# grey_word_packer

**src/rtl/grey_word_packer_pkg.sv**
```systemverilog
// Shared definitions for the grey pixel path: pixel width, the legal
// word-width range and the byte-keep mask helper used by the packer.
package grey_word_packer_pkg;

  // Grey pixel width, common to the converter and the packer.
  localparam int GREY_W = 8;

  // Legal range for the number of pixels packed per output word.
  localparam int WORD_BYTES_MIN = 2;
  localparam int WORD_BYTES_MAX = 8;

  // State of the single-entry output register.
  typedef enum logic {
    SKID_EMPTY = 1'b0,
    SKID_FULL  = 1'b1
  } skid_state_e;

  // Byte-keep mask with ones in lanes 0..count and zeros above.
  function automatic logic [WORD_BYTES_MAX-1:0] keep_mask(input int count);
    logic [WORD_BYTES_MAX-1:0] mask;
    mask = '0;
    for (int i = 0; i < WORD_BYTES_MAX; i++) begin
      if (i <= count) mask[i] = 1'b1;
    end
    return mask;
  endfunction

endpackage

```
**src/rtl/grey_skid_reg.sv**
```systemverilog
// Single-entry output register with a valid/ready handshake. It reloads in
// the same cycle it hands a word off, so a continuous stream runs at one
// word per cycle; while stalled the held payload never changes.
module grey_skid_reg
  import grey_word_packer_pkg::*;
#(
  parameter int PAYLOAD_W = 8
) (
  input  logic                 clk,
  input  logic                 rst,
  input  logic                 load,
  input  logic [PAYLOAD_W-1:0] load_payload,
  output logic                 can_load,
  output logic                 out_valid,
  input  logic                 out_ready,
  output logic [PAYLOAD_W-1:0] out_payload
);

  skid_state_e          state_q, state_d;
  logic [PAYLOAD_W-1:0] payload_q, payload_d;

  // A new word may enter when the register is empty or is draining now.
  assign can_load    = (state_q == SKID_EMPTY) || out_ready;
  assign out_valid   = (state_q == SKID_FULL);
  assign out_payload = payload_q;

  // Next state and payload: load when empty, reload or drain when full.
  always_comb begin
    // NOTE: every variable assigned here gets a default first so no path
    // leaves it unassigned; a missing default would infer a latch.
    state_d   = state_q;
    payload_d = payload_q;
    case (state_q)
      SKID_EMPTY: begin
        if (load) begin
          state_d   = SKID_FULL;
          payload_d = load_payload;
        end
      end
      SKID_FULL: begin
        if (out_ready) begin
          if (load) payload_d = load_payload;
          else      state_d   = SKID_EMPTY;
        end
      end
      default: state_d = SKID_EMPTY;
    endcase
  end

  // State and payload registers; the payload resets so out_data reads 0.
  always_ff @(posedge clk) begin
    // NOTE: flops use non-blocking assignments so every register samples
    // the pre-edge values regardless of block evaluation order.
    if (rst) begin
      state_q   <= SKID_EMPTY;
      payload_q <= '0;
    end else begin
      state_q   <= state_d;
      payload_q <= payload_d;
    end
  end

endmodule

```
**src/rtl/grey_word_packer.sv**
```systemverilog
// Packs the 8-bit grey pixel stream into WORD_BYTES-wide words for the
// frame-buffer write path, flushes a partial word at end of frame with a
// byte-keep mask, and reports per-frame word count and a sticky error.
module grey_word_packer
  import grey_word_packer_pkg::*;
#(
  parameter int WORD_BYTES = 4,
  parameter int CNT_W      = 16
) (
  input  logic                         clk,
  input  logic                         rst,
  input  logic                         in_valid,
  output logic                         in_ready,
  input  logic [GREY_W-1:0]            in_grey,
  input  logic                         in_last,
  output logic                         out_valid,
  input  logic                         out_ready,
  output logic [GREY_W*WORD_BYTES-1:0] out_data,
  output logic [WORD_BYTES-1:0]        out_keep,
  output logic                         out_last,
  output logic [CNT_W-1:0]             frame_words,
  output logic                         proto_err
);

  localparam int LANE_W = $clog2(WORD_BYTES);
  localparam int DATA_W = GREY_W * WORD_BYTES;
  localparam int ACC_W  = GREY_W * (WORD_BYTES - 1);
  localparam int PAY_W  = DATA_W + WORD_BYTES + 1;
  localparam logic [LANE_W-1:0] LAST_LANE = LANE_W'(WORD_BYTES - 1);

  if (WORD_BYTES < WORD_BYTES_MIN || WORD_BYTES > WORD_BYTES_MAX) begin : g_word_bytes_illegal
    $error("grey_word_packer: WORD_BYTES outside the supported range");
  end

  logic [ACC_W-1:0]  acc_data_q, acc_data_d;
  logic [LANE_W-1:0] acc_cnt_q, acc_cnt_d;
  logic [CNT_W-1:0]  word_cnt_q, word_cnt_d;
  logic [CNT_W-1:0]  frame_words_q, frame_words_d;
  logic              proto_err_q, proto_err_d;
  logic              pend_q, pend_d;
  logic              stall_q, stall_d;
  logic [DATA_W-1:0] prev_data_q, prev_data_d;

  logic              can_load;
  logic              accept;
  logic              complete;
  logic              out_xfer;
  logic              stall;
  logic [DATA_W-1:0] load_data;
  logic [WORD_BYTES-1:0] load_keep;
  logic [PAY_W-1:0]  out_payload;

  // During reset the packer swallows input so upstream never stalls on it.
  assign in_ready = rst || can_load;
  assign accept   = in_valid && in_ready;
  assign complete = accept && ((acc_cnt_q == LAST_LANE) || in_last);
  assign out_xfer = out_valid && out_ready;
  assign stall    = out_valid && !out_ready;

  // Assemble the outgoing word: stored lanes, the new pixel, zeros above.
  always_comb begin
    load_keep = WORD_BYTES'(keep_mask(int'(acc_cnt_q)));
    load_data = '0;
    for (int i = 0; i < WORD_BYTES - 1; i++) begin
      if (LANE_W'(i) < acc_cnt_q)
        load_data[i*GREY_W +: GREY_W] = acc_data_q[i*GREY_W +: GREY_W];
    end
    for (int i = 0; i < WORD_BYTES; i++) begin
      if (LANE_W'(i) == acc_cnt_q)
        load_data[i*GREY_W +: GREY_W] = in_grey;
    end
  end

  // Accumulator: store the pixel in its lane, or restart at lane 0 when the
  // word completes. Stale lanes are left in place; the keep mask hides them.
  always_comb begin
    acc_data_d = acc_data_q;
    acc_cnt_d  = acc_cnt_q;
    if (accept) begin
      if (complete) begin
        acc_cnt_d = '0;
      end else begin
        acc_cnt_d = acc_cnt_q + 1'b1;
        for (int i = 0; i < WORD_BYTES - 1; i++) begin
          if (LANE_W'(i) == acc_cnt_q)
            acc_data_d[i*GREY_W +: GREY_W] = in_grey;
        end
      end
    end
  end

  // Word counter: count handed-off words, publish the total on the last one.
  always_comb begin
    word_cnt_d    = word_cnt_q;
    frame_words_d = frame_words_q;
    if (out_xfer) begin
      if (out_last) begin
        frame_words_d = word_cnt_q + 1'b1;
        word_cnt_d    = '0;
      end else begin
        word_cnt_d = word_cnt_q + 1'b1;
      end
    end
  end

  // Protocol watch while stalled: a withdrawn pixel or a changing word.
  always_comb begin
    pend_d      = in_valid && !in_ready;
    stall_d     = stall;
    prev_data_d = out_data;
    proto_err_d = proto_err_q
                || (pend_q && !in_valid)
                || (stall_q && (out_data != prev_data_q));
  end

  // Control state; cleared by reset so a restarted frame begins at lane 0.
  always_ff @(posedge clk) begin
    if (rst) begin
      acc_cnt_q     <= '0;
      word_cnt_q    <= '0;
      frame_words_q <= '0;
      proto_err_q   <= 1'b0;
      pend_q        <= 1'b0;
      stall_q       <= 1'b0;
    end else begin
      acc_cnt_q     <= acc_cnt_d;
      word_cnt_q    <= word_cnt_d;
      frame_words_q <= frame_words_d;
      proto_err_q   <= proto_err_d;
      pend_q        <= pend_d;
      stall_q       <= stall_d;
    end
  end

  // Data-only storage without reset.
  always_ff @(posedge clk) begin
    // NOTE: these registers need no reset: accumulator lanes are only
    // emitted after being written in the current word, and the previous
    // output copy is only compared when stall_q (which does reset) is set.
    acc_data_q  <= acc_data_d;
    prev_data_q <= prev_data_d;
  end

  grey_skid_reg #(
    .PAYLOAD_W (PAY_W)
  ) u_out_reg (
    .clk          (clk),
    .rst          (rst),
    .load         (complete),
    .load_payload ({in_last, load_keep, load_data}),
    .can_load     (can_load),
    .out_valid    (out_valid),
    .out_ready    (out_ready),
    .out_payload  (out_payload)
  );

  assign out_data    = out_payload[DATA_W-1:0];
  assign out_keep    = out_payload[DATA_W +: WORD_BYTES];
  assign out_last    = out_payload[PAY_W-1];
  assign frame_words = frame_words_q;
  assign proto_err   = proto_err_q;

endmodule
```
**config.mk**
```make
export PLATFORM = sky130hd
export DESIGN_NAME = grey_word_packer
export DESIGN_NICKNAME = d
export VERILOG_FILES = /design/src/rtl/grey_word_packer_pkg.sv /design/src/rtl/grey_skid_reg.sv /design/src/rtl/grey_word_packer.sv
export SDC_FILE = /design/constraint.sdc
export NUM_CORES = 1
export LEC_CHECK = 0
export CAP_MARGIN = 20
export CORE_MARGIN = 2
export CORE_UTILIZATION = 61
export CTS_BUF_LIST = sky130_fd_sc_hd__clkbuf_4
export DETAILED_ROUTE_END_ITERATION = 8
export HOLD_SLACK_MARGIN = 0.1
export PLACE_DENSITY = 0.88
export SLEW_MARGIN = 5
export SYNTH_ARGS = -nofsm -noshare
export SYNTH_HDL_FRONTEND = slang
export SYNTH_SLANG_ARGS = --single-unit
```
**constraint.sdc**
```tcl
create_clock -name clk -period 4.8 [get_ports clk]
set_input_delay 0.96 -clock clk [delete_from_list [all_inputs] [get_ports clk]]
set_output_delay 0.96 -clock clk [all_outputs]
set_load 0.005 [all_outputs]
```
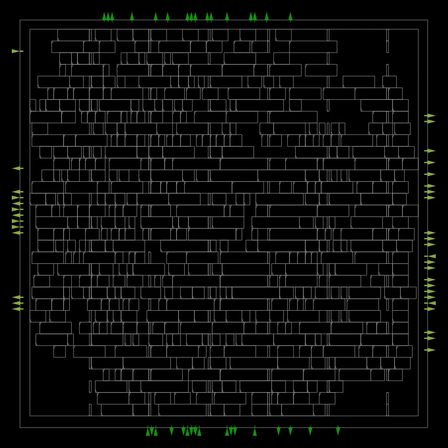
**Above:** grey_word_packer (placement view).
Layout fillers: 548
flip-flops: 131
Tapcell Cnt: 105

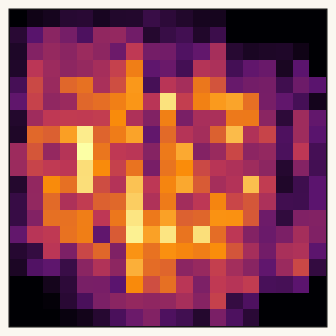
**Above:** grey_word_packer (routed metal per tile).
19 x 19 tiles, from black (low) to pale yellow (high), scaled to the fullest tile. Values are wire area over tile area, all layers added.
tiles over half the peak	32%
nearly empty tiles	8.9%
emptiest ninth of the die	upper right
mean over tiles	0.20
fullest tile	0.50

==> notes.md <==
• completed — status
• 11.0 mm — final wirelength
• 13.5 ps — final clock skew
• 24 — number of synthesized flops with an enable pin
• 37 — flip-flop count of the largest register, all copies and words added
• buffers and inverters — kind of cell adding the most delay to the critical path
• 11.5% — share of final layout cell area taken by non-clock buffers
• 18 — clock buffer instance count of the final layout
• 107 x sky130_fd_sc_hd__dfxtp_1, 67 x sky130_fd_sc_hd__nor2_1, 36 x sky130_fd_sc_hd__xor2_1 — top post-synthesis cells by count
• in_ready — destination of the critical timing path
• clkdlybuf4s50_1, nand2b_1, nor2_1, inv_1, clkdlybuf4s50_1 — cells along the critical path
• 0 — MaxCap Viol Count
• sky130_fd_sc_hd__clkbuf_4 — clock root buffer
• 7.53% — fraction of final layout cells sized beyond drive strength 1
• 54.6% — sequential group share of total power
• 2.17 mW — total chip power
• acc_cnt_q[1] — start of the worst register-to-register path
• 0.816 — RD Place Congestion
• 5010 um2 — summed instance area of the synthesized netlist
• 37.7% — part of the power in the clock network
[per-layer routing]
| metal | up-vias | share of wire [%] | GRT usage [%] |
|---|---|---|---|
| li1 | 1852 | - | - |
| met5 | - | 0 | 0 |
| met2 | 131 | 52 | 42.7 |
| met4 | 0 | 1.8 | 11.5 |
| met1 | 1790 | 41 | 31.0 |
| met3 | 21 | 5.1 | 6.86 |
[cell families after synthesis]
kind of cell | share of synthesized area, %
and+or+nand+nor | 16.6
DFF | 57.1
AOI/OAI and AO/OA | 10.7
xor gates and xnor gates | 7.69
buffers and inverters | 2.97
muxes | 3.20
adders and majority gates | 1.75

# systolic_ctrl_flat

<file path="src/rtl/systolic_ctrl_pkg.sv">
// Shared configuration for the systolic array sequencer: array geometry,
// derived widths and the controller state type.
package systolic_ctrl_pkg;

  localparam int SYS_ROWS   = 4;
  localparam int SYS_COLS   = 4;
  localparam int CTRL_VEC_W = 8;
  localparam int WADDR_W    = $clog2(SYS_ROWS);
  localparam int O_LAT      = SYS_ROWS;
  // Wide enough that a full-length job never wraps any sequencing counter.
  localparam int CNT_W      = CTRL_VEC_W + $clog2(SYS_ROWS + SYS_COLS + O_LAT) + 1;

  typedef enum logic [2:0] {
    IDLE,
    LOAD_W,
    SWITCH,
    STREAM,
    DRAIN
  } ctrl_state_e;

endpackage

</file>
<file path="src/rtl/systolic_ctrl_if.sv">
// Job request and buffer/array strobe bundle between the sequencer (slave)
// and whoever issues jobs and watches the strobes (master).
interface systolic_ctrl_if;
  import systolic_ctrl_pkg::*;

  logic                                  start;
  logic [CTRL_VEC_W-1:0]                 num_vec;
  logic                                  reuse_w;
  logic                                  busy;
  logic                                  done;
  logic                                  w_rd_en;
  logic [WADDR_W-1:0]                    w_rd_addr;
  logic [SYS_COLS-1:0]                   wfetch;
  logic                                  switch;
  logic [SYS_ROWS-1:0]                   a_rd_en;
  logic [SYS_ROWS-1:0][CTRL_VEC_W-1:0]   a_rd_addr;
  logic [SYS_ROWS-1:0]                   if_en;
  logic [SYS_COLS-1:0]                   o_valid;
  logic [SYS_COLS-1:0][CTRL_VEC_W-1:0]   o_addr;

  modport master (
    output start, num_vec, reuse_w,
    input  busy, done, w_rd_en, w_rd_addr, wfetch, switch,
    input  a_rd_en, a_rd_addr, if_en, o_valid, o_addr
  );

  modport slave (
    input  start, num_vec, reuse_w,
    output busy, done, w_rd_en, w_rd_addr, wfetch, switch,
    output a_rd_en, a_rd_addr, if_en, o_valid, o_addr
  );

endinterface

</file>
<file path="src/rtl/systolic_ctrl_skew_line.sv">
// Skew line: N-tap shift register of {valid, index}; tap i is the input
// delayed by i+1 cycles. Used for both the row and the column skew.
module systolic_ctrl_skew_line #(
  parameter int N = 4,
  parameter int W = 8
) (
  input  logic                clk,
  input  logic                rst,
  input  logic                in_valid,
  input  logic [W-1:0]        in_idx,
  output logic [N-1:0]        tap_valid,
  output logic [N-1:0][W-1:0] tap_idx
);

  logic [N-1:0]        valid_reg;
  logic [N-1:0][W-1:0] idx_reg;

  always_ff @(posedge clk) begin
    if (rst) begin
      valid_reg <= '0;
      idx_reg   <= '0;
    end else begin
      valid_reg[0] <= in_valid;
      idx_reg[0]   <= in_idx;
      for (int i = 1; i < N; i++) begin
        valid_reg[i] <= valid_reg[i-1];
        idx_reg[i]   <= idx_reg[i-1];
      end
    end
  end

  assign tap_valid = valid_reg;
  assign tap_idx   = idx_reg;

endmodule

</file>
<file path="src/rtl/systolic_ctrl.sv">
// Systolic MAC array sequencer: weight load, switch, skewed activation
// streaming and result-column tagging per job, ending with a done pulse.
module systolic_ctrl
  import systolic_ctrl_pkg::*;
(
  input logic            clk,
  input logic            rst,
  systolic_ctrl_if.slave bus
);

  localparam int VEC_W = CTRL_VEC_W;

  ctrl_state_e                      state_reg;
  logic [VEC_W-1:0]                 nv_reg;
  logic [VEC_W-1:0]                 nv_last_reg;
  logic [CNT_W-1:0]                 cnt_reg;
  logic [CNT_W-1:0]                 cnt_next;
  logic [CNT_W-1:0]                 stream_last;
  logic                             busy_reg;
  logic                             done_reg;
  logic                             w_rd_en_reg;
  logic [WADDR_W-1:0]               w_rd_addr_reg;
  logic                             wfetch_reg;
  logic                             switch_reg;
  logic                             issue_valid_reg;
  logic [VEC_W-1:0]                 issue_idx_reg;
  logic [SYS_ROWS-1:0]              row_valid;
  logic [SYS_ROWS-1:0][VEC_W-1:0]   row_idx;
  logic [SYS_COLS-1:0]              col_valid;
  logic [SYS_COLS-1:0][VEC_W-1:0]   col_idx;
  logic                             last_out;

  assign cnt_next    = cnt_reg + CNT_W'(1);
  assign stream_last = CNT_W'(nv_reg) + CNT_W'(SYS_ROWS - 2);
  assign last_out    = col_valid[SYS_COLS-1] && (col_idx[SYS_COLS-1] == nv_last_reg);

  // Outputs are computed one cycle ahead so every strobe leaves a flop.
  always_ff @(posedge clk) begin
    if (rst) begin
      state_reg       <= IDLE;
      nv_reg          <= '0;
      nv_last_reg     <= '0;
      cnt_reg         <= '0;
      busy_reg        <= 1'b0;
      done_reg        <= 1'b0;
      w_rd_en_reg     <= 1'b0;
      w_rd_addr_reg   <= '0;
      wfetch_reg      <= 1'b0;
      switch_reg      <= 1'b0;
      issue_valid_reg <= 1'b0;
      issue_idx_reg   <= '0;
    end else begin
      switch_reg <= 1'b0;
      done_reg   <= 1'b0;
      case (state_reg)
        IDLE: begin
          if (bus.start) begin
            nv_reg      <= bus.num_vec;
            nv_last_reg <= bus.num_vec - VEC_W'(1);
            busy_reg    <= 1'b1;
            cnt_reg     <= '0;
            if (bus.num_vec == '0) begin
              state_reg <= DRAIN;
            end else if (bus.reuse_w) begin
              state_reg       <= STREAM;
              issue_valid_reg <= 1'b1;
              issue_idx_reg   <= '0;
            end else begin
              state_reg     <= LOAD_W;
              w_rd_en_reg   <= 1'b1;
              w_rd_addr_reg <= WADDR_W'(SYS_ROWS - 1);
            end
          end
        end
        LOAD_W: begin
          if (cnt_reg == CNT_W'(SYS_ROWS)) begin
            state_reg  <= SWITCH;
            cnt_reg    <= '0;
            wfetch_reg <= 1'b0;
            switch_reg <= 1'b1;
          end else begin
            cnt_reg    <= cnt_next;
            // Buffer data lands one cycle after each read, so wfetch trails w_rd_en.
            wfetch_reg <= 1'b1;
            if (cnt_next < CNT_W'(SYS_ROWS)) begin
              w_rd_en_reg   <= 1'b1;
              w_rd_addr_reg <= WADDR_W'(SYS_ROWS - 2) - cnt_reg[WADDR_W-1:0];
            end else begin
              w_rd_en_reg   <= 1'b0;
              w_rd_addr_reg <= '0;
            end
          end
        end
        SWITCH: begin
          state_reg       <= STREAM;
          cnt_reg         <= '0;
          issue_valid_reg <= 1'b1;
          issue_idx_reg   <= '0;
        end
        STREAM: begin
          if (cnt_reg == stream_last) begin
            state_reg       <= DRAIN;
            cnt_reg         <= '0;
            issue_valid_reg <= 1'b0;
            issue_idx_reg   <= '0;
          end else begin
            cnt_reg <= cnt_next;
            if (cnt_next < CNT_W'(nv_reg)) begin
              issue_valid_reg <= 1'b1;
              issue_idx_reg   <= cnt_next[VEC_W-1:0];
            end else begin
              issue_valid_reg <= 1'b0;
              issue_idx_reg   <= '0;
            end
          end
        end
        DRAIN: begin
          if (done_reg) begin
            state_reg <= IDLE;
            busy_reg  <= 1'b0;
          end else if ((nv_reg == '0) || last_out) begin
            done_reg <= 1'b1;
          end
        end
        default: state_reg <= IDLE;
      endcase
    end
  end

  // Row line: tap r-1 is the read strobe of row r, tap r is row r's if_en.
  systolic_ctrl_skew_line #(
    .N (SYS_ROWS),
    .W (VEC_W)
  ) u_row_skew (
    .clk       (clk),
    .rst       (rst),
    .in_valid  (issue_valid_reg),
    .in_idx    (issue_idx_reg),
    .tap_valid (row_valid),
    .tap_idx   (row_idx)
  );

  // Results leave the last row one hop after its if_en, then skew by column.
  systolic_ctrl_skew_line #(
    .N (SYS_COLS),
    .W (VEC_W)
  ) u_col_skew (
    .clk       (clk),
    .rst       (rst),
    .in_valid  (row_valid[SYS_ROWS-1]),
    .in_idx    (row_idx[SYS_ROWS-1]),
    .tap_valid (col_valid),
    .tap_idx   (col_idx)
  );

  assign bus.busy      = busy_reg;
  assign bus.done      = done_reg;
  assign bus.w_rd_en   = w_rd_en_reg;
  assign bus.w_rd_addr = w_rd_addr_reg;
  assign bus.wfetch    = {SYS_COLS{wfetch_reg}};
  assign bus.switch    = switch_reg;
  assign bus.a_rd_en   = {row_valid[SYS_ROWS-2:0], issue_valid_reg};
  assign bus.a_rd_addr = {row_idx[SYS_ROWS-2:0], issue_idx_reg};
  assign bus.if_en     = row_valid;
  assign bus.o_valid   = col_valid;
  assign bus.o_addr    = col_idx;

endmodule

</file>
<file path="src/flat_wrapper.sv">
// flat-port wrapper written by rule: the top's interface ports become plain ports
module systolic_ctrl_flat import systolic_ctrl_pkg::*;
  (clk, rst, bus_start, bus_num_vec, bus_reuse_w, bus_busy, bus_done, bus_w_rd_en, bus_w_rd_addr, bus_wfetch, bus_switch, bus_a_rd_en, bus_a_rd_addr, bus_if_en, bus_o_valid, bus_o_addr);
  systolic_ctrl_if bus_i ();
  input logic clk;
  input logic rst;
  input wire logic [$bits(bus_i.start)-1:0] bus_start;
  input wire logic [$bits(bus_i.num_vec)-1:0] bus_num_vec;
  input wire logic [$bits(bus_i.reuse_w)-1:0] bus_reuse_w;
  output wire logic [$bits(bus_i.busy)-1:0] bus_busy;
  output wire logic [$bits(bus_i.done)-1:0] bus_done;
  output wire logic [$bits(bus_i.w_rd_en)-1:0] bus_w_rd_en;
  output wire logic [$bits(bus_i.w_rd_addr)-1:0] bus_w_rd_addr;
  output wire logic [$bits(bus_i.wfetch)-1:0] bus_wfetch;
  output wire logic [$bits(bus_i.switch)-1:0] bus_switch;
  output wire logic [$bits(bus_i.a_rd_en)-1:0] bus_a_rd_en;
  output wire logic [$bits(bus_i.a_rd_addr)-1:0] bus_a_rd_addr;
  output wire logic [$bits(bus_i.if_en)-1:0] bus_if_en;
  output wire logic [$bits(bus_i.o_valid)-1:0] bus_o_valid;
  output wire logic [$bits(bus_i.o_addr)-1:0] bus_o_addr;
  assign bus_i.start = bus_start;
  assign bus_i.num_vec = bus_num_vec;
  assign bus_i.reuse_w = bus_reuse_w;
  assign bus_busy = bus_i.busy;
  assign bus_done = bus_i.done;
  assign bus_w_rd_en = bus_i.w_rd_en;
  assign bus_w_rd_addr = bus_i.w_rd_addr;
  assign bus_wfetch = bus_i.wfetch;
  assign bus_switch = bus_i.switch;
  assign bus_a_rd_en = bus_i.a_rd_en;
  assign bus_a_rd_addr = bus_i.a_rd_addr;
  assign bus_if_en = bus_i.if_en;
  assign bus_o_valid = bus_i.o_valid;
  assign bus_o_addr = bus_i.o_addr;
  systolic_ctrl u_core (.clk(clk), .rst(rst), .bus(bus_i));
endmodule
</file>
<file path="config.mk">
export PLATFORM = sky130hd
export DESIGN_NAME = systolic_ctrl_flat
export DESIGN_NICKNAME = d
export VERILOG_FILES = /design/src/rtl/systolic_ctrl_pkg.sv /design/src/rtl/systolic_ctrl_if.sv /design/src/rtl/systolic_ctrl_skew_line.sv /design/src/rtl/systolic_ctrl.sv /design/src/flat_wrapper.sv
export SDC_FILE = /design/constraint.sdc
export NUM_CORES = 1
export LEC_CHECK = 0
export ABC_AREA = 0
export CAP_MARGIN = 10
export CORE_MARGIN = 5
export CORE_UTILIZATION = 56
export CTS_CLUSTER_DIAMETER = 30
export DETAILED_ROUTE_END_ITERATION = 7
export PLACE_DENSITY = 0.85
export SYNTH_ARGS = -nofsm -noshare
export SYNTH_HDL_FRONTEND = slang
export SYNTH_SLANG_ARGS = --single-unit
</file>
<file path="constraint.sdc">
create_clock -name clk -period 7.8 [get_ports clk]
set_input_delay 1.56 -clock clk [delete_from_list [all_inputs] [get_ports clk]]
set_output_delay 1.56 -clock clk [all_outputs]
set_load 0.05 [all_outputs]
</file>
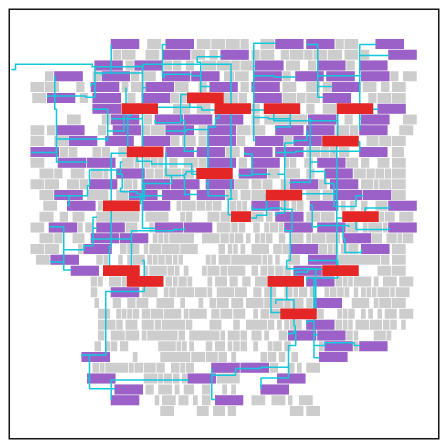
**Above:** systolic_ctrl_flat (clock wires, drivers and flops).
[red] cells driving clock nets | count: 17
[cyan] clock wires | length: 1400 um
[purple] flip-flops | count: 120
routed clock nets	18
flops lie	all over the die

==> notes.md <==
• sky130_fd_sc_hd__dfxtp_1 — most repeated cell in the gate-level netlist after synthesis
• in -> reg — Crit Path Category
• 0.747% — post-synthesis mux area share
• 0 — count of synthesis-stage warnings from yosys
• 4 — count of H-tree levels built during CTS
• u_core.issue_valid_reg — destination of the critical timing path
• 23.3% — GR Util All Layers
• 0.905 — RD Place Congestion
• 44.8% — area share of the leading cell type in the synthesized netlist
• 5 — First-pass DRT Iterations
• 36.6% — logic share of the area
• 0 — number of endpoints failing setup at the final stage
• 0 — final antenna-violating net count
• completed — status
• 32.4% — max-slew headroom at the worst pin
• 0 — CTS Hold Bufs
• 0 — number of slew-limit violations in the final report
• sky130_fd_sc_hd__dfxtp_1 — dominant cell type by area after synthesis
• 9.99 ps — final clock skew
• 23.8% — layout-stage area growth over the synthesis result
• 98 — IO Pins
• 5360 um2 — summed instance area of the synthesized netlist
• 2430 um2 — Comb area
• sky130_fd_sc_hd__dfxtp_1 — most used logic cell in the final layout
• 129 — Tapcell Cnt
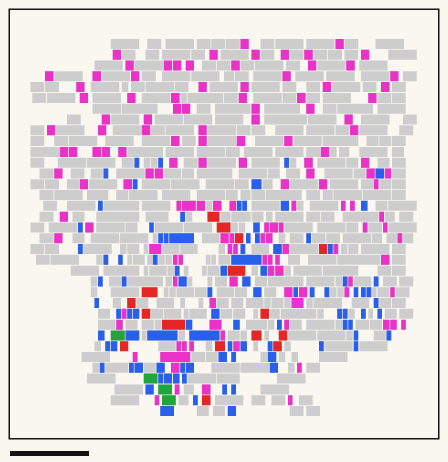
**Above:** systolic_ctrl_flat (logic cells by family).
Scale bar: 20 um.
colour	family	cells	most used
green	multiplexers	4	mux2i_1
red	AND and OR gates	16	or3_1
magenta	NOR gates	134	nor2b_1
blue	NAND gates	95	nand2_1

## power by group
group          internal (mW)  leakage (nW)  switching, mW
combinational         0.0881          1.26          0.166
sequential             0.639         0.971         0.0381
clock                  0.487         0.292          0.282
total                   1.21          2.53          0.486
## layer usage
metal | share of wire (%) | track usage, % | vias up
met1 | 41 | 27.8 | 2023
li1 | - | - | 2013
met3 | 7.7 | 6.54 | 34
met5 | 0 | 0 | -
met4 | 2.5 | 9.65 | 0
met2 | 49 | 39.3 | 218
## critical path, delay by kind of cell
kind | cells | cell delay, ps
simple gates | 5 | 1390
compound gates | 1 | 580
buf+inv | 1 | 510

# booth8_seq_ctrl

**booth8_seq_ctrl: logic cells by family**

Scale bar: 50 um.
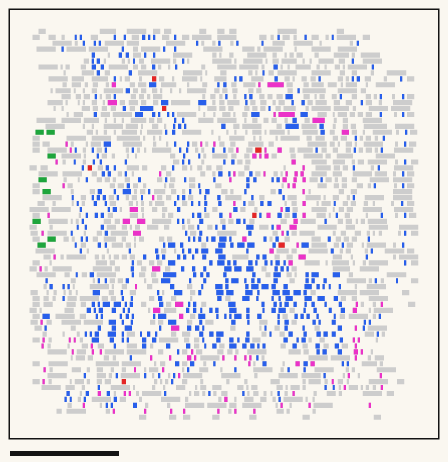
**booth8_seq_ctrl: placement view**

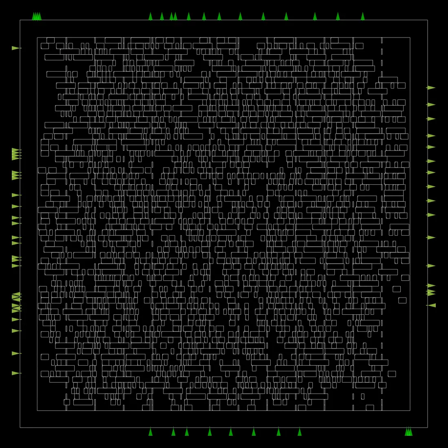
**booth8_seq_ctrl: zoomed window**

Scale bar: 10 um. Window x 86 to 111, y 46 to 71 um. Cells in grey, sequential cells in the stronger grey; small squares are vias.
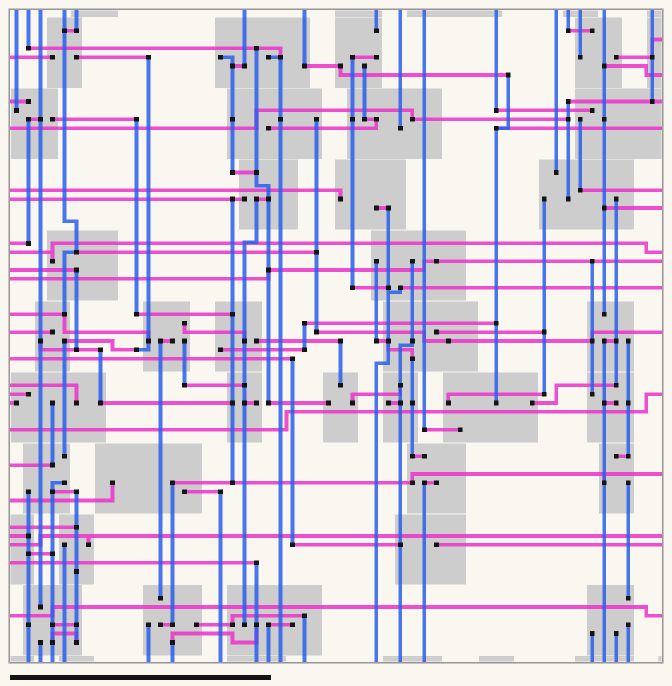
File: src/rtl/mult_pkg.sv
// Shared types for the radix-8 Booth multipliers: controller states,
// partial-product magnitude selects and the Booth group count.
package mult_pkg;

  typedef enum logic [1:0] {IDLE, PRE, ACC, DONE} state_t;

  typedef enum logic [2:0] {SEL_0, SEL_1M, SEL_2M, SEL_3M, SEL_4M} sel_t;

  function automatic int ngrp_f(input int bits);
    return (bits + 3) / 3;
  endfunction

endpackage

File: src/rtl/booth8_digit_enc.sv
// Radix-8 Booth digit encoder: 4-bit overlapping multiplier group to
// magnitude select (0..4M) plus sign.
module booth8_digit_enc
  import mult_pkg::*;
(
  input  logic [3:0] grp_i,
  output sel_t       sel_o,
  output logic       neg_o
);

  logic [2:0] pos_sum;
  logic [2:0] mag;

  // Digit = -4*g[3] + pos_sum; for negative digits the magnitude is 4 - pos_sum.
  assign pos_sum = {1'b0, grp_i[2], 1'b0} + {2'b00, grp_i[1]} + {2'b00, grp_i[0]};
  assign neg_o   = grp_i[3];
  assign mag     = grp_i[3] ? (3'd4 - pos_sum) : pos_sum;

  always_comb begin
    sel_o = SEL_0;
    case (mag)
      3'd1:    sel_o = SEL_1M;
      3'd2:    sel_o = SEL_2M;
      3'd3:    sel_o = SEL_3M;
      3'd4:    sel_o = SEL_4M;
      default: sel_o = SEL_0;
    endcase
  end

endmodule

File: src/rtl/booth8_seq_ctrl.sv
// Sequential radix-8 Booth multiplier: one Booth group per clock, 3M
// precomputed once per operation, valid/ready on both sides.
module booth8_seq_ctrl
  import mult_pkg::*;
#(
  parameter int Bits = 16
) (
  input  logic              iClk,
  input  logic              iRst,
  input  logic              iValid,
  output logic              oReady,
  input  logic [Bits-1:0]   iM,
  input  logic [Bits-1:0]   iQ,
  output logic              oValid,
  input  logic              iReady,
  output logic [2*Bits-1:0] oZ,
  output logic              oBusy
);

  localparam int NGRP = ngrp_f(Bits);
  localparam int KW   = (NGRP > 1) ? $clog2(NGRP) : 1;
  localparam int MW   = Bits + 2;
  localparam int AW   = 2 * Bits + 3;
  localparam int QW   = 3 * NGRP + 1;
  localparam int SW   = $clog2(3 * NGRP);

  state_t              state_q, state_d;
  logic [Bits-1:0]     m_q, m_d;
  logic [Bits-1:0]     q_q, q_d;
  logic [MW-1:0]       m3_q, m3_d;
  logic [AW-1:0]       acc_q, acc_d;
  logic [KW-1:0]       k_q, k_d;
  logic [2*Bits-1:0]   z_q, z_d;

  logic [QW-1:0]       q_ext;
  logic [SW-1:0]       shamt;
  logic [3:0]          grp;
  sel_t                sel;
  logic                neg;
  logic [MW-1:0]       mag;
  logic [AW-1:0]       pp;
  logic [AW-1:0]       acc_sum;
  logic                ready_int;
  logic                accept;

  // Q with the implicit q[-1]=0 below and zero padding above.
  assign q_ext = QW'({q_q, 1'b0});
  assign shamt = SW'(k_q) + SW'({k_q, 1'b0});
  assign grp   = q_ext[shamt +: 4];

  booth8_digit_enc u_enc (
    .grp_i (grp),
    .sel_o (sel),
    .neg_o (neg)
  );

  always_comb begin
    mag = '0;
    case (sel)
      SEL_1M:  mag = {2'b00, m_q};
      SEL_2M:  mag = {1'b0, m_q, 1'b0};
      SEL_3M:  mag = m3_q;
      SEL_4M:  mag = {m_q, 2'b00};
      default: mag = '0;
    endcase
  end

  // Negation as inverse plus a carry-in at the group's weight 2^(3k).
  assign pp      = neg ? ~AW'(mag) : AW'(mag);
  assign acc_sum = acc_q + (pp << shamt) + (AW'(neg) << shamt);

  always_ff @(posedge iClk or posedge iRst) begin
    if (iRst) begin
      state_q <= IDLE;
      m_q     <= '0;
      q_q     <= '0;
      m3_q    <= '0;
      acc_q   <= '0;
      k_q     <= '0;
      z_q     <= '0;
    end else begin
      state_q <= state_d;
      m_q     <= m_d;
      q_q     <= q_d;
      m3_q    <= m3_d;
      acc_q   <= acc_d;
      k_q     <= k_d;
      z_q     <= z_d;
    end
  end

  always_comb begin
    state_d   = state_q;
    m_d       = m_q;
    q_d       = q_q;
    m3_d      = m3_q;
    acc_d     = acc_q;
    k_d       = k_q;
    z_d       = z_q;
    ready_int = 1'b0;
    oValid    = 1'b0;
    oBusy     = 1'b0;
    accept    = 1'b0;
    case (state_q)
      IDLE: begin
        ready_int = 1'b1;
        accept    = iValid;
      end
      PRE: begin
        oBusy   = 1'b1;
        m3_d    = {2'b00, m_q} + {1'b0, m_q, 1'b0};
        state_d = ACC;
      end
      ACC: begin
        oBusy = 1'b1;
        acc_d = acc_sum;
        k_d   = k_q + KW'(1);
        if (k_q == KW'(NGRP - 1)) begin
          state_d = DONE;
          z_d     = acc_sum[2*Bits-1:0];
        end
      end
      DONE: begin
        oValid    = 1'b1;
        ready_int = iReady;
        if (iReady) begin
          accept  = iValid;
          state_d = IDLE;
        end
      end
      default: state_d = IDLE;
    endcase
    if (accept) begin
      m_d     = iM;
      q_d     = iQ;
      acc_d   = '0;
      k_d     = '0;
      state_d = PRE;
    end
  end

  assign oReady = ready_int & ~iRst;
  assign oZ     = z_q;

endmodule

File: config.mk
export PLATFORM = sky130hd
export DESIGN_NAME = booth8_seq_ctrl
export DESIGN_NICKNAME = d
export VERILOG_FILES = /design/src/rtl/mult_pkg.sv /design/src/rtl/booth8_digit_enc.sv /design/src/rtl/booth8_seq_ctrl.sv
export SDC_FILE = /design/constraint.sdc
export NUM_CORES = 1
export LEC_CHECK = 0
export ABC_AREA = 1
export CAP_MARGIN = 0
export CELL_PAD_IN_SITES_DETAIL_PLACEMENT = 1
export CELL_PAD_IN_SITES_GLOBAL_PLACEMENT = 2
export CORE_MARGIN = 8
export CORE_UTILIZATION = 31
export DETAILED_ROUTE_END_ITERATION = 10
export PLACE_DENSITY_LB_ADDON = 0.1
export REMOVE_ABC_BUFFERS = 1
export SKIP_LAST_GASP = 1
export SLEW_MARGIN = 10
export SYNTH_ARGS = -nofsm -noshare
export SYNTH_HDL_FRONTEND = slang
export SYNTH_SLANG_ARGS = --single-unit
File: constraint.sdc
create_clock -name iClk -period 6.6 [get_ports iClk]
set_input_delay 1.65 -clock iClk [delete_from_list [all_inputs] [get_ports iClk]]
set_output_delay 1.65 -clock iClk [all_outputs]
set_load 0.01 [all_outputs]
==> notes.md <==
• 28.1 mm — placed wire-length estimate
• 32200 um2 — area of the core
• 17 — number of buffers created by CTS
• 42 — number of endpoints failing setup at the final stage
• 4 — count of H-tree levels built during CTS
• 31.2% — Floorplan Utilization
• -1070 ps — Placement Setup Slack
• sky130_fd_sc_hd__nand2_1 — most used logic cell in the final layout
• 38500 um2 — chip area
• 119 — clk sinks
• oZ[9] — Worst Min Path Start
• 4 — maximum fanout along the worst path
• 0 — residual overflow from global routing
• sky130_fd_sc_hd__clkbuf_16 — clock root buffer
• 71 — IO Pins
• 196 um — DIE WIDTH
• 17.8 um — post-detailed-route wirelength per cell
• 19.9% — GR Util All Layers
• 450 ps — clock latency of the later-clocked register in the worst-skew pair
• -524 ps — smallest setup slack after layout
• finished, violations left — status
• 280 x sky130_fd_sc_hd__nand2_1, 236 x sky130_fd_sc_hd__buf_4, 138 x sky130_fd_sc_hd__inv_1 — dominant logic cell types in the final layout
• 60.9 mm — first-pass GRT wire length
• met2 — routing layer with the top usage in global route
• setup timing — failing checks
• 11300 — via count of the first global-routing pass
Notes on 'logic cells by family' of booth8_seq_ctrl above:
colour	family	cells	most used
green	multiplexers	8	mux2_2
blue	NAND gates	553	nand2_1
magenta	NOR gates	122	nor2_1
red	AND and OR gates	7	or2_2

Notes on 'placement view' of booth8_seq_ctrl above:
FP Rows: 66
Layout fillers: 3931

Notes on 'zoomed window' of booth8_seq_ctrl above:
colour	layer
magenta	met1
blue	met2
most frequent	nand3_2 (10), nand3_1 (9), nand2_1 (7)
sequential cells in the window	0
cells with their middle in the window	34

==> flip-flops by register name (all words and copies together) (netlist names) <==
name     cells
acc_q       32
k_q          3
m3_q        18
m_q         16
oZ          32
q_q         16
state_q      2
==> area by class of cell <==
cell class                      count  share of cell area [%]
Clock buffer                       20                    3.10
Inverter                          152                    3.91
Tap cell                          408                    3.47
Clock inverter                     12                    1.19
Timing Repair Buffer              316                    17.6
Multi-Input combinational cell   1090                    50.5
Sequential cell                   119                    20.2
==> timing repair <==
action	CTS	global route
pin swaps	54	72
resized	139	125
setup buffers	18	17
endpoints found under the setup margin	48	50

# tl_xbar_2to1

**tl_xbar_2to1: clock wires, drivers and flops**

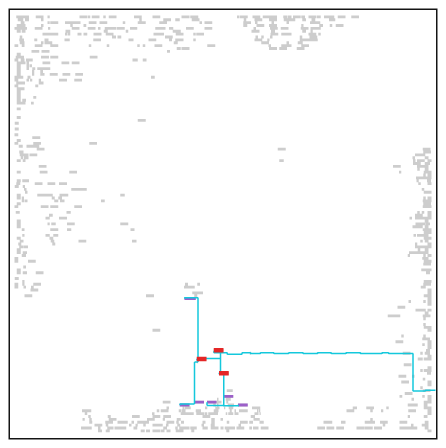
**tl_xbar_2to1: cells by drive strength**

Scale bar: 100 um.
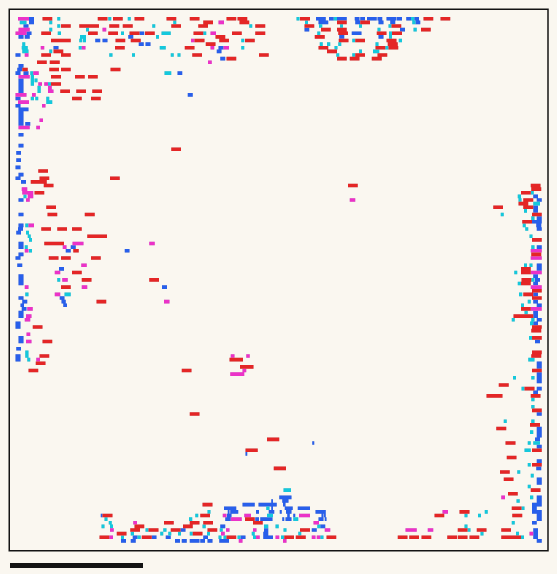
[config.mk]
export PLATFORM = sky130hd
export DESIGN_NAME = tl_xbar_2to1
export DESIGN_NICKNAME = d
export VERILOG_FILES = /design/src/rtl/tl_xbar_2to1.sv
export SDC_FILE = /design/constraint.sdc
export NUM_CORES = 1
export LEC_CHECK = 0
export CAP_MARGIN = 30
export CORE_AREA = 4 4 399 401
export DETAILED_ROUTE_END_ITERATION = 16
export DIE_AREA = 0 0 403 405
export DONT_BUFFER_PORTS = 1
export PLACE_DENSITY = 0.3
export SLEW_MARGIN = 20
export SYNTH_ARGS = -nofsm -noshare
export SYNTH_HDL_FRONTEND = slang
export SYNTH_SLANG_ARGS = --single-unit
[constraint.sdc]
create_clock -name clk -period 2.55 [get_ports clk]
set_input_delay 0.51 -clock clk [delete_from_list [all_inputs] [get_ports clk]]
set_output_delay 0.51 -clock clk [all_outputs]
set_load 0.1 [all_outputs]
[src/rtl/tl_xbar_2to1.sv]
// Two-master, one-slave TileLink-UL arbiter with one outstanding transaction; routes D beats back to the owner.
// Define TL_XBAR_RR_EN for round-robin arbitration; otherwise m1 (dl1) has fixed priority on a tie.
module tl_xbar_2to1 #(
    parameter int unsigned DW = 128,
    parameter int unsigned AW = 32,
    parameter int unsigned SW = 3,
    parameter int unsigned ZW = 8
) (
    input  logic            clk,
    input  logic            rst,

    input  logic            m0_a_valid,
    output logic            m0_a_ready,
    input  logic [2:0]      m0_a_opcode,
    input  logic [2:0]      m0_a_param,
    input  logic [ZW-1:0]   m0_a_size,
    input  logic [SW-1:0]   m0_a_source,
    input  logic [AW-1:0]   m0_a_address,
    input  logic [DW/8-1:0] m0_a_mask,
    input  logic [DW-1:0]   m0_a_data,
    input  logic            m0_a_corrupt,
    output logic            m0_d_valid,
    input  logic            m0_d_ready,
    output logic [2:0]      m0_d_opcode,
    output logic [1:0]      m0_d_param,
    output logic [ZW-1:0]   m0_d_size,
    output logic [SW-1:0]   m0_d_source,
    output logic [SW-1:0]   m0_d_sink,
    output logic            m0_d_denied,
    output logic [DW-1:0]   m0_d_data,
    output logic            m0_d_corrupt,

    input  logic            m1_a_valid,
    output logic            m1_a_ready,
    input  logic [2:0]      m1_a_opcode,
    input  logic [2:0]      m1_a_param,
    input  logic [ZW-1:0]   m1_a_size,
    input  logic [SW-1:0]   m1_a_source,
    input  logic [AW-1:0]   m1_a_address,
    input  logic [DW/8-1:0] m1_a_mask,
    input  logic [DW-1:0]   m1_a_data,
    input  logic            m1_a_corrupt,
    output logic            m1_d_valid,
    input  logic            m1_d_ready,
    output logic [2:0]      m1_d_opcode,
    output logic [1:0]      m1_d_param,
    output logic [ZW-1:0]   m1_d_size,
    output logic [SW-1:0]   m1_d_source,
    output logic [SW-1:0]   m1_d_sink,
    output logic            m1_d_denied,
    output logic [DW-1:0]   m1_d_data,
    output logic            m1_d_corrupt,

    output logic            s_a_valid,
    input  logic            s_a_ready,
    output logic [2:0]      s_a_opcode,
    output logic [2:0]      s_a_param,
    output logic [ZW-1:0]   s_a_size,
    output logic [SW-1:0]   s_a_source,
    output logic [AW-1:0]   s_a_address,
    output logic [DW/8-1:0] s_a_mask,
    output logic [DW-1:0]   s_a_data,
    output logic            s_a_corrupt,
    input  logic            s_d_valid,
    output logic            s_d_ready,
    input  logic [2:0]      s_d_opcode,
    input  logic [1:0]      s_d_param,
    input  logic [ZW-1:0]   s_d_size,
    input  logic [SW-1:0]   s_d_source,
    input  logic [SW-1:0]   s_d_sink,
    input  logic            s_d_denied,
    input  logic [DW-1:0]   s_d_data,
    input  logic            s_d_corrupt
);

    localparam logic [2:0] OP_GET = 3'd4;

    typedef enum logic [1:0] {IDLE, REQ, RESP} state_t;

    state_t     state_q, state_d;
    logic       owner_q, owner_d;
    logic [2:0] beats_q, beats_d;
`ifdef TL_XBAR_RR_EN
    logic       rr_ptr_q, rr_ptr_d;
`endif

    logic          in_req;
    logic          grant;
    logic          sel_a_valid;
    logic          sel_d_ready;
    logic [2:0]    sel_a_opcode;
    logic [ZW-1:0] sel_a_size;

    // Get response length in beats for a DW=128 (16-byte) data bus
    function automatic logic [2:0] get_beats(input logic [ZW-1:0] size);
        if (size <= ZW'(4))
            return 3'd1;
        else if (size == ZW'(5))
            return 3'd2;
        else
            return 3'd4;
    endfunction

    assign in_req       = (state_q == REQ);
    assign sel_a_valid  = owner_q ? m1_a_valid  : m0_a_valid;
    assign sel_a_opcode = owner_q ? m1_a_opcode : m0_a_opcode;
    assign sel_a_size   = owner_q ? m1_a_size   : m0_a_size;
    assign sel_d_ready  = owner_q ? m1_d_ready  : m0_d_ready;

    // A payload follows the owner only while a request is presented; zero otherwise
    assign s_a_opcode  = in_req ? sel_a_opcode : '0;
    assign s_a_param   = in_req ? (owner_q ? m1_a_param   : m0_a_param)   : '0;
    assign s_a_size    = in_req ? sel_a_size : '0;
    assign s_a_source  = in_req ? (owner_q ? m1_a_source  : m0_a_source)  : '0;
    assign s_a_address = in_req ? (owner_q ? m1_a_address : m0_a_address) : '0;
    assign s_a_mask    = in_req ? (owner_q ? m1_a_mask    : m0_a_mask)    : '0;
    assign s_a_data    = in_req ? (owner_q ? m1_a_data    : m0_a_data)    : '0;
    assign s_a_corrupt = in_req & (owner_q ? m1_a_corrupt : m0_a_corrupt);

    // D payload is broadcast; only d_valid distinguishes the owner
    assign m0_d_opcode  = s_d_opcode;
    assign m0_d_param   = s_d_param;
    assign m0_d_size    = s_d_size;
    assign m0_d_source  = s_d_source;
    assign m0_d_sink    = s_d_sink;
    assign m0_d_denied  = s_d_denied;
    assign m0_d_data    = s_d_data;
    assign m0_d_corrupt = s_d_corrupt;
    assign m1_d_opcode  = s_d_opcode;
    assign m1_d_param   = s_d_param;
    assign m1_d_size    = s_d_size;
    assign m1_d_source  = s_d_source;
    assign m1_d_sink    = s_d_sink;
    assign m1_d_denied  = s_d_denied;
    assign m1_d_data    = s_d_data;
    assign m1_d_corrupt = s_d_corrupt;

    always_ff @(posedge clk or posedge rst) begin
        if (rst) begin
            state_q  <= IDLE;
            owner_q  <= 1'b0;
            beats_q  <= 3'd0;
`ifdef TL_XBAR_RR_EN
            rr_ptr_q <= 1'b0;
`endif
        end else begin
            state_q  <= state_d;
            owner_q  <= owner_d;
            beats_q  <= beats_d;
`ifdef TL_XBAR_RR_EN
            rr_ptr_q <= rr_ptr_d;
`endif
        end
    end

    always_comb begin
        state_d    = state_q;
        owner_d    = owner_q;
        beats_d    = beats_q;
`ifdef TL_XBAR_RR_EN
        rr_ptr_d   = rr_ptr_q;
`endif
        grant      = m1_a_valid;
        s_a_valid  = 1'b0;
        s_d_ready  = 1'b0;
        m0_a_ready = 1'b0;
        m1_a_ready = 1'b0;
        m0_d_valid = 1'b0;
        m1_d_valid = 1'b0;

        // Tie-break: rr pointer, or dl1 by fixed priority
        if (m0_a_valid && m1_a_valid) begin
`ifdef TL_XBAR_RR_EN
            grant = rr_ptr_q;
`else
            grant = 1'b1;
`endif
        end

        case (state_q)
            IDLE: begin
                if (m0_a_valid || m1_a_valid) begin
                    owner_d  = grant;
`ifdef TL_XBAR_RR_EN
                    rr_ptr_d = ~grant;
`endif
                    state_d  = REQ;
                end
            end
            REQ: begin
                s_a_valid  = sel_a_valid;
                m0_a_ready = ~owner_q & s_a_ready;
                m1_a_ready = owner_q & s_a_ready;
                if (sel_a_valid && s_a_ready) begin
                    beats_d = (sel_a_opcode == OP_GET) ? get_beats(sel_a_size) : 3'd1;
                    state_d = RESP;
                end
            end
            RESP: begin
                m0_d_valid = ~owner_q & s_d_valid;
                m1_d_valid = owner_q & s_d_valid;
                s_d_ready  = sel_d_ready;
                if (s_d_valid && sel_d_ready) begin
                    beats_d = beats_q - 3'd1;
                    if (beats_q == 3'd1)
                        state_d = IDLE;
                end
            end
            default: state_d = IDLE;
        endcase
    end

endmodule

==> notes.md <==
• 796 — number of cells in Yosys stat
• 8.01% — GR Util All Layers
• reg -> out — Crit Path Category
• 25.4 um — post-detailed-route wirelength per cell
• 350 ps — reg-to-reg slack, setup
• 1043 — IO Pins
• 0 — final antenna-violating net count
• 40.9% — area share of the leading cell type in the synthesized netlist
• completed — status
• 100% — async set-or-reset flop fraction in the synthesized netlist
• 19.9 ps — smallest setup slack after layout
• 0 — number of slew-limit violations in the final report
• buf_16, buf_6, mux2i_1, nor2_2, buf_12 — cells along the critical path
• 70.1 mm — final wirelength
• 2530 ps — minimum clock period after layout
• 403 um — DIE WIDTH
• 0% — fraction of synthesized cell area in xor and xnor cells
• 65 — pin count of the biggest net entering global routing
• 5760 um2 — synthesis area per yosys
• 0 — total of buffers placed on input and output ports
• 13.5 mm — amount of wire on met3 after detailed routing
• 7.11% — core occupancy in the finished layout
• 5192 — vias after detailed routing
• no — unrepaired setup endpoints after global routing
• 2.61% — sequential share of the synthesized area
Notes on 'clock wires, drivers and flops' of tl_xbar_2to1 above:
[purple] flip-flops | count: 6
[cyan] clock wires | length: 509 um
[red] cells driving clock nets | count: 3
flops lie	bottom centre
routed clock nets	4

Notes on 'cells by drive strength' of tl_xbar_2to1 above:
colour	size	cells	most used
red	drive 6 and up	204	buf_12
cyan	drive 2	180	nor2_2
blue	drive 1 or less	228	mux2i_1
magenta	drive 3 to 4	84	buf_4

==> sequential cells by signal (all words and copies together), names as in the netlist <==
name / cells
state_q: 2
owner_q: 1
beats_q: 3
==> final cells by class <==
class	count	area, um2	area share [%]
timing repair buffer	239	4330	39.2
multi-input combinational	440	3870	35.0
tap	2058	2570	23.3
sequential	6	154	1.39
clock buffer	4	78.8	0.713
inverter	7	26.3	0.238
antenna	9	22.5	0.204

# control_sequencer

**control_sequencer: zoomed window**

Scale bar: 10 um. Window x 10 to 35, y 2 to 27 um. Cells in grey, sequential cells in the stronger grey; small squares are vias.
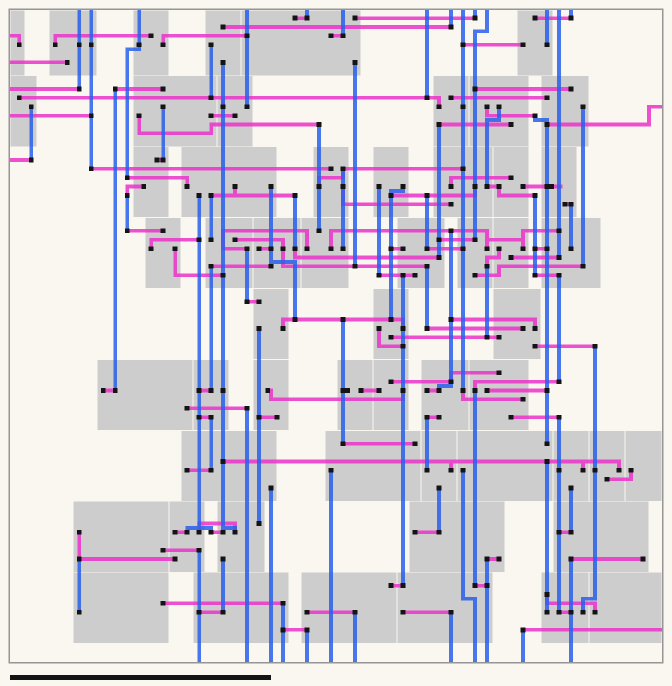
**control_sequencer: logic cells by family**

Scale bar: 10 um.
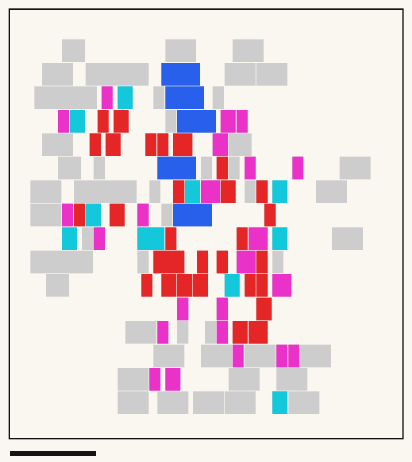
--- src/rtl/control_sequencer.sv ---
// control_sequencer: microcoded T-state sequencer for the 8-bit computer.
// Steps T0..T4 and decodes (step, opcode, flags) into bus-enable and load
// strobes for the PC, MAR, RAM, IR, A, B, ALU, flags and output register.
// Optional feature macro: CONDITIONAL_JUMP_EN enables JC (0x7) and JZ (0x8);
// when undefined both decode as NOP and the flag inputs are ignored.
module control_sequencer #(
    parameter int STEPS = 5
) (
    input  logic       clk,
    input  logic       reset,
    input  logic [3:0] opcode,
    input  logic       carry_flag,
    input  logic       zero_flag,
    output logic       counter_out,
    output logic       CE,
    output logic       jump,
    output logic       mar_in,
    output logic       ram_out,
    output logic       ram_in,
    output logic       ir_in,
    output logic       ir_out,
    output logic       a_in,
    output logic       a_out,
    output logic       b_in,
    output logic       sum_out,
    output logic       subtract,
    output logic       flags_in,
    output logic       out_in,
    output logic       halt,
    output logic [2:0] step
);

    typedef enum logic [2:0] {
        T0 = 3'd0,
        T1 = 3'd1,
        T2 = 3'd2,
        T3 = 3'd3,
        T4 = 3'd4
    } step_t;

    localparam step_t LAST_STEP = step_t'(3'(STEPS - 1));

    step_t step_reg;
    logic  halted_reg;

    // Step counter and halt latch; HLT freezes the counter at T2.
    always_ff @(posedge clk) begin
        if (reset) begin
            step_reg   <= T0;
            halted_reg <= 1'b0;
        end else if (halted_reg) begin
            step_reg   <= step_reg;
        end else if (step_reg == T2 && opcode == 4'hF) begin
            halted_reg <= 1'b1;
        end else if (step_reg == LAST_STEP) begin
            step_reg   <= T0;
        end else begin
            step_reg   <= step_t'(step_reg + 3'd1);
        end
    end

`ifndef CONDITIONAL_JUMP_EN
    // Flags only steer conditional jumps, which are absent in this build.
    logic unused_flags;
    assign unused_flags = carry_flag ^ zero_flag;
`endif

    // Microcode decode; everything is forced low in reset and once halted.
    always_comb begin
        counter_out = 1'b0;
        CE          = 1'b0;
        jump        = 1'b0;
        mar_in      = 1'b0;
        ram_out     = 1'b0;
        ram_in      = 1'b0;
        ir_in       = 1'b0;
        ir_out      = 1'b0;
        a_in        = 1'b0;
        a_out       = 1'b0;
        b_in        = 1'b0;
        sum_out     = 1'b0;
        subtract    = 1'b0;
        flags_in    = 1'b0;
        out_in      = 1'b0;
        if (!reset && !halted_reg) begin
            case (step_reg)
                T0: begin
                    counter_out = 1'b1;
                    mar_in      = 1'b1;
                end
                T1: begin
                    ram_out = 1'b1;
                    ir_in   = 1'b1;
                    CE      = 1'b1;
                end
                T2: begin
                    case (opcode)
                        4'h1, 4'h2, 4'h3, 4'h4: begin
                            ir_out = 1'b1;
                            mar_in = 1'b1;
                        end
                        4'h5: begin
                            ir_out = 1'b1;
                            a_in   = 1'b1;
                        end
                        4'h6: begin
                            ir_out = 1'b1;
                            jump   = 1'b1;
                        end
`ifdef CONDITIONAL_JUMP_EN
                        4'h7: begin
                            ir_out = 1'b1;
                            jump   = carry_flag;
                        end
                        4'h8: begin
                            ir_out = 1'b1;
                            jump   = zero_flag;
                        end
`endif
                        4'hE: begin
                            a_out  = 1'b1;
                            out_in = 1'b1;
                        end
                        default: ;
                    endcase
                end
                T3: begin
                    case (opcode)
                        4'h1: begin
                            ram_out = 1'b1;
                            a_in    = 1'b1;
                        end
                        4'h2, 4'h3: begin
                            ram_out = 1'b1;
                            b_in    = 1'b1;
                        end
                        4'h4: begin
                            a_out  = 1'b1;
                            ram_in = 1'b1;
                        end
                        default: ;
                    endcase
                end
                T4: begin
                    if (opcode == 4'h2 || opcode == 4'h3) begin
                        sum_out  = 1'b1;
                        a_in     = 1'b1;
                        flags_in = 1'b1;
                        subtract = (opcode == 4'h3);
                    end
                end
                default: ;
            endcase
        end
    end

    assign halt = halted_reg & ~reset;
    assign step = step_reg;

endmodule

--- config.mk ---
export PLATFORM = sky130hd
export DESIGN_NAME = control_sequencer
export DESIGN_NICKNAME = d
export VERILOG_FILES = /design/src/rtl/control_sequencer.sv
export SDC_FILE = /design/constraint.sdc
export NUM_CORES = 1
export LEC_CHECK = 0
export ABC_AREA = 1
export CORE_ASPECT_RATIO = 1.1
export CORE_MARGIN = 2
export CORE_UTILIZATION = 27
export CTS_CLUSTER_DIAMETER = 60
export CTS_CLUSTER_SIZE = 12
export DETAILED_ROUTE_END_ITERATION = 10
export PLACE_DENSITY = 0.66
export RECOVER_POWER = 50
export SYNTH_ARGS = -nofsm -noshare
export SYNTH_HDL_FRONTEND = slang
export SYNTH_SLANG_ARGS = --single-unit
--- constraint.sdc ---
create_clock -name clk -period 4.1 [get_ports clk]
set_input_delay 0.82 -clock clk [delete_from_list [all_inputs] [get_ports clk]]
set_output_delay 0.82 -clock clk [all_outputs]
set_load 0.02 [all_outputs]
==> notes.md <==
• 0 — number of endpoints failing setup at the final stage
• 510 um2 — synthesis area per yosys
• 0 — final-report hold violation count
• 25.4% — part of the power in the clock network
• 758 um2 — cell area reported after detailed placement
• 31 — tool warning count
• 669 ps — smallest setup slack after layout
• 83.7% — cycle use final
• ram_out — destination of the critical timing path
• 652 um — met2 routed WL
• 51.5% — layout-stage area growth over the synthesis result
• 0 — antenna violations before repair
• 0.162 mV — maximum ir drop on the vdd rail
• completed — status
• 11 — pin count of the biggest net entering global routing
Notes on 'zoomed window' of control_sequencer above:
colour	layer
blue	met2
magenta	met1
cells with their middle in the window	53
sequential cells in the window	0
most frequent	clkdlybuf4s50_1 (11), nor2_1 (10), nand2_1 (9)

Notes on 'logic cells by family' of control_sequencer above:
colour	family	cells	most used
red	NAND gates	29	nand2_1
cyan	inverting AOI/OAI gates	10	a21oi_1
blue	adder and majority cells	5	ha_1
magenta	NOR gates	23	nor2_1

routing by layer:
layer	vias to the layer above	GRT usage, %
met3	0	2.56
li1	331	-
met5	-	0
met2	8	20.4
met4	0	7.35
met1	271	14.9
worst min path at each step:
stage | startpoint | to | cells past startpoint
2_1_floorplan | halted_reg | step[2] | 2
3_3_place_gp | halted_reg | step[2] | 2
3_5_place_dp | halted_reg | step[2] | 2
4_1_cts | halted_reg | step[2] | 2
5_1_grt | halted_reg | step[2] | 2
6_report | halted_reg | step[2] | 2

# seq_shifter

**seq_shifter: zoomed window**

Scale bar: 10 um. Window x 12 to 37, y 11 to 36 um. Cells in grey, sequential cells in the stronger grey; small squares are vias.
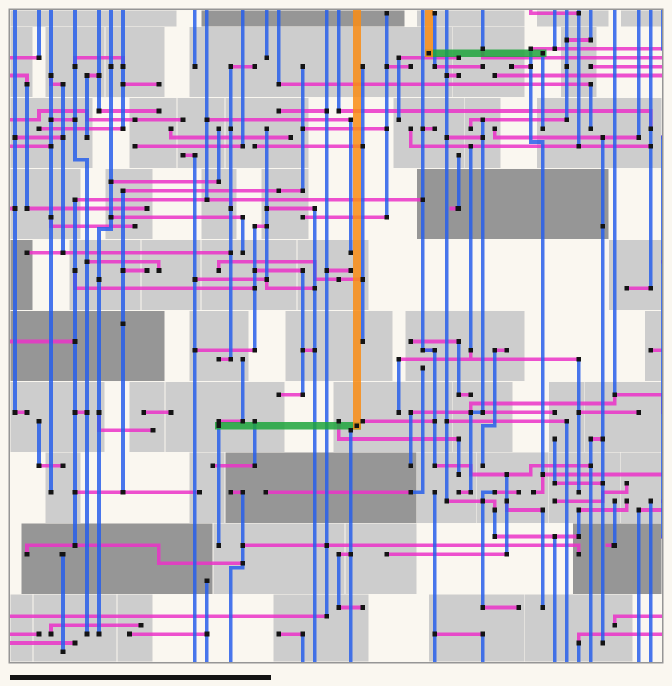
**seq_shifter: logic cells by family**

Scale bar: 10 um.
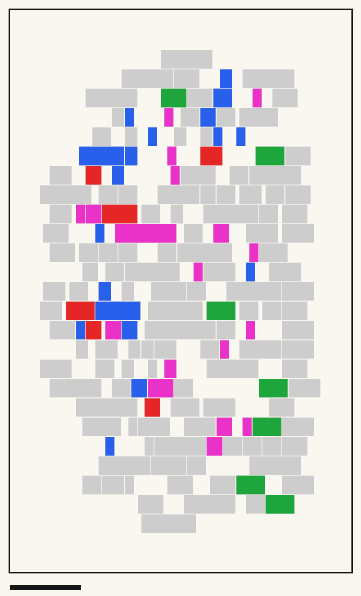
===== src/rtl/seq_shifter.sv =====
// Multi-cycle shift/rotate unit: runs a programmed shift amount STEP bits per
// clock, with start/busy/done handshake and serial fill/drain.
`timescale 1ns/1ps

// state | meaning
// IDLE  | waiting for start; modes 0/1 and zero-amount shifts finish here
// RUN   | applying up to STEP single-bit steps per edge until rem hits 0
module seq_shifter #(
  parameter int N    = 8,
  parameter int STEP = 1,
  parameter int SW   = $clog2(N+1)
) (
  input  logic          clk,
  input  logic          rst,
  input  logic          start,
  input  logic [2:0]    mode,
  input  logic [SW-1:0] amt,
  input  logic [N-1:0]  in,
  input  logic          ser_in,
  output logic          busy,
  output logic          done,
  output logic [N-1:0]  out,
  output logic          ser_out
);

  typedef enum logic {IDLE, RUN} state_t;

  localparam logic [SW-1:0] STEP_W = SW'(STEP);

  state_t        state;
  logic [2:0]    op;
  logic [SW-1:0] rem;
  logic [SW-1:0] k;
  logic [N-1:0]  nxt_out;
  logic          nxt_ser;

  assign k = (rem > STEP_W) ? STEP_W : rem;

  // k chained single-bit steps; ser_in is held constant across all of them
  always_comb begin
    nxt_out = out;
    nxt_ser = ser_out;
    for (int i = 0; i < STEP; i++) begin
      if (SW'(i) < k) begin
        case (op)
          3'd2: begin nxt_ser = nxt_out[0];   nxt_out = {1'b0, nxt_out[N-1:1]}; end
          3'd3: begin nxt_ser = nxt_out[N-1]; nxt_out = {nxt_out[N-2:0], 1'b0}; end
          3'd4: begin nxt_ser = nxt_out[0];   nxt_out = {nxt_out[N-1], nxt_out[N-1:1]}; end
          3'd5: begin nxt_ser = nxt_out[0];   nxt_out = {ser_in, nxt_out[N-1:1]}; end
          3'd6: begin nxt_ser = nxt_out[0];   nxt_out = {nxt_out[0], nxt_out[N-1:1]}; end
          3'd7: begin nxt_ser = nxt_out[N-1]; nxt_out = {nxt_out[N-2:0], nxt_out[N-1]}; end
          default: ;
        endcase
      end
    end
  end

  always_ff @(posedge clk) begin
    if (rst) begin
      state   <= IDLE;
      op      <= 3'd0;
      rem     <= '0;
      busy    <= 1'b0;
      done    <= 1'b0;
      out     <= '0;
      ser_out <= 1'b0;
    end else begin
      done <= 1'b0;
      case (state)
        IDLE: begin
          if (start) begin
            case (mode)
              3'd0: begin out <= '0; done <= 1'b1; end
              3'd1: begin out <= in; done <= 1'b1; end
              default: begin
                if (amt == '0) begin
                  done <= 1'b1;
                end else begin
                  op    <= mode;
                  rem   <= amt;
                  busy  <= 1'b1;
                  state <= RUN;
                end
              end
            endcase
          end
        end
        RUN: begin
          out     <= nxt_out;
          ser_out <= nxt_ser;
          rem     <= rem - k;
          if (rem <= STEP_W) begin
            state <= IDLE;
            busy  <= 1'b0;
            done  <= 1'b1;
          end
        end
        default: state <= IDLE;
      endcase
    end
  end

endmodule


===== config.mk =====
export PLATFORM = sky130hd
export DESIGN_NAME = seq_shifter
export DESIGN_NICKNAME = d
export VERILOG_FILES = /design/src/rtl/seq_shifter.sv
export SDC_FILE = /design/constraint.sdc
export NUM_CORES = 1
export LEC_CHECK = 0
export ABC_AREA = 0
export CORE_AREA = 4 4 44 75
export CTS_CLUSTER_DIAMETER = 50
export DETAILED_ROUTE_END_ITERATION = 6
export DIE_AREA = 0 0 48 79
export PLACE_DENSITY_LB_ADDON = 0.2
export SETUP_SLACK_MARGIN = 0.1
export SLEW_MARGIN = 15
export SYNTH_ARGS = -nofsm -noshare
export SYNTH_HDL_FRONTEND = slang
export SYNTH_SLANG_ARGS = --single-unit
export TNS_END_PERCENT = 5

===== constraint.sdc =====
create_clock -name clk -period 1.5 [get_ports clk]
set_input_delay 0.225 -clock clk [delete_from_list [all_inputs] [get_ports clk]]
set_output_delay 0.225 -clock clk [all_outputs]
set_load 0.01 [all_outputs]

==> notes.md <==
• rem[2] — Worst Hold Path EP
• 0 — residual overflow from global routing
• 4 — number of cells on the worst hold path
• completed — status
• 4.97 mm — first-pass GRT wire length
• flop — CP endpoint kind
• 1068 — vias after detailed routing
• sky130_fd_sc_hd__dfxtp_1 — ys flop type
• 23.8% — fraction of area in registers
• 368 uW — total clock network power
• 374 uW — total combinational power
• 96.6% — cycle use final
• 937 uW — internal power
• 18 — Resized cells post-CTS
• 25 — FP Rows
• 29.6% — fraction of power spent switching nets
• 117 — number of cells in Yosys stat
• 1680 ps — Crit path required time
• 67.1% — max-slew headroom at the worst pin
• 0 — final-report hold violation count
• 48 — Repair and plain buffers
• 0.753 nW — cell leakage power
• 0.594 mV — maximum ir drop on the vdd rail
• 492 ps — slew at the pin closest to its max-slew limit
• 6 — depth of the worst register-to-register path
• 447 ps — WHS
• 1450 ps — minimum clock period after layout
• 3 — Non-CTS inverters
About 'zoomed window' of seq_shifter:
colour	layer
green	met3
magenta	met1
orange	met4
blue	met2
sequential cells in the window	4
netlist names of flops here include	`out` (2)
cells with their middle in the window	47

About 'logic cells by family' of seq_shifter:
colour	family	cells	most used
green	multiplexers	7	mux2_2
blue	NAND gates	18	nand2_1
magenta	NOR gates	18	nor2_1
red	AND and OR gates	6	or2_2

metal layers:
layer | GRT usage, % | routed length [um]
met1 | 18.5 | 1150
met2 | 32.0 | 1650
met3 | 2.49 | 131
met4 | 10.5 | 78
met5 | 0 | 0
logic make-up after synthesis:
logic type | count (synthesis) | share of synthesized area, %
compound gates | 38 | 28.3
fa+ha+maj | 1 | 1.15
buf+inv | 10 | 6.30
flops | 19 | 34.8
mux | 7 | 7.10
simple gates | 42 | 22.3

# sw_alloc

**sw_alloc: zoomed window**

Scale bar: 10 um. Window x 55 to 80, y 28 to 53 um. Cells in grey, sequential cells in the stronger grey; small squares are vias.
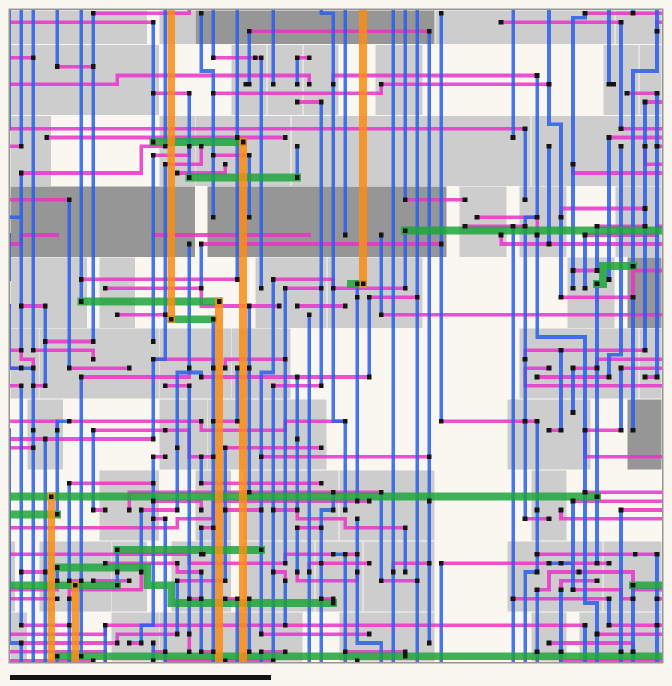
**sw_alloc: logic cells by family**

Scale bar: 50 um.
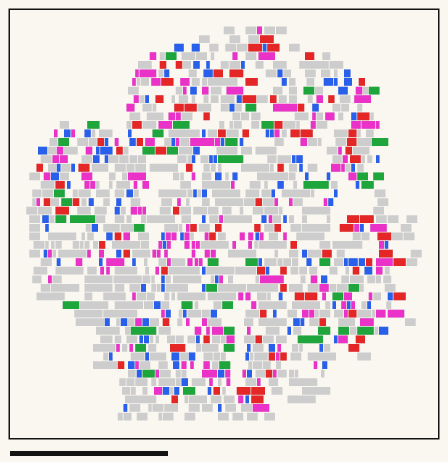
### src/rtl/noc_pkg.sv
// Shared router constants, port/lock enums and the round-robin index helper.
package noc_pkg;

    localparam int NPORT  = 5;
    localparam int PORT_W = 3;

    typedef enum logic [PORT_W-1:0] {
        LOCAL = 3'd0,
        NORTH = 3'd1,
        EAST  = 3'd2,
        SOUTH = 3'd3,
        WEST  = 3'd4
    } port_e;

    typedef enum logic {
        IDLE   = 1'b0,
        LOCKED = 1'b1
    } lock_e;

    // Next port index modulo NPORT.
    function automatic logic [PORT_W-1:0] port_inc(input logic [PORT_W-1:0] p);
        return (p >= PORT_W'(NPORT - 1)) ? '0 : p + 1'b1;
    endfunction

endpackage

### src/rtl/sw_out_arb.sv
// Per-output arbiter: round-robin among candidates, wormhole lock from head to tail, credit gated.
//   state  | meaning
//   IDLE   | no packet in flight; RR scan from r_ptr picks the winner
//   LOCKED | packet from r_owner in flight; only r_owner may be granted
module sw_out_arb
    import noc_pkg::*;
(
    input  logic              clk,
    input  logic              rst,
    input  logic [NPORT-1:0]  i_cand,
    input  logic              i_credit,
    input  logic [NPORT-1:0]  i_tail,
    output logic [NPORT-1:0]  o_win,
    output logic              o_valid,
    output logic [PORT_W-1:0] o_sel
);

    lock_e             r_state, w_state_nxt;
    logic [PORT_W-1:0] r_owner, w_owner_nxt;
    logic [PORT_W-1:0] r_ptr, w_ptr_nxt;
    logic              w_found;
    logic [PORT_W-1:0] w_win_idx;

    always_comb begin
        logic [PORT_W-1:0] v_idx;
        w_found   = 1'b0;
        w_win_idx = '0;
        v_idx     = r_ptr;
        if (r_state == LOCKED) begin
            w_found   = i_cand[r_owner];
            w_win_idx = r_owner;
        end else begin
            for (int k = 0; k < NPORT; k++) begin
                if (!w_found && i_cand[v_idx]) begin
                    w_found   = 1'b1;
                    w_win_idx = v_idx;
                end
                v_idx = port_inc(v_idx);
            end
        end
        // Outputs are held quiet while reset is asserted, not just after the first edge.
        w_found = w_found && i_credit && rst;
    end

    always_comb begin
        o_win   = '0;
        o_valid = w_found;
        o_sel   = '0;
        if (w_found) begin
            o_win[w_win_idx] = 1'b1;
            o_sel            = w_win_idx;
        end
    end

    always_comb begin
        w_state_nxt = r_state;
        w_owner_nxt = r_owner;
        w_ptr_nxt   = r_ptr;
        if (w_found) begin
            if (i_tail[w_win_idx]) begin
                w_state_nxt = IDLE;
                w_ptr_nxt   = port_inc(w_win_idx);
            end else begin
                w_state_nxt = LOCKED;
                w_owner_nxt = w_win_idx;
            end
        end
    end

    always_ff @(posedge clk or negedge rst) begin
        if (!rst) begin
            r_state <= IDLE;
            r_owner <= '0;
            r_ptr   <= '0;
        end else begin
            r_state <= w_state_nxt;
            r_owner <= w_owner_nxt;
            r_ptr   <= w_ptr_nxt;
        end
    end

endmodule

### src/rtl/sw_alloc.sv
// Switch allocator for the 5-port router: one lock/RR arbiter per output, grants ORed per input.
module sw_alloc
    import noc_pkg::*;
(
    input  logic                          clk,
    input  logic                          rst,
    input  logic [NPORT-1:0]              sw_req,
    input  logic [NPORT-1:0][PORT_W-1:0]  dest,
    input  logic [NPORT-1:0]              tail,
    input  logic [NPORT-1:0]              credit_ok,
    output logic [NPORT-1:0]              grant,
    output logic [NPORT-1:0][PORT_W-1:0]  xbar_sel,
    output logic [NPORT-1:0]              out_valid
);

    logic [NPORT-1:0][NPORT-1:0] w_cand;
    logic [NPORT-1:0][NPORT-1:0] w_win;

    // Destinations above the last port match no output and are never granted.
    always_comb begin
        for (int o = 0; o < NPORT; o++) begin
            for (int i = 0; i < NPORT; i++) begin
                w_cand[o][i] = sw_req[i] && (dest[i] == PORT_W'(o));
            end
        end
    end

    for (genvar o = 0; o < NPORT; o++) begin : g_out
        sw_out_arb u_arb (
            .clk      (clk),
            .rst      (rst),
            .i_cand   (w_cand[o]),
            .i_credit (credit_ok[o]),
            .i_tail   (tail),
            .o_win    (w_win[o]),
            .o_valid  (out_valid[o]),
            .o_sel    (xbar_sel[o])
        );
    end

    always_comb begin
        grant = '0;
        for (int o = 0; o < NPORT; o++) begin
            grant = grant | w_win[o];
        end
    end

endmodule

### config.mk
export PLATFORM = sky130hd
export DESIGN_NAME = sw_alloc
export DESIGN_NICKNAME = d
export VERILOG_FILES = /design/src/rtl/noc_pkg.sv /design/src/rtl/sw_out_arb.sv /design/src/rtl/sw_alloc.sv
export SDC_FILE = /design/constraint.sdc
export NUM_CORES = 1
export LEC_CHECK = 0
export CAP_MARGIN = 10
export CORE_MARGIN = 5
export CORE_UTILIZATION = 45
export DETAILED_ROUTE_END_ITERATION = 16
export PLACE_DENSITY = 0.74
export SYNTH_ARGS = -nofsm -noshare
export SYNTH_HDL_FRONTEND = slang
export SYNTH_HIERARCHICAL = 1
export SYNTH_SLANG_ARGS = --single-unit
### constraint.sdc
create_clock -name clk -period 14.52 [get_ports clk]
set_input_delay 2.904 -clock clk [delete_from_list [all_inputs] [get_ports clk]]
set_output_delay 2.904 -clock clk [all_outputs]
set_load 0.005 [all_outputs]
==> notes.md <==
• completed — status
• 0 — post-CTS setup-driven buffer insertion count
• 23.0% — GR Util All Layers
• 18 — depth of the worst register-to-register path
• 6 — count of synthesis-stage warnings from yosys
• g_out[2].u_arb/r_owner[1] — Worst Min Path Start
• 60 ps — clock input transition at the sequential cells of the worst setup and hold paths
• 3 — count of buffer and inverter cells on the critical path
• 33.3% — simple share
• 14 — stages on the worst setup path
• 7150 ps — arrival time at the worst endpoint
• 290 ps — clock latency of the later-clocked register in the worst-skew pair
• 912 — number of nets at floorplan
• 11620 ps — Crit path required time
• sky130_fd_sc_hd__dfrtp_1 12%, sky130_fd_sc_hd__ha_1 4.4%, sky130_fd_sc_hd__nand2_1 3.8% — Synth area leaders
• 4470 ps — smallest setup slack after layout
• 21.3 mm — final wirelength
• 99.5 MHz — Peak Freq
• 100% — async set-or-reset flop fraction in the synthesized netlist
• 8.31 um2 — average cell area after synthesis
Notes on 'zoomed window' of sw_alloc above:
colour	layer
blue	met2
magenta	met1
green	met3
orange	met4
sequential cells in the window	2
cells with their middle in the window	46
netlist names of flops here include	`g_out.u_arb/r_ptr` (2)
most frequent	nand2_1 (5), mux2i_1 (5)

Notes on 'logic cells by family' of sw_alloc above:
colour	family	cells	most used
blue	NAND gates	140	nand2_1
magenta	NOR gates	154	nor2_1
green	multiplexers	43	mux2i_1
red	AND and OR gates	87	and2_1

cell type report:
cell class                 instances  area, um2
multi-input combinational        730       5750
timing repair buffer              62        601
inverter                          67        251
clock buffer                       5        125
tap                              216        270
sequential                        35        876
clock inverter                     3       43.8
fill                            1513       7790
registers in the layout (all words and copies together) (netlist names):
register	flops
g_out.u_arb/r_ptr	15
g_out.u_arb/r_owner	15
g_out.u_arb/r_state	5

# pong_match_ctrl_flat

--- config.mk ---
export PLATFORM = sky130hd
export DESIGN_NAME = pong_match_ctrl_flat
export DESIGN_NICKNAME = d
export VERILOG_FILES = /design/src/rtl/pong_match_ctrl_pkg.sv /design/src/rtl/pong_match_ctrl_if.sv /design/src/rtl/pong_btn_sync.sv /design/src/rtl/pong_match_ctrl.sv /design/src/flat_wrapper.sv
export SDC_FILE = /design/constraint.sdc
export NUM_CORES = 1
export LEC_CHECK = 0
export CORE_ASPECT_RATIO = 1.1
export CORE_MARGIN = 4
export CORE_UTILIZATION = 49
export CTS_CLUSTER_SIZE = 40
export DETAILED_ROUTE_END_ITERATION = 10
export PLACE_DENSITY = 0.85
export SETUP_SLACK_MARGIN = 0.5
export SYNTH_ARGS = -nofsm -noshare
export SYNTH_HDL_FRONTEND = slang
export SYNTH_SLANG_ARGS = --single-unit
--- constraint.sdc ---
create_clock -name dyn_clk -period 2.4 [get_ports dyn_clk]
set_clock_uncertainty 0.15 [all_clocks]
set_input_delay 0.36 -clock dyn_clk [delete_from_list [all_inputs] [get_ports dyn_clk]]
set_output_delay 0.36 -clock dyn_clk [all_outputs]
set_load 0.02 [all_outputs]
--- src/rtl/pong_match_ctrl_pkg.sv ---
// Shared definitions for the Pong match sequencer: state codes, winner codes
// and the per-state engine control word.
package pong_match_ctrl_pkg;

  typedef enum logic [2:0] {
    ST_IDLE  = 3'd0,
    ST_SERVE = 3'd1,
    ST_PLAY  = 3'd2,
    ST_GOAL  = 3'd3,
    ST_PAUSE = 3'd4,
    ST_OVER  = 3'd5
  } state_t;

  localparam logic [1:0] WIN_NONE = 2'd0;
  localparam logic [1:0] WIN_PLY1 = 2'd1;
  localparam logic [1:0] WIN_PLY2 = 2'd2;

  typedef struct packed {
    logic game_reset;
    logic game_run;
    logic reset_goals;
  } ctrl_t;

  localparam ctrl_t CTRL_IDLE = '{game_reset: 1'b1, game_run: 1'b0, reset_goals: 1'b1};

endpackage

--- src/rtl/pong_match_ctrl_if.sv ---
// Signal bundle between the match sequencer and its surroundings
// (button/engine inputs, engine control and score display outputs).
interface pong_match_ctrl_if;
  logic       start_btn;
  logic       goal_ply1;
  logic       goal_ply2;
  logic       game_reset;
  logic       game_run;
  logic       reset_goals;
  logic [3:0] score_ply1;
  logic [3:0] score_ply2;
  logic [1:0] winner;
  logic [2:0] state;

  modport master (
    output start_btn, goal_ply1, goal_ply2,
    input  game_reset, game_run, reset_goals, score_ply1, score_ply2, winner, state
  );

  modport slave (
    input  start_btn, goal_ply1, goal_ply2,
    output game_reset, game_run, reset_goals, score_ply1, score_ply2, winner, state
  );
endinterface

--- src/rtl/pong_btn_sync.sv ---
// Two-flop synchroniser for an asynchronous button followed by a
// rising-edge detector producing a one-cycle pulse.
module pong_btn_sync (
  input  logic clk,
  input  logic rst,
  input  logic btn,
  output logic pulse
);

  logic sync_p0;
  logic sync_p1;
  logic prev_p2;

  always_ff @(posedge clk or posedge rst) begin
    if (rst) begin
      sync_p0 <= 1'b0;
      sync_p1 <= 1'b0;
      prev_p2 <= 1'b0;
    end else begin
      sync_p0 <= btn;
      sync_p1 <= sync_p0;
      prev_p2 <= sync_p1;
    end
  end

  assign pulse = sync_p1 & ~prev_p2;

endmodule

--- src/rtl/pong_match_ctrl.sv ---
// Match sequencer: serve delay, goal counting, pause and game-over control
// of the ball engine, with scores and state for the score display.
module pong_match_ctrl
  import pong_match_ctrl_pkg::*;
#(
  parameter int WIN_SCORE   = 9,
  parameter int SERVE_TICKS = 60,
  parameter int GOAL_TICKS  = 30,
  parameter int TMR_W       = 8
) (
  input  logic            dyn_clk,
  input  logic            reset,
  pong_match_ctrl_if.slave bus
);

  localparam logic [3:0]       WIN        = 4'(WIN_SCORE);
  localparam logic [TMR_W-1:0] SERVE_LOAD = TMR_W'(SERVE_TICKS - 1);
  localparam logic [TMR_W-1:0] GOAL_LOAD  = TMR_W'(GOAL_TICKS - 1);

  state_t           state_q, state_d;
  ctrl_t            ctrl_d, ctrl_q;
  logic [TMR_W-1:0] timer;
  logic [3:0]       score1, score2;
  logic [3:0]       score1_inc, score2_inc;
  logic [1:0]       winner_q;
  logic             start_p;
  logic             g1_prev, g2_prev;
  logic             g1_edge, g2_edge;
  logic             g1_cnt, g2_cnt;

  pong_btn_sync u_start_sync (
    .clk   (dyn_clk),
    .rst   (reset),
    .btn   (bus.start_btn),
    .pulse (start_p)
  );

  assign g1_edge    = bus.goal_ply1 & ~g1_prev;
  assign g2_edge    = bus.goal_ply2 & ~g2_prev;
  // Simultaneous goals cancel each other out
  assign g1_cnt     = g1_edge & ~g2_edge;
  assign g2_cnt     = g2_edge & ~g1_edge;
  assign score1_inc = score1 + 4'd1;
  assign score2_inc = score2 + 4'd1;

  always_ff @(posedge dyn_clk or posedge reset) begin
    if (reset) state_q <= ST_IDLE;
    else       state_q <= state_d;
  end

  always_comb begin
    state_d = state_q;
    case (state_q)
      ST_IDLE:  if (start_p) state_d = ST_SERVE;
      ST_SERVE: if (timer == '0) state_d = ST_PLAY;
      ST_PLAY: begin
        if (g1_cnt)       state_d = (score1_inc == WIN) ? ST_OVER : ST_GOAL;
        else if (g2_cnt)  state_d = (score2_inc == WIN) ? ST_OVER : ST_GOAL;
        else if (start_p) state_d = ST_PAUSE;
      end
      ST_GOAL:  if (timer == '0) state_d = ST_SERVE;
      ST_PAUSE: if (start_p) state_d = ST_PLAY;
      ST_OVER:  if (start_p) state_d = ST_IDLE;
      default:  state_d = ST_IDLE;
    endcase
  end

  always_comb begin
    ctrl_d = CTRL_IDLE;
    case (state_q)
      ST_SERVE: ctrl_d = '{game_reset: 1'b1, game_run: 1'b0, reset_goals: 1'b0};
      ST_PLAY:  ctrl_d = '{game_reset: 1'b0, game_run: 1'b1, reset_goals: 1'b0};
      ST_GOAL,
      ST_PAUSE,
      ST_OVER:  ctrl_d = '{game_reset: 1'b0, game_run: 1'b0, reset_goals: 1'b0};
      default:  ctrl_d = CTRL_IDLE;
    endcase
  end

  // Engine controls are registered, so they follow the state by one clock
  always_ff @(posedge dyn_clk or posedge reset) begin
    if (reset) ctrl_q <= CTRL_IDLE;
    else       ctrl_q <= ctrl_d;
  end

  always_ff @(posedge dyn_clk or posedge reset) begin
    if (reset) begin
      g1_prev <= 1'b0;
      g2_prev <= 1'b0;
    end else begin
      g1_prev <= bus.goal_ply1;
      g2_prev <= bus.goal_ply2;
    end
  end

  always_ff @(posedge dyn_clk or posedge reset) begin
    if (reset) begin
      score1   <= '0;
      score2   <= '0;
      winner_q <= WIN_NONE;
      timer    <= '0;
    end else begin
      if (state_q == ST_IDLE || (state_q == ST_OVER && start_p)) begin
        score1   <= '0;
        score2   <= '0;
        winner_q <= WIN_NONE;
      end else if (state_q == ST_PLAY) begin
        if (g1_cnt) score1 <= score1_inc;
        if (g2_cnt) score2 <= score2_inc;
        if (state_d == ST_OVER) winner_q <= g1_cnt ? WIN_PLY1 : WIN_PLY2;
      end

      if (state_d == ST_SERVE && state_q != ST_SERVE)
        timer <= SERVE_LOAD;
      else if (state_d == ST_GOAL && state_q == ST_PLAY)
        timer <= GOAL_LOAD;
      else if ((state_q == ST_SERVE || state_q == ST_GOAL) && timer != '0)
        timer <= timer - TMR_W'(1);
    end
  end

  assign bus.game_reset  = ctrl_q.game_reset;
  assign bus.game_run    = ctrl_q.game_run;
  assign bus.reset_goals = ctrl_q.reset_goals;
  assign bus.score_ply1  = score1;
  assign bus.score_ply2  = score2;
  assign bus.winner      = winner_q;
  assign bus.state       = state_q;

endmodule

--- src/flat_wrapper.sv ---
// flat-port wrapper written by rule: the top's interface ports become plain ports
module pong_match_ctrl_flat import pong_match_ctrl_pkg::*;
#(
  parameter int WIN_SCORE   = 9,
  parameter int SERVE_TICKS = 60,
  parameter int GOAL_TICKS  = 30,
  parameter int TMR_W       = 8
)
  (dyn_clk, reset, bus_start_btn, bus_goal_ply1, bus_goal_ply2, bus_game_reset, bus_game_run, bus_reset_goals, bus_score_ply1, bus_score_ply2, bus_winner, bus_state);
  pong_match_ctrl_if bus_i ();
  input  logic dyn_clk;
  input  logic reset;
  input wire logic [$bits(bus_i.start_btn)-1:0] bus_start_btn;
  input wire logic [$bits(bus_i.goal_ply1)-1:0] bus_goal_ply1;
  input wire logic [$bits(bus_i.goal_ply2)-1:0] bus_goal_ply2;
  output wire logic [$bits(bus_i.game_reset)-1:0] bus_game_reset;
  output wire logic [$bits(bus_i.game_run)-1:0] bus_game_run;
  output wire logic [$bits(bus_i.reset_goals)-1:0] bus_reset_goals;
  output wire logic [$bits(bus_i.score_ply1)-1:0] bus_score_ply1;
  output wire logic [$bits(bus_i.score_ply2)-1:0] bus_score_ply2;
  output wire logic [$bits(bus_i.winner)-1:0] bus_winner;
  output wire logic [$bits(bus_i.state)-1:0] bus_state;
  assign bus_i.start_btn = bus_start_btn;
  assign bus_i.goal_ply1 = bus_goal_ply1;
  assign bus_i.goal_ply2 = bus_goal_ply2;
  assign bus_game_reset = bus_i.game_reset;
  assign bus_game_run = bus_i.game_run;
  assign bus_reset_goals = bus_i.reset_goals;
  assign bus_score_ply1 = bus_i.score_ply1;
  assign bus_score_ply2 = bus_i.score_ply2;
  assign bus_winner = bus_i.winner;
  assign bus_state = bus_i.state;
  pong_match_ctrl #(.WIN_SCORE(WIN_SCORE), .SERVE_TICKS(SERVE_TICKS), .GOAL_TICKS(GOAL_TICKS), .TMR_W(TMR_W)) u_core (.dyn_clk(dyn_clk), .reset(reset), .bus(bus_i));
endmodule
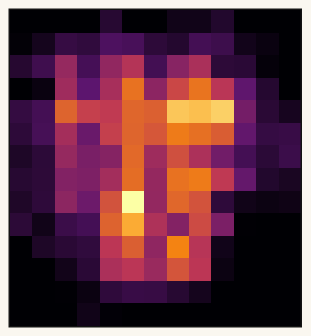
**Above:** pong_match_ctrl_flat (routed metal per tile).
13 x 14 tiles, from black (low) to pale yellow (high), scaled to the fullest tile. Values are wire area over tile area, all layers added.
nearly empty tiles	25%
tiles over half the peak	18%
mean over tiles	0.14
fullest tile	0.58
densest ninth of the die	centre

-- area by class of cell --
cell class	count	area (um2)
clock buffers	8	48.8
flip-flops and latches	29	734
repair buffers	41	364
inverters	9	33.8
well taps	34	42.5
fillers	229	961
multi-input cells	121	968
-- worst max path at each step --
stage                                end  slack (ps)
floorplan           u_core.bus.winner[1]         160
global placement    u_core.bus.winner[1]        -110
detailed placement  u_core.bus.winner[1]        -180
CTS                 u_core.bus.winner[1]         100
global route        u_core.bus.winner[1]         -10
finish              u_core.bus.winner[1]          60
==> notes.md <==
• met2 — routing layer with the top usage in global route
• 69.0 um — floorplan die height
• 2460 ps — Crit path required time
• u_core.timer[1] — CP Launch Point
• 5 — post-CTS setup-driven buffer insertion count
• 2340 ps — minimum clock period after layout
• 0 — count of synthesis-stage warnings from yosys
• u_core.bus.winner[1] — destination of the worst register-to-register timing path
• 60 ps — reg-to-reg slack, setup
• 29.6% — met2 Track Usage GR
• 8 — flip-flop count of the largest register, all copies and words added
• 2 — maximum fanout along the worst path
• u_core.u_start_sync.sync_p0 — Worst Min Path Start
• 1.68 mm — M1 wire length
• 21 — IO Pins
• built — clock tree from TritonCTS
• 30 — pin count of the biggest net entering global routing
• 40.7% — area share of the leading cell type in the synthesized netlist
• completed — status
• 228 — Inst Count DP
• 3150 um2 — area of the core
• 2 — deepest clock path buffer count
• 29 — clk sinks
• sky130_fd_sc_hd__dfrtp_1 — most repeated cell in the gate-level netlist after synthesis
• flop — CP endpoint kind
• reg -> reg — Crit Path Category
• AND-OR/OR-AND gates — kind of cell adding the most delay to the critical path

# preprocess_ctrl

**preprocess_ctrl: routed metal per tile**

22 x 22 tiles, from black (low) to pale yellow (high), scaled to the fullest tile. Values are wire area over tile area, all layers added.
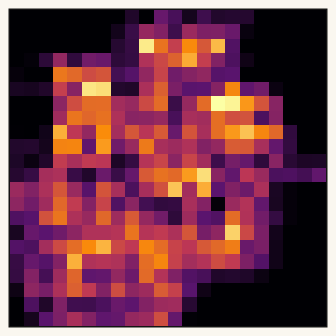
**preprocess_ctrl: placement view**

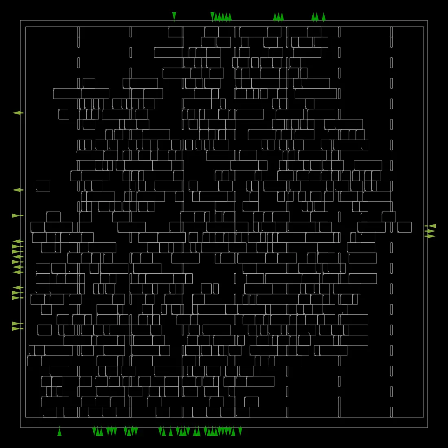
**preprocess_ctrl: zoomed window**

Scale bar: 10 um. Window x 41 to 66, y 20 to 45 um. Cells in grey, sequential cells in the stronger grey; small squares are vias.
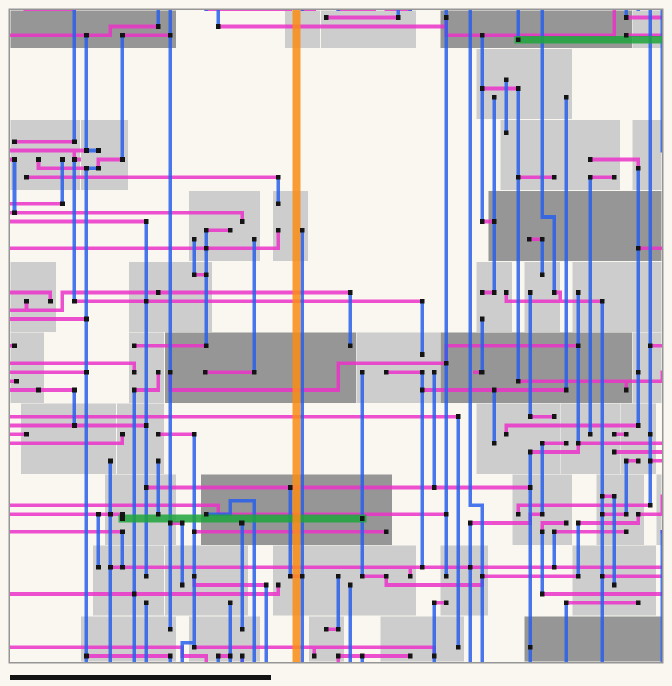
===== src/rtl/preprocess_ctrl.sv =====
// preprocess_ctrl: frame sequencer for the 3-row line-buffer preprocess stage
// Ports:
//   clk, rst                   system clock, synchronous active-high reset
//   start_i, base_addr_i       frame start pulse and frame base address (honoured in IDLE only)
//   mem_rd_en_o, mem_addr_o    linear single-pixel read requests, held until mem_ready_i
//   mem_ready_i                memory accepts the pending request this cycle
//   mem_rd_valid_i             read data return strobe
//   core_run_o, core_done_i    one window sweep per output row, ended by the stage's last-column pulse
//   out_row_o, row_phase_o     output row being swept, buffer index holding the oldest window row
//   busy_o, done_o, err_o      not-idle flag, one-cycle frame-complete pulse, sticky protocol error
//   frame_cycles_o             start-to-done cycle count, present only with PRE_CTRL_PERF_EN defined
module preprocess_ctrl #(
    parameter int MAX_ROW = 540,
    parameter int MAX_COL = 540,
    parameter int ADDR_W  = 19
) (
    input  logic              clk,
    input  logic              rst,
    input  logic              start_i,
    input  logic [ADDR_W-1:0] base_addr_i,
    output logic              mem_rd_en_o,
    output logic [ADDR_W-1:0] mem_addr_o,
    input  logic              mem_ready_i,
    input  logic              mem_rd_valid_i,
    output logic              core_run_o,
    input  logic              core_done_i,
    output logic [9:0]        out_row_o,
    output logic [1:0]        row_phase_o,
    output logic              busy_o,
    output logic              done_o,
    output logic              err_o
`ifdef PRE_CTRL_PERF_EN
    ,
    output logic [31:0]       frame_cycles_o
`endif
);
    localparam int CNT_W = $clog2(3 * MAX_COL + 1);
    localparam int RUN_W = $clog2(2 * MAX_COL + 1);
    localparam logic [CNT_W-1:0] FILL_T   = CNT_W'(3 * MAX_COL);
    localparam logic [CNT_W-1:0] LOAD_T   = CNT_W'(MAX_COL);
    localparam logic [RUN_W-1:0] RUN_LIM  = RUN_W'(2 * MAX_COL - 1);
    localparam logic [9:0]       LAST_ROW = 10'(MAX_ROW - 3);

    typedef enum logic [2:0] {IDLE, FILL, RUN, LOAD, DONE} state_t;

    state_t           state;
    logic [CNT_W-1:0] issued, returned, target;
    logic [RUN_W-1:0] run_cnt;
    logic             quiet, in_req, take, ret_ok, timeout, sweep_end, bad;

    always_comb begin
        in_req      = state == FILL || state == LOAD;
        target      = state == FILL ? FILL_T : LOAD_T;
        mem_rd_en_o = in_req && issued < target;
        take        = mem_rd_en_o && mem_ready_i;
        ret_ok      = in_req && mem_rd_valid_i && returned < target;
        timeout     = state == RUN && run_cnt == RUN_LIM;
        sweep_end   = state == RUN && (core_done_i || timeout);
        core_run_o  = state == RUN;
        busy_o      = state != IDLE;
        done_o      = state == DONE;
        // quiet covers IDLE after reset, where returns of an aborted frame may still arrive
        bad         = (mem_rd_valid_i && !ret_ok && !(state == IDLE && quiet))
                    || (core_done_i && state != RUN)
                    || (timeout && !core_done_i);
    end

    always_ff @(posedge clk) begin
        if (rst) begin
            state       <= IDLE;
            mem_addr_o  <= '0;
            issued      <= '0;
            returned    <= '0;
            run_cnt     <= '0;
            out_row_o   <= '0;
            row_phase_o <= '0;
            err_o       <= 1'b0;
            quiet       <= 1'b1;
        end else begin
            if (bad)
                err_o <= 1'b1;
            if (take) begin
                mem_addr_o <= mem_addr_o + 1'b1;
                issued     <= issued + 1'b1;
            end
            if (ret_ok)
                returned <= returned + 1'b1;
            case (state)
                IDLE: if (start_i) begin
                    state       <= FILL;
                    mem_addr_o  <= base_addr_i;
                    issued      <= '0;
                    returned    <= '0;
                    out_row_o   <= '0;
                    row_phase_o <= '0;
                    quiet       <= 1'b0;
                end
                FILL, LOAD: if (ret_ok && returned == target - 1'b1) begin
                    // every request was issued before its return, so the counters restart cleanly
                    state    <= RUN;
                    issued   <= '0;
                    returned <= '0;
                    run_cnt  <= '0;
                    if (state == LOAD)
                        row_phase_o <= row_phase_o == 2'd2 ? 2'd0 : row_phase_o + 2'd1;
                end
                RUN: begin
                    run_cnt <= run_cnt + 1'b1;
                    if (sweep_end) begin
                        if (out_row_o == LAST_ROW)
                            state <= DONE;
                        else begin
                            state     <= LOAD;
                            out_row_o <= out_row_o + 10'd1;
                        end
                    end
                end
                DONE: state <= IDLE;
                default: state <= IDLE;
            endcase
        end
    end

`ifdef PRE_CTRL_PERF_EN
    always_ff @(posedge clk) begin
        if (rst)
            frame_cycles_o <= '0;
        else if (state == IDLE && start_i)
            frame_cycles_o <= '0;
        else if (state == FILL || state == RUN || state == LOAD)
            frame_cycles_o <= frame_cycles_o + 32'd1;
    end
`endif
endmodule


===== config.mk =====
export PLATFORM = sky130hd
export DESIGN_NAME = preprocess_ctrl
export DESIGN_NICKNAME = d
export VERILOG_FILES = /design/src/rtl/preprocess_ctrl.sv
export SDC_FILE = /design/constraint.sdc
export NUM_CORES = 1
export LEC_CHECK = 0
export CAP_MARGIN = 20
export CORE_UTILIZATION = 35
export CTS_CLUSTER_DIAMETER = 120
export DETAILED_ROUTE_END_ITERATION = 7
export PLACE_DENSITY = 0.6
export SKIP_CTS_REPAIR_TIMING = 1
export SYNTH_ARGS = -nofsm -noshare
export SYNTH_HDL_FRONTEND = slang
export SYNTH_SLANG_ARGS = --single-unit

===== constraint.sdc =====
create_clock -name clk -period 3.8 [get_ports clk]
set_input_delay 0.38 -clock clk [delete_from_list [all_inputs] [get_ports clk]]
set_output_delay 0.38 -clock clk [all_outputs]
set_load 0.1 [all_outputs]

==> notes.md <==
• 0.775 — RD Place Congestion
• 0 — count of synthesis-stage warnings from yosys
• 44.2% — core occupancy in the finished layout
• no — unrepaired setup endpoints after global routing
• 17 — Non-CTS inverters
• 61 — IO Pins
• 368 nW/um2 — total power density per cell area
• 10 — maximum fanout along the worst path
• multi-input combinational cells — Largest cell class
• 0 — final antenna-violating net count
• sky130_fd_sc_hd__a2111o_1 — CP max stage cell
• 0 — final-report hold violation count
• 14.8 um — post-detailed-route wirelength per cell
• 1 — number of cells on the worst hold path
• 12.8% — share of final layout cell area taken by non-clock buffers
• 18.0% — Comb power frac
• 2.72% — global-route met3 utilization
• 8.73 ps — final clock skew
• 4010 ps — Crit path required time
• 643 — Inst Count DP
• completed — status
• 69 x sky130_fd_sc_hd__dfxtp_1, 48 x sky130_fd_sc_hd__nor2_1, 35 x sky130_fd_sc_hd__nand2_1 — top post-synthesis cells by count
• 630 ps — CP max stage delay
About 'routed metal per tile' of preprocess_ctrl:
mean over tiles	0.13
fullest tile	0.45
nearly empty tiles	26%
tiles over half the peak	22%
emptiest ninth of the die	lower right
densest ninth of the die	centre

About 'placement view' of preprocess_ctrl:
FP Rows: 38
area of the core: 10900 um2
fraction of area in registers: 28.7%
flip-flops: 69

About 'zoomed window' of preprocess_ctrl:
colour	layer
blue	met2
orange	met4
green	met3
magenta	met1
netlist names of flops here include	`issued` (3), `mem_addr_o` (3)
cells with their middle in the window	39
most frequent	dfxtp_1 (7)
sequential cells in the window	7

==> through the flow <==
stage / total power [mW] / hold slack (ps)
after floorplan: 1.02 / 426
after global placement: 1.10 / 437
after detailed placement: 1.11 / 446
after CTS: 1.79 / 464
after global routing: 1.84 / 477
final: 1.77 / 463
==> cells by family after synthesis <==
family	Yosys count
simple gates	194
compound gates	120
flops	69
buf+inv	41
xor+xnor	26
fa+ha+maj	10
mux	4
==> registers in the layout (all words and copies together), names as in the netlist <==
name	cells
state	3
run_cnt	11
issued	11
quiet	1
mem_addr_o	19
err_o	1
row_phase_o	2
returned	11
out_row_o	10

# lc3b_mem_access

===== config.mk =====
export PLATFORM = sky130hd
export DESIGN_NAME = lc3b_mem_access
export DESIGN_NICKNAME = d
export VERILOG_FILES = /design/src/rtl/lc3b_mem_access.sv
export SDC_FILE = /design/constraint.sdc
export NUM_CORES = 1
export LEC_CHECK = 0
export CORE_UTILIZATION = 43
export CTS_CLUSTER_DIAMETER = 150
export CTS_CLUSTER_SIZE = 20
export DETAILED_ROUTE_END_ITERATION = 6
export MAX_ROUTING_LAYER = met4
export PLACE_DENSITY = 0.79
export SYNTH_ARGS = -nofsm -noshare
export SYNTH_HDL_FRONTEND = slang
export SYNTH_SLANG_ARGS = --single-unit

===== constraint.sdc =====
create_clock -name clk -period 1.65 [get_ports clk]
set_input_delay 0.33 -clock clk [delete_from_list [all_inputs] [get_ports clk]]
set_output_delay 0.33 -clock clk [all_outputs]
set_load 0.03 [all_outputs]

===== src/rtl/lc3b_mem_access.sv =====
// LC-3b load/store memory access unit: one LDR/LDB/STR/STB per handshake,
// word-addressed memory port with byte lanes, sign-extended byte loads, fault on misalignment/timeout.
module lc3b_mem_access #(
  parameter int unsigned MAX_WAIT = 15
) (
  input  logic        clk,
  input  logic        rst_n,
  input  logic        req_valid,
  output logic        req_ready,
  input  logic        req_we,
  input  logic        req_byte,
  input  logic [15:0] req_addr,
  input  logic [15:0] req_wdata,
  output logic        rsp_valid,
  output logic [15:0] rsp_rdata,
  output logic        rsp_fault,
  output logic        mem_en,
  output logic        mem_we,
  output logic [1:0]  mem_lane,
  output logic [15:0] mem_addr,
  output logic [15:0] mem_wdata,
  input  logic [15:0] mem_rdata,
  input  logic        mem_r
);

  typedef enum logic [1:0] {
    S_IDLE   = 2'd0,
    S_ACCESS = 2'd1,
    S_RESP   = 2'd2
  } state_t;

  // Counter compares against MAX_WAIT-1 so the abort lands on the MAX_WAIT-th idle ACCESS cycle.
  localparam logic [7:0] LIMIT = 8'(MAX_WAIT - 1);

  state_t      r_state;
  state_t      w_state_nxt;
  logic        r_we;
  logic        r_byte;
  logic [15:0] r_addr;
  logic [15:0] r_wdata;
  logic [7:0]  r_cnt;
  logic [15:0] r_rsp_rdata;
  logic        r_rsp_fault;

  logic        w_accept;
  logic        w_unaligned;
  logic        w_rsp_load;
  logic        w_rsp_fault_nxt;
  logic [15:0] w_rsp_rdata_nxt;
  logic [15:0] w_load_data;

  assign w_accept    = req_valid && (r_state == S_IDLE);
  assign w_unaligned = !req_byte && req_addr[0];

  always_ff @(posedge clk) begin
    if (!rst_n) begin
      r_state     <= S_IDLE;
      r_we        <= 1'b0;
      r_byte      <= 1'b0;
      r_addr      <= '0;
      r_wdata     <= '0;
      r_cnt       <= '0;
      r_rsp_rdata <= '0;
      r_rsp_fault <= 1'b0;
    end else begin
      r_state <= w_state_nxt;
      if (w_accept) begin
        r_we    <= req_we;
        r_byte  <= req_byte;
        r_addr  <= req_addr;
        r_wdata <= req_wdata;
        r_cnt   <= '0;
      end else if (r_state == S_ACCESS && !mem_r) begin
        r_cnt <= r_cnt + 8'd1;
      end
      if (w_rsp_load) begin
        r_rsp_rdata <= w_rsp_rdata_nxt;
        r_rsp_fault <= w_rsp_fault_nxt;
      end
    end
  end

  always_comb begin
    w_load_data = '0;
    if (!r_we) begin
      if (r_byte) begin
        w_load_data = r_addr[0] ? {{8{mem_rdata[15]}}, mem_rdata[15:8]}
                                : {{8{mem_rdata[7]}},  mem_rdata[7:0]};
      end else begin
        w_load_data = mem_rdata;
      end
    end
  end

  always_comb begin
    w_state_nxt     = r_state;
    w_rsp_load      = 1'b0;
    w_rsp_fault_nxt = 1'b0;
    w_rsp_rdata_nxt = '0;
    unique case (r_state)
      S_IDLE: begin
        if (w_accept) begin
          if (w_unaligned) begin
            w_state_nxt     = S_RESP;
            w_rsp_load      = 1'b1;
            w_rsp_fault_nxt = 1'b1;
          end else begin
            w_state_nxt = S_ACCESS;
          end
        end
      end
      S_ACCESS: begin
        // mem_r takes priority over the timeout in the same cycle.
        if (mem_r) begin
          w_state_nxt     = S_RESP;
          w_rsp_load      = 1'b1;
          w_rsp_rdata_nxt = w_load_data;
        end else if (r_cnt == LIMIT) begin
          w_state_nxt     = S_RESP;
          w_rsp_load      = 1'b1;
          w_rsp_fault_nxt = 1'b1;
        end
      end
      S_RESP:  w_state_nxt = S_IDLE;
      default: w_state_nxt = S_IDLE;
    endcase
  end

  always_comb begin
    req_ready = (r_state == S_IDLE);
    rsp_valid = (r_state == S_RESP);
    rsp_rdata = r_rsp_rdata;
    rsp_fault = r_rsp_fault;
    mem_en    = 1'b0;
    mem_we    = 1'b0;
    mem_lane  = 2'b00;
    mem_addr  = '0;
    mem_wdata = '0;
    if (r_state == S_ACCESS) begin
      mem_en    = 1'b1;
      mem_we    = r_we;
      mem_addr  = {r_addr[15:1], 1'b0};
      mem_wdata = r_byte ? {r_wdata[7:0], r_wdata[7:0]} : r_wdata;
      if (r_we) begin
        mem_lane = r_byte ? (r_addr[0] ? 2'b10 : 2'b01) : 2'b11;
      end
    end
  end

endmodule


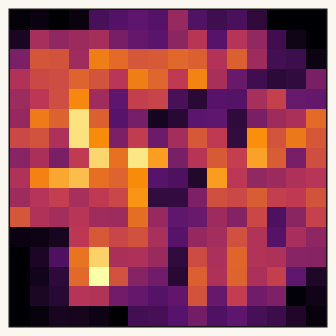
**Above:** lc3b_mem_access (routed metal per tile).
16 x 16 tiles, from black (low) to pale yellow (high), scaled to the fullest tile. Values are wire area over tile area, all layers added.
fullest tile	0.42
tiles over half the peak	33%
mean over tiles	0.16
densest ninth of the die	middle left

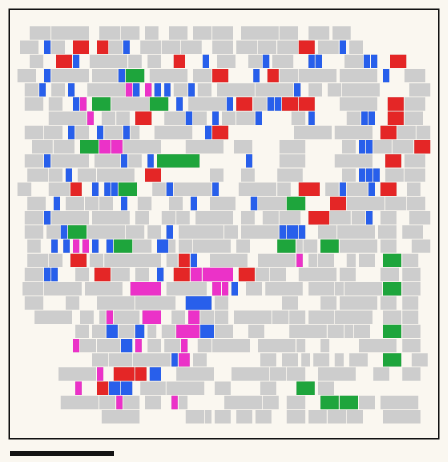
**Above:** lc3b_mem_access (logic cells by family).
Scale bar: 20 um.
colour	family	cells	most used
blue	NAND gates	83	nand2_1
red	AND and OR gates	32	and2_4
magenta	NOR gates	26	nor2_1
green	multiplexers	18	mux2i_1

repair_timing:
item,4_1_cts,5_1_grt
setup endpoints to repair,53,40
pin swaps,8,8
resized,80,12
cloned,2,0
hold buffers,0,0
setup buffers,3,2
hold endpoints to repair,0,0
worst max-delay path: stages, from the launching register on:
cell and delay [ps]:
sky130_fd_sc_hd__dfxtp_2 320, sky130_fd_sc_hd__nand2b_4 170, sky130_fd_sc_hd__inv_6 90, sky130_fd_sc_hd__buf_6 110, sky130_fd_sc_hd__and3_4 180, sky130_fd_sc_hd__buf_6 120
==> notes.md <==
• completed — status
• 70 ps — clock input transition at the sequential cells of the worst setup and hold paths
• 230 — multi-input logic cell count
• registers — Pwr top
• 1.87 nW — cell leakage power
• 0 — number of design rule violations left after detail routing
• 2750 um2 — summed instance area of the synthesized netlist
• 677 uW — total combinational power
• 1320 ps — arrival time at the worst endpoint
• 1510 um2 — Comb area
• mem_lane[0] — destination of the critical timing path
• flop — critical path launch point type
• 340 ps — clock latency of the later-clocked register in the worst-skew pair
• sky130_fd_sc_hd__dfxtp_1 44%, sky130_fd_sc_hd__nand2_1 10%, sky130_fd_sc_hd__a21boi_0 9.6% — Synth area leaders
• 99.8% — cycle use final
• 2579 — vias after detailed routing
• 4 — First-pass DRT Iterations
• 107 — total of buffers placed on input and output ports
• 134 — Repair and plain buffers
• 2750 um2 — synthesis area per yosys
• 607 MHz — Peak Freq
• 2442 — via count of the first global-routing pass

# lutram_fifo32

**lutram_fifo32: routed metal per tile**

40 x 30 tiles, from black (low) to pale yellow (high), scaled to the fullest tile. Values are wire area over tile area, all layers added.
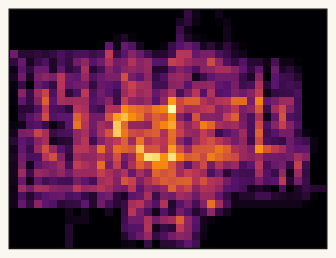
**lutram_fifo32: zoomed window**

Scale bar: 10 um. Window x 87 to 112, y 32 to 57 um. Cells in grey, sequential cells in the stronger grey; small squares are vias.
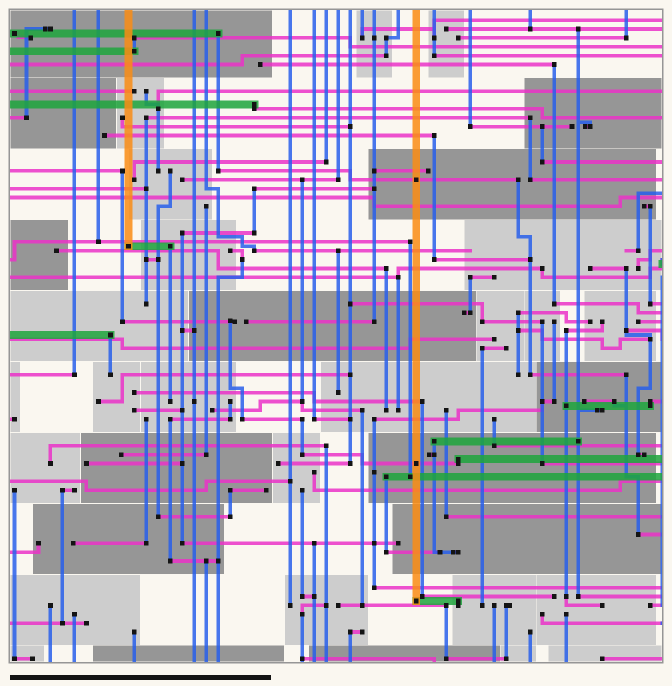
--- src/rtl/lutram_fifo32.sv ---
// 32-entry first-word-fall-through FIFO on distributed dual-port RAM.
// RAM holds up to 32 words; a registered output stage holds the head word.

module lutram_fifo32_ram32x1d (
   input  logic       clk,
   input  logic       we,
   input  logic       d,
   input  logic [4:0] a,
   input  logic [4:0] dpra,
   output logic       dpo
);
   logic [31:0] bits_q;

   // Storage is not reset: stale bits are masked by the FIFO's VALID flag.
   always_ff @(posedge clk) begin
      if (we) bits_q[a] <= d;
   end

   assign dpo = bits_q[dpra];
endmodule

module lutram_fifo32 #(
   parameter int WIDTH      = 8,
   parameter int AFULL_THR  = 28,
   parameter int AEMPTY_THR = 4
) (
   input  logic             CLK,
   input  logic             RST,
   input  logic             WR_EN,
   input  logic [WIDTH-1:0] DIN,
   output logic             FULL,
   input  logic             RD_EN,
   output logic [WIDTH-1:0] DOUT,
   output logic             VALID,
   output logic [5:0]       LEVEL,
   output logic             AFULL,
   output logic             AEMPTY,
   output logic             OVF,
   output logic             UDF
);
   logic [4:0]       wr_ptr_q, wr_ptr_d;
   logic [4:0]       rd_ptr_q, rd_ptr_d;
   logic [5:0]       mem_cnt_q, mem_cnt_d;
   logic             valid_q, valid_d;
   logic [WIDTH-1:0] dout_q, dout_d;
   logic             ovf_q, ovf_d;
   logic             udf_q, udf_d;
   logic [WIDTH-1:0] ram_rd;
   logic             push, pop, load;

   assign FULL = (mem_cnt_q == 6'd32);
   assign push = WR_EN && !FULL;
   assign pop  = RD_EN && valid_q;
   // Refill the output stage whenever it is empty or being consumed.
   assign load = (!valid_q || pop) && (mem_cnt_q != 6'd0);

   for (genvar b = 0; b < WIDTH; b++) begin : g_col
      lutram_fifo32_ram32x1d u_col (
         .clk  (CLK),
         .we   (push),
         .d    (DIN[b]),
         .a    (wr_ptr_q),
         .dpra (rd_ptr_q),
         .dpo  (ram_rd[b])
      );
   end

   always_comb begin
      wr_ptr_d  = wr_ptr_q + {4'd0, push};
      rd_ptr_d  = rd_ptr_q + {4'd0, load};
      mem_cnt_d = mem_cnt_q + {5'd0, push} - {5'd0, load};
      valid_d   = valid_q;
      dout_d    = dout_q;
      ovf_d     = ovf_q || (WR_EN && FULL);
      udf_d     = udf_q || (RD_EN && !valid_q);
      if (load) begin
         dout_d  = ram_rd;
         valid_d = 1'b1;
      end else if (pop) begin
         valid_d = 1'b0;
      end
   end

   always_ff @(posedge CLK) begin
      if (RST) begin
         wr_ptr_q  <= '0;
         rd_ptr_q  <= '0;
         mem_cnt_q <= '0;
         valid_q   <= 1'b0;
         dout_q    <= '0;
         ovf_q     <= 1'b0;
         udf_q     <= 1'b0;
      end else begin
         wr_ptr_q  <= wr_ptr_d;
         rd_ptr_q  <= rd_ptr_d;
         mem_cnt_q <= mem_cnt_d;
         valid_q   <= valid_d;
         dout_q    <= dout_d;
         ovf_q     <= ovf_d;
         udf_q     <= udf_d;
      end
   end

   assign DOUT   = dout_q;
   assign VALID  = valid_q;
   assign OVF    = ovf_q;
   assign UDF    = udf_q;
   assign LEVEL  = mem_cnt_q + {5'd0, valid_q};
   assign AFULL  = (32'(LEVEL) >= 32'(AFULL_THR));
   assign AEMPTY = (32'(LEVEL) <= 32'(AEMPTY_THR));
endmodule

--- config.mk ---
export PLATFORM = sky130hd
export DESIGN_NAME = lutram_fifo32
export DESIGN_NICKNAME = d
export VERILOG_FILES = /design/src/rtl/lutram_fifo32.sv
export SDC_FILE = /design/constraint.sdc
export NUM_CORES = 1
export LEC_CHECK = 0
export CAP_MARGIN = 20
export CORE_ASPECT_RATIO = 0.75
export CORE_UTILIZATION = 39
export DETAILED_ROUTE_END_ITERATION = 7
export PLACE_DENSITY = 0.65
export SYNTH_ARGS = -nofsm -noshare
export SYNTH_HDL_FRONTEND = slang
export SYNTH_SLANG_ARGS = --single-unit
--- constraint.sdc ---
create_clock -name CLK -period 7.9 [get_ports CLK]
set_input_delay 1.975 -clock CLK [delete_from_list [all_inputs] [get_ports CLK]]
set_output_delay 1.975 -clock CLK [all_outputs]
set_load 0.02 [all_outputs]
==> notes.md <==
• completed — status
• 42 — Repair and plain buffers
• met4 — Top Metal Used
• 25.5% — met2 Track Usage GR
• 0.201 mV — maximum ir drop on the vdd rail
• 32 — IO Pins
• 625 — number of cells in Yosys stat
• reg -> reg — worst min-delay path class
• 0 — antenna violations before repair
• 45.3% — core occupancy in the finished layout
• 5930 ps — Crit path required time
• 23.1% — Comb power frac
• 962 ps — slew at the pin closest to its max-slew limit
• 5684 — vias after detailed routing
• 1.01% — fraction of synthesized cell area in xor and xnor cells
• 0 — number of design rule violations left after detail routing
• 0 — number of slew-limit violations in the final report
• 10.8 mm — met2 routed WL
• 5.00% — Post-Synth AOI/OAI Area
• 53 — FP Rows
• 0 — Resized cells post-CTS
• 2820 um2 — Comb area
• 0 — CTS Hold Bufs
• 4.11 nW — cell leakage power
• 4530 ps — minimum clock period after layout
• 28200 um2 — area of the core
• 0 — number of endpoints failing setup at the final stage
• 481 — DRC marker count from the first detailed-route iteration
• 283 — clk sinks
• 12800 um2 — post-route cell area
Notes on 'routed metal per tile' of lutram_fifo32 above:
nearly empty tiles	31%
emptiest ninth of the die	upper right
fullest tile	0.56
tiles over half the peak	11%

Notes on 'zoomed window' of lutram_fifo32 above:
colour	layer
magenta	met1
green	met3
orange	met4
blue	met2
netlist names of flops here include	`g_col.u_col.bits_q` (5), `DOUT` (2)
sequential cells in the window	7
cells with their middle in the window	26
most frequent	edfxtp_1 (5), o21ai_1 (4), a22o_1 (3)

worst paths after layout:
path	startpoint	end	slack, ps	cells past startpoint
max	mem_cnt_q[0]	AEMPTY	3370	6
min	UDF	UDF	470	2
max reg2reg	rd_ptr_q[0]	DOUT[6]	4760	6
min reg2reg	UDF	UDF	470	2
cell families (layout without fill, tap and decap cells):
logic type               after synthesis  in the layout
AND/OR/NAND/NOR                       89             89
flip-flops                           283            283
XOR/XNOR                              13             13
adder cells (fa/ha/maj)               19             19
multiplexers                          97             97
buffers and inverters                 42            101
AND-OR/OR-AND                         82             82

# cur_block_fetch

## config.mk

```make
export PLATFORM = sky130hd
export DESIGN_NAME = cur_block_fetch
export DESIGN_NICKNAME = d
export VERILOG_FILES = /design/src/rtl/cur_block_fetch.sv
export SDC_FILE = /design/constraint.sdc
export NUM_CORES = 1
export LEC_CHECK = 0
export CORE_MARGIN = 1
export CORE_UTILIZATION = 40
export CTS_CLUSTER_SIZE = 10
export DETAILED_ROUTE_END_ITERATION = 8
export PLACE_DENSITY_LB_ADDON = 0.05
export SYNTH_ARGS = -nofsm -noshare
export SYNTH_HDL_FRONTEND = slang
export SYNTH_SLANG_ARGS = --single-unit
```

## constraint.sdc

```tcl
create_clock -name clk -period 6.1 [get_ports clk]
set_input_delay 0.61 -clock clk [delete_from_list [all_inputs] [get_ports clk]]
set_output_delay 0.61 -clock clk [all_outputs]
set_load 0.005 [all_outputs]
```

## src/rtl/cur_block_fetch.sv

```systemverilog
// cur_block_fetch: prefetches 8x8 current-frame blocks (raster order) into a
// 2-bank x 16-word store and streams one block per need_cur burst.
// Ports:
//   clk, rst          clock, synchronous active-high reset
//   frame_start       restart fetching at block (0,0)
//   mem_rd/mem_addr   one word read per cycle, data back MEM_LAT cycles later
//   mem_rdata         read data, pixel x+0 in [7:0]
//   need_cur/cur_in   consumer handshake and combinational stream word
//   cur_ready         a complete block waits in the fill bank
//   blk_x/blk_y       coordinates of the block last streamed
//   last_blk          the block last streamed ends the frame
//   underrun          sticky: a stream began with no block pending
module cur_block_fetch #(
  parameter int FRAME_W = 64,
  parameter int FRAME_H = 64,
  parameter int MEM_LAT = 2,
  parameter int AW      = 16,
  localparam int NBX = FRAME_W / 8,
  localparam int NBY = FRAME_H / 8,
  localparam int BXW = (NBX > 1) ? $clog2(NBX) : 1,
  localparam int BYW = (NBY > 1) ? $clog2(NBY) : 1
) (
  input  logic          clk,
  input  logic          rst,
  input  logic          frame_start,
  output logic          mem_rd,
  output logic [AW-1:0] mem_addr,
  input  logic [31:0]   mem_rdata,
  input  logic          need_cur,
  output logic [31:0]   cur_in,
  output logic          cur_ready,
  output logic [BXW-1:0] blk_x,
  output logic [BYW-1:0] blk_y,
  output logic          last_blk,
  output logic          underrun
);

  typedef enum logic [1:0] {
    S_IDLE,
    S_FETCH,
    S_DRAIN,
    S_FULL
  } state_e;

  state_e state_q, state_d;

  logic           rd_bank_q, rd_bank_d;
  logic           pending_q, pending_d;
  logic [3:0]     ptr_q, ptr_d;
  logic           ncd_q, ncd_d;
  logic [3:0]     k_q, k_d;
  logic [BXW-1:0] bx_q, bx_d;
  logic [BYW-1:0] by_q, by_d;
  logic [BXW-1:0] blk_x_q, blk_x_d;
  logic [BYW-1:0] blk_y_q, blk_y_d;
  logic           last_q, last_d;
  logic           und_q, und_d;

  // In-flight read tags: valid bit and word index per latency stage.
  logic [MEM_LAT-1:0] sv_q, sv_d;
  logic [3:0]         sk_q [MEM_LAT];
  logic [3:0]         sk_d [MEM_LAT];

  logic [31:0] store_q [2][16];

  logic         ss;
  logic [3:0]   idx;
  logic         flip;
  logic         bank_eff;
  logic         ret_v;
  logic [3:0]   ret_k;
  logic         at_last;
  logic [BYW+2:0] row;
  logic [BXW:0]   col;

  assign ss       = need_cur & ~ncd_q;
  assign idx      = ss ? 4'd0 : ptr_q;
  assign flip     = ss & pending_q;
  assign bank_eff = flip ? ~rd_bank_q : rd_bank_q;
  assign ret_v    = sv_q[MEM_LAT-1] & ~frame_start;
  assign ret_k    = sk_q[MEM_LAT-1];
  assign at_last  = (bx_q == BXW'(NBX - 1)) &&
                    (by_q == BYW'(NBY - 1));

  assign row      = {by_q, k_q[3:1]};
  assign col      = {bx_q, k_q[0]};
  assign mem_rd   = (state_q == S_FETCH);
  assign mem_addr = AW'(row) * AW'(FRAME_W / 4) + AW'(col);

  assign cur_in    = store_q[bank_eff][idx];
  assign cur_ready = pending_q;
  assign blk_x     = blk_x_q;
  assign blk_y     = blk_y_q;
  assign last_blk  = last_q;
  assign underrun  = und_q;

  always_comb begin
    state_d   = state_q;
    rd_bank_d = rd_bank_q;
    pending_d = pending_q;
    k_d       = k_q;
    bx_d      = bx_q;
    by_d      = by_q;
    blk_x_d   = blk_x_q;
    blk_y_d   = blk_y_q;
    last_d    = last_q;
    und_d     = und_q;
    ncd_d     = need_cur;

    // Saturate at word 15: the consumer keeps rewriting it until its swap.
    if (need_cur) begin
      ptr_d = (idx == 4'd15) ? 4'd15 : idx + 4'd1;
    end else begin
      ptr_d = ptr_q;
    end

    sv_d[0] = mem_rd;
    sk_d[0] = k_q;
    for (int i = 1; i < MEM_LAT; i++) begin
      sv_d[i] = sv_q[i-1];
      sk_d[i] = sk_q[i-1];
    end

    if (ss) begin
      if (pending_q) begin
        rd_bank_d = ~rd_bank_q;
        pending_d = 1'b0;
        blk_x_d   = bx_q;
        blk_y_d   = by_q;
        last_d    = at_last;
      end else begin
        und_d = 1'b1;
      end
    end

    unique case (state_q)
      S_IDLE: begin
      end
      S_FETCH: begin
        k_d = k_q + 4'd1;
        if (k_q == 4'd15) begin
          state_d = S_DRAIN;
        end
      end
      S_DRAIN: begin
        // A return landing with ss still counts as pending for the next ss.
        if (ret_v && ret_k == 4'd15) begin
          pending_d = 1'b1;
          state_d   = S_FULL;
        end
      end
      S_FULL: begin
        if (flip) begin
          if (at_last) begin
            state_d = S_IDLE;
          end else begin
            state_d = S_FETCH;
            k_d     = 4'd0;
            if (bx_q == BXW'(NBX - 1)) begin
              bx_d = '0;
              by_d = by_q + BYW'(1);
            end else begin
              bx_d = bx_q + BXW'(1);
            end
          end
        end
      end
      default: state_d = S_IDLE;
    endcase

    if (frame_start) begin
      state_d   = S_FETCH;
      pending_d = 1'b0;
      k_d       = 4'd0;
      bx_d      = '0;
      by_d      = '0;
      sv_d      = '0;
    end
  end

  always_ff @(posedge clk) begin
    if (rst) begin
      state_q   <= S_IDLE;
      rd_bank_q <= 1'b0;
      pending_q <= 1'b0;
      ptr_q     <= 4'd0;
      ncd_q     <= 1'b0;
      k_q       <= 4'd0;
      bx_q      <= '0;
      by_q      <= '0;
      blk_x_q   <= '0;
      blk_y_q   <= '0;
      last_q    <= 1'b0;
      und_q     <= 1'b0;
      sv_q      <= '0;
      for (int i = 0; i < MEM_LAT; i++) begin
        sk_q[i] <= 4'd0;
      end
    end else begin
      state_q   <= state_d;
      rd_bank_q <= rd_bank_d;
      pending_q <= pending_d;
      ptr_q     <= ptr_d;
      ncd_q     <= ncd_d;
      k_q       <= k_d;
      bx_q      <= bx_d;
      by_q      <= by_d;
      blk_x_q   <= blk_x_d;
      blk_y_q   <= blk_y_d;
      last_q    <= last_d;
      und_q     <= und_d;
      sv_q      <= sv_d;
      for (int i = 0; i < MEM_LAT; i++) begin
        sk_q[i] <= sk_d[i];
      end
    end
  end

  // Block store is not reset; returns always land in the fill bank.
  always_ff @(posedge clk) begin
    if (ret_v && !rst) begin
      store_q[~rd_bank_q][ret_k] <= mem_rdata;
    end
  end

endmodule

```

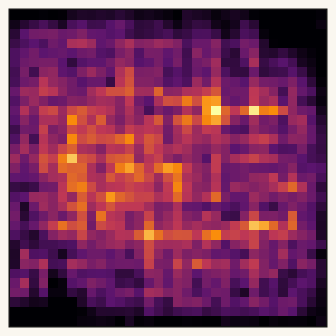
**Above:** cur_block_fetch (routed metal per tile).
33 x 33 tiles, from black (low) to pale yellow (high), scaled to the fullest tile. Values are wire area over tile area, all layers added.
densest ninth of the die	centre
nearly empty tiles	6.6%
tiles over half the peak	15%

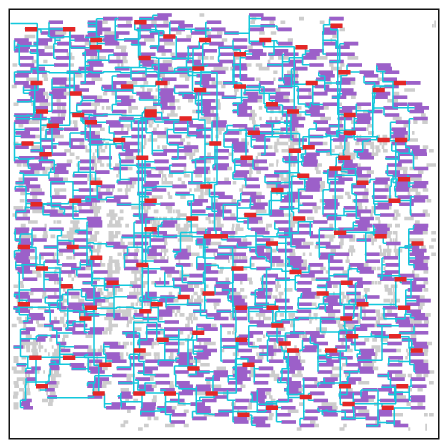
**Above:** cur_block_fetch (clock wires, drivers and flops).
[cyan] clock wires | length: 13200 um
[red] cells driving clock nets | count: 119
[purple] flip-flops | count: 1061
routed clock nets	120
flops lie	all over the die

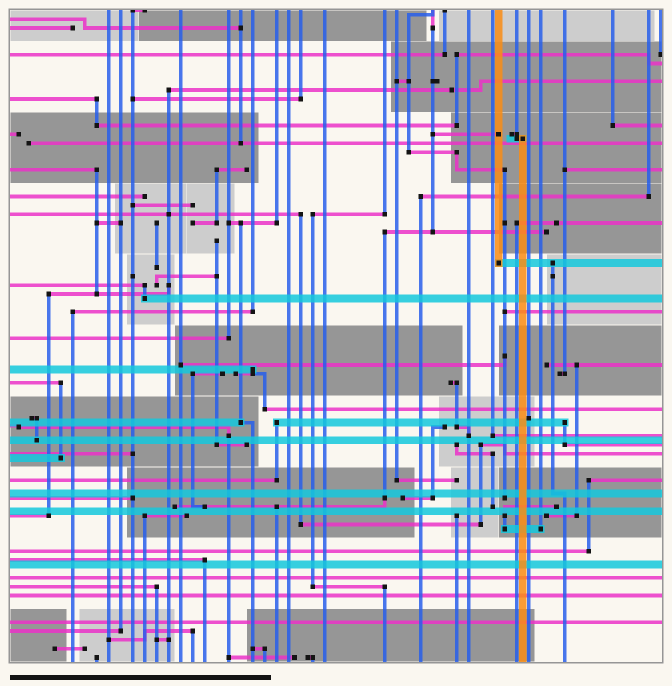
**Above:** cur_block_fetch (zoomed window).
Scale bar: 10 um. Window x 151 to 176, y 85 to 110 um. Cells in grey, sequential cells in the stronger grey; small squares are vias.
colour	layer
magenta	met1
cyan	met3
orange	met4
blue	met2
cells with their middle in the window	16
most frequent	edfxtp_1 (10), mux2i_1 (2), a21oi_1 (2)
sequential cells in the window	10
netlist names of flops here include	`store_q` (10)

==> notes.md <==
• 48400 um2 — post-route cell area
• 1140 ps — Placement Setup Slack
• buffers and inverters — kind of cell adding the most delay to the critical path
• 24.7% — GR Util All Layers
• 4480 ps — arrival time at the worst endpoint
• 5.95 — via density per instance
• 94 — IO Pins
• 14.9 mW — total chip power
• 0 — residual overflow from global routing
• 3865 — Inst Count DP
• 40.5% — Floorplan Utilization
• 7.85 mm — amount of wire on met3 after detailed routing
• 0 — number of design rule violations left after detail routing
• 3.98% — simple share
• 1350 ps — slew at the pin closest to its max-slew limit
• 9.82% — max-slew headroom at the worst pin
• 106000 um2 — chip area
• 0% — async set-or-reset flop fraction in the synthesized netlist
• 870 ps — CP max stage delay
• completed — status
==> final timing paths <==
check             startpoint              end  cells after the start
setup reg to reg   rd_bank_q  store_q[0][123]                      4
hold reg to reg      sv_q[0]          sv_q[1]                      1
hold / removal       sv_q[0]          sv_q[1]                      1
setup / recovery   rd_bank_q       cur_in[29]                      7
==> final cells by class <==
class | count | area, um2
antenna | 2 | 5.00
clock buffer | 159 | 3230
clock inverter | 6 | 47.5
fill | 8882 | 55400
inverter | 6 | 22.5
multi-input combinational | 1239 | 10100
sequential | 1061 | 31500
tap | 1380 | 1730
timing repair buffer | 179 | 1760


## Gallery

Zoomed window.
picture 1
Scale bar: 10 um. Window x 35 to 60, y 16 to 41 um. Cells in grey, sequential cells in the stronger grey; small squares are vias.
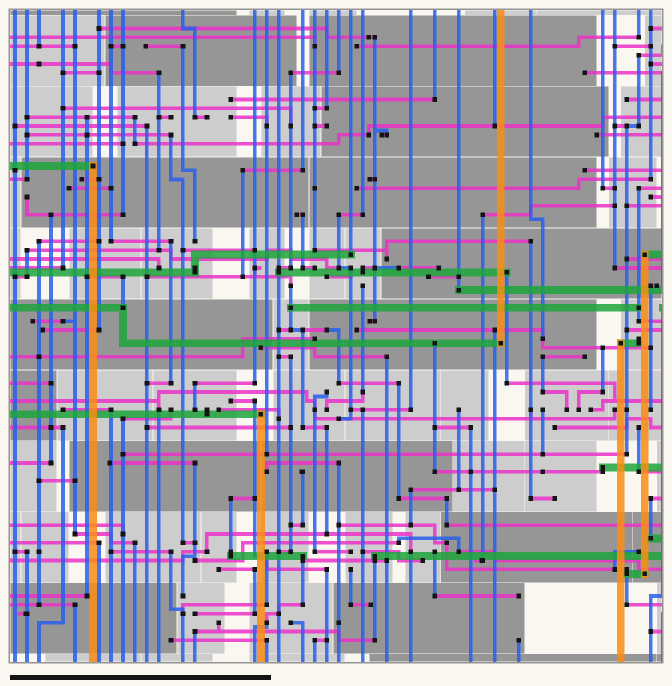
picture 2
Scale bar: 10 um. Window x 41 to 66, y 20 to 45 um. Cells in grey, sequential cells in the stronger grey; small squares are vias.
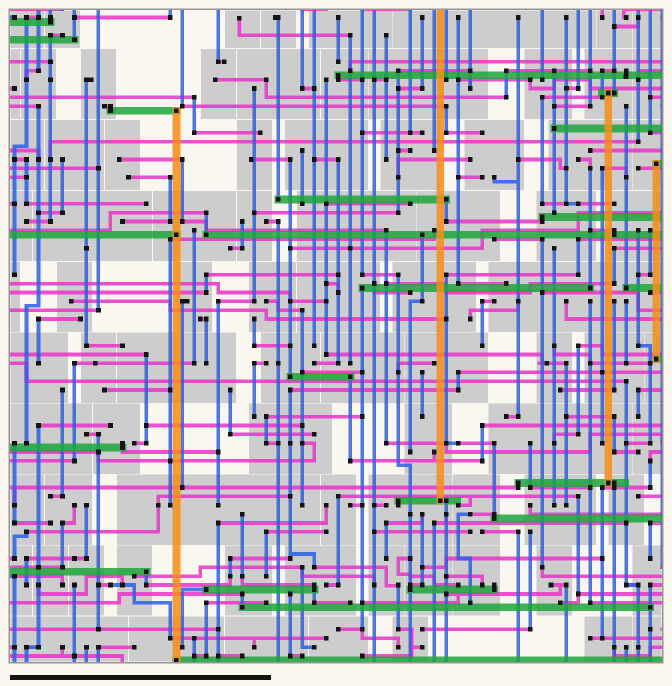
picture 3
Scale bar: 10 um. Window x 19 to 44, y 8 to 33 um. Cells in grey, sequential cells in the stronger grey; small squares are vias.
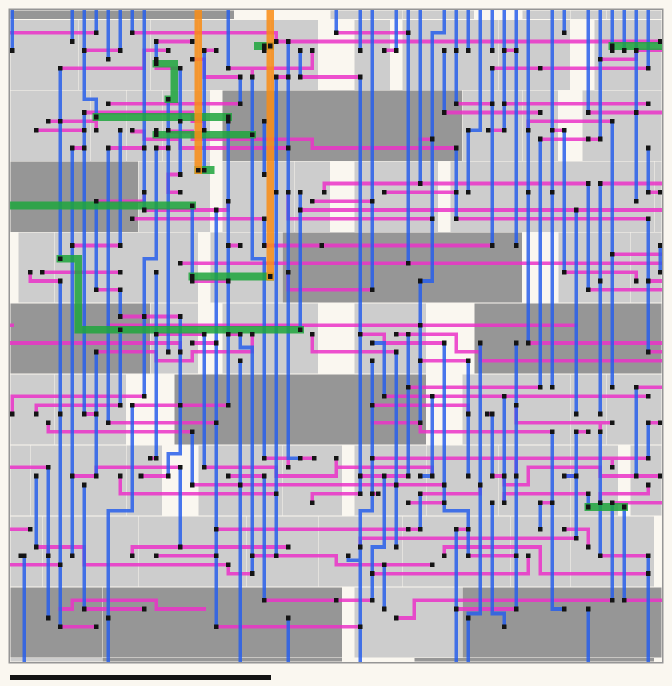
picture 4
Scale bar: 10 um. Window x 28 to 53, y 12 to 37 um. Cells in grey, sequential cells in the stronger grey; small squares are vias.
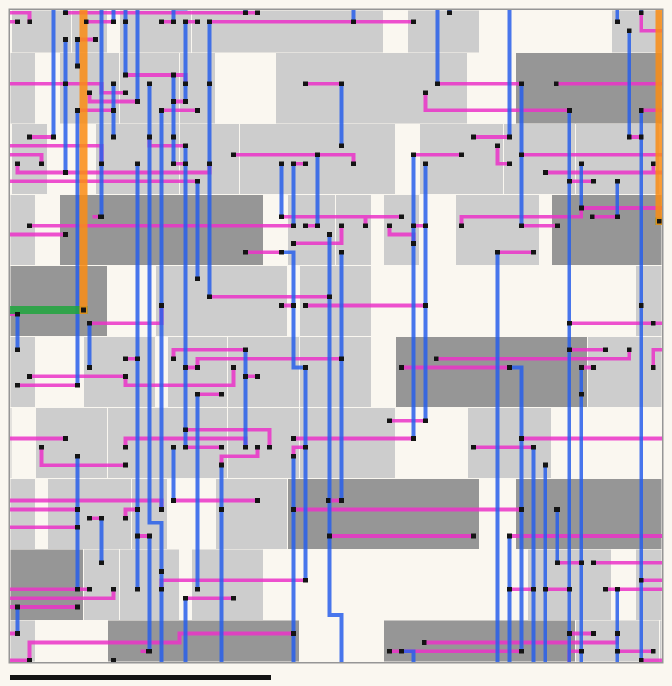
For systolic_ctrl_flat, see picture 2.
For pong_match_ctrl_flat, see picture 3.
For lc3b_mem_access, see picture 4.
For grey_word_packer, see picture 1.


==> gallery <==
Routed metal per tile.
image #1
22 x 22 tiles, from black (low) to pale yellow (high), scaled to the fullest tile. Values are wire area over tile area, all layers added.
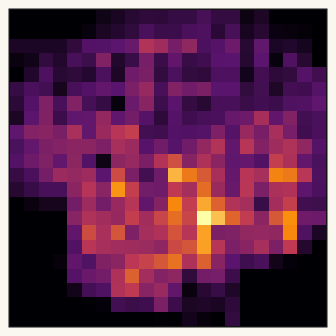
image #2
9 x 10 tiles, from black (low) to pale yellow (high), scaled to the fullest tile. Values are wire area over tile area, all layers added.
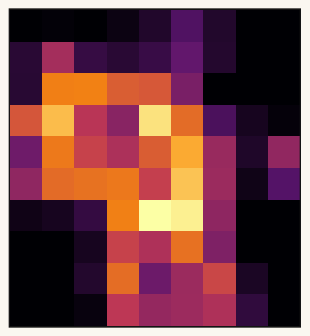
image #3
39 x 39 tiles, from black (low) to pale yellow (high), scaled to the fullest tile. Values are wire area over tile area, all layers added.
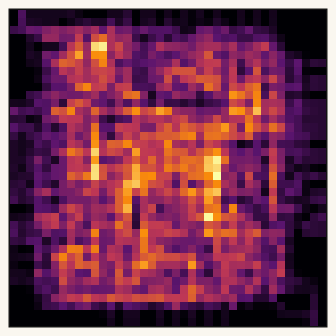
image #4
20 x 20 tiles, from black (low) to pale yellow (high), scaled to the fullest tile. Values are wire area over tile area, all layers added.
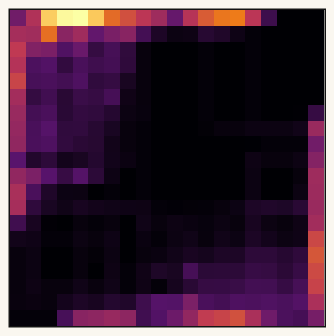
image #5
10 x 16 tiles, from black (low) to pale yellow (high), scaled to the fullest tile. Values are wire area over tile area, all layers added.
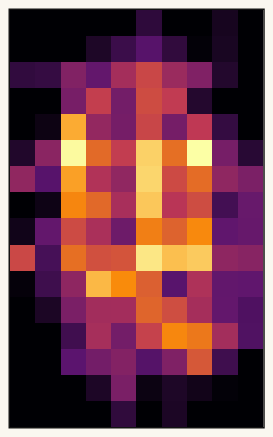
tl_xbar_2to1 is image #4.
control_sequencer is image #2.
systolic_ctrl_flat is image #1.
booth8_seq_ctrl is image #3.
seq_shifter is image #5.

No activity file was given, so power comes from the tool's default toggle rates.
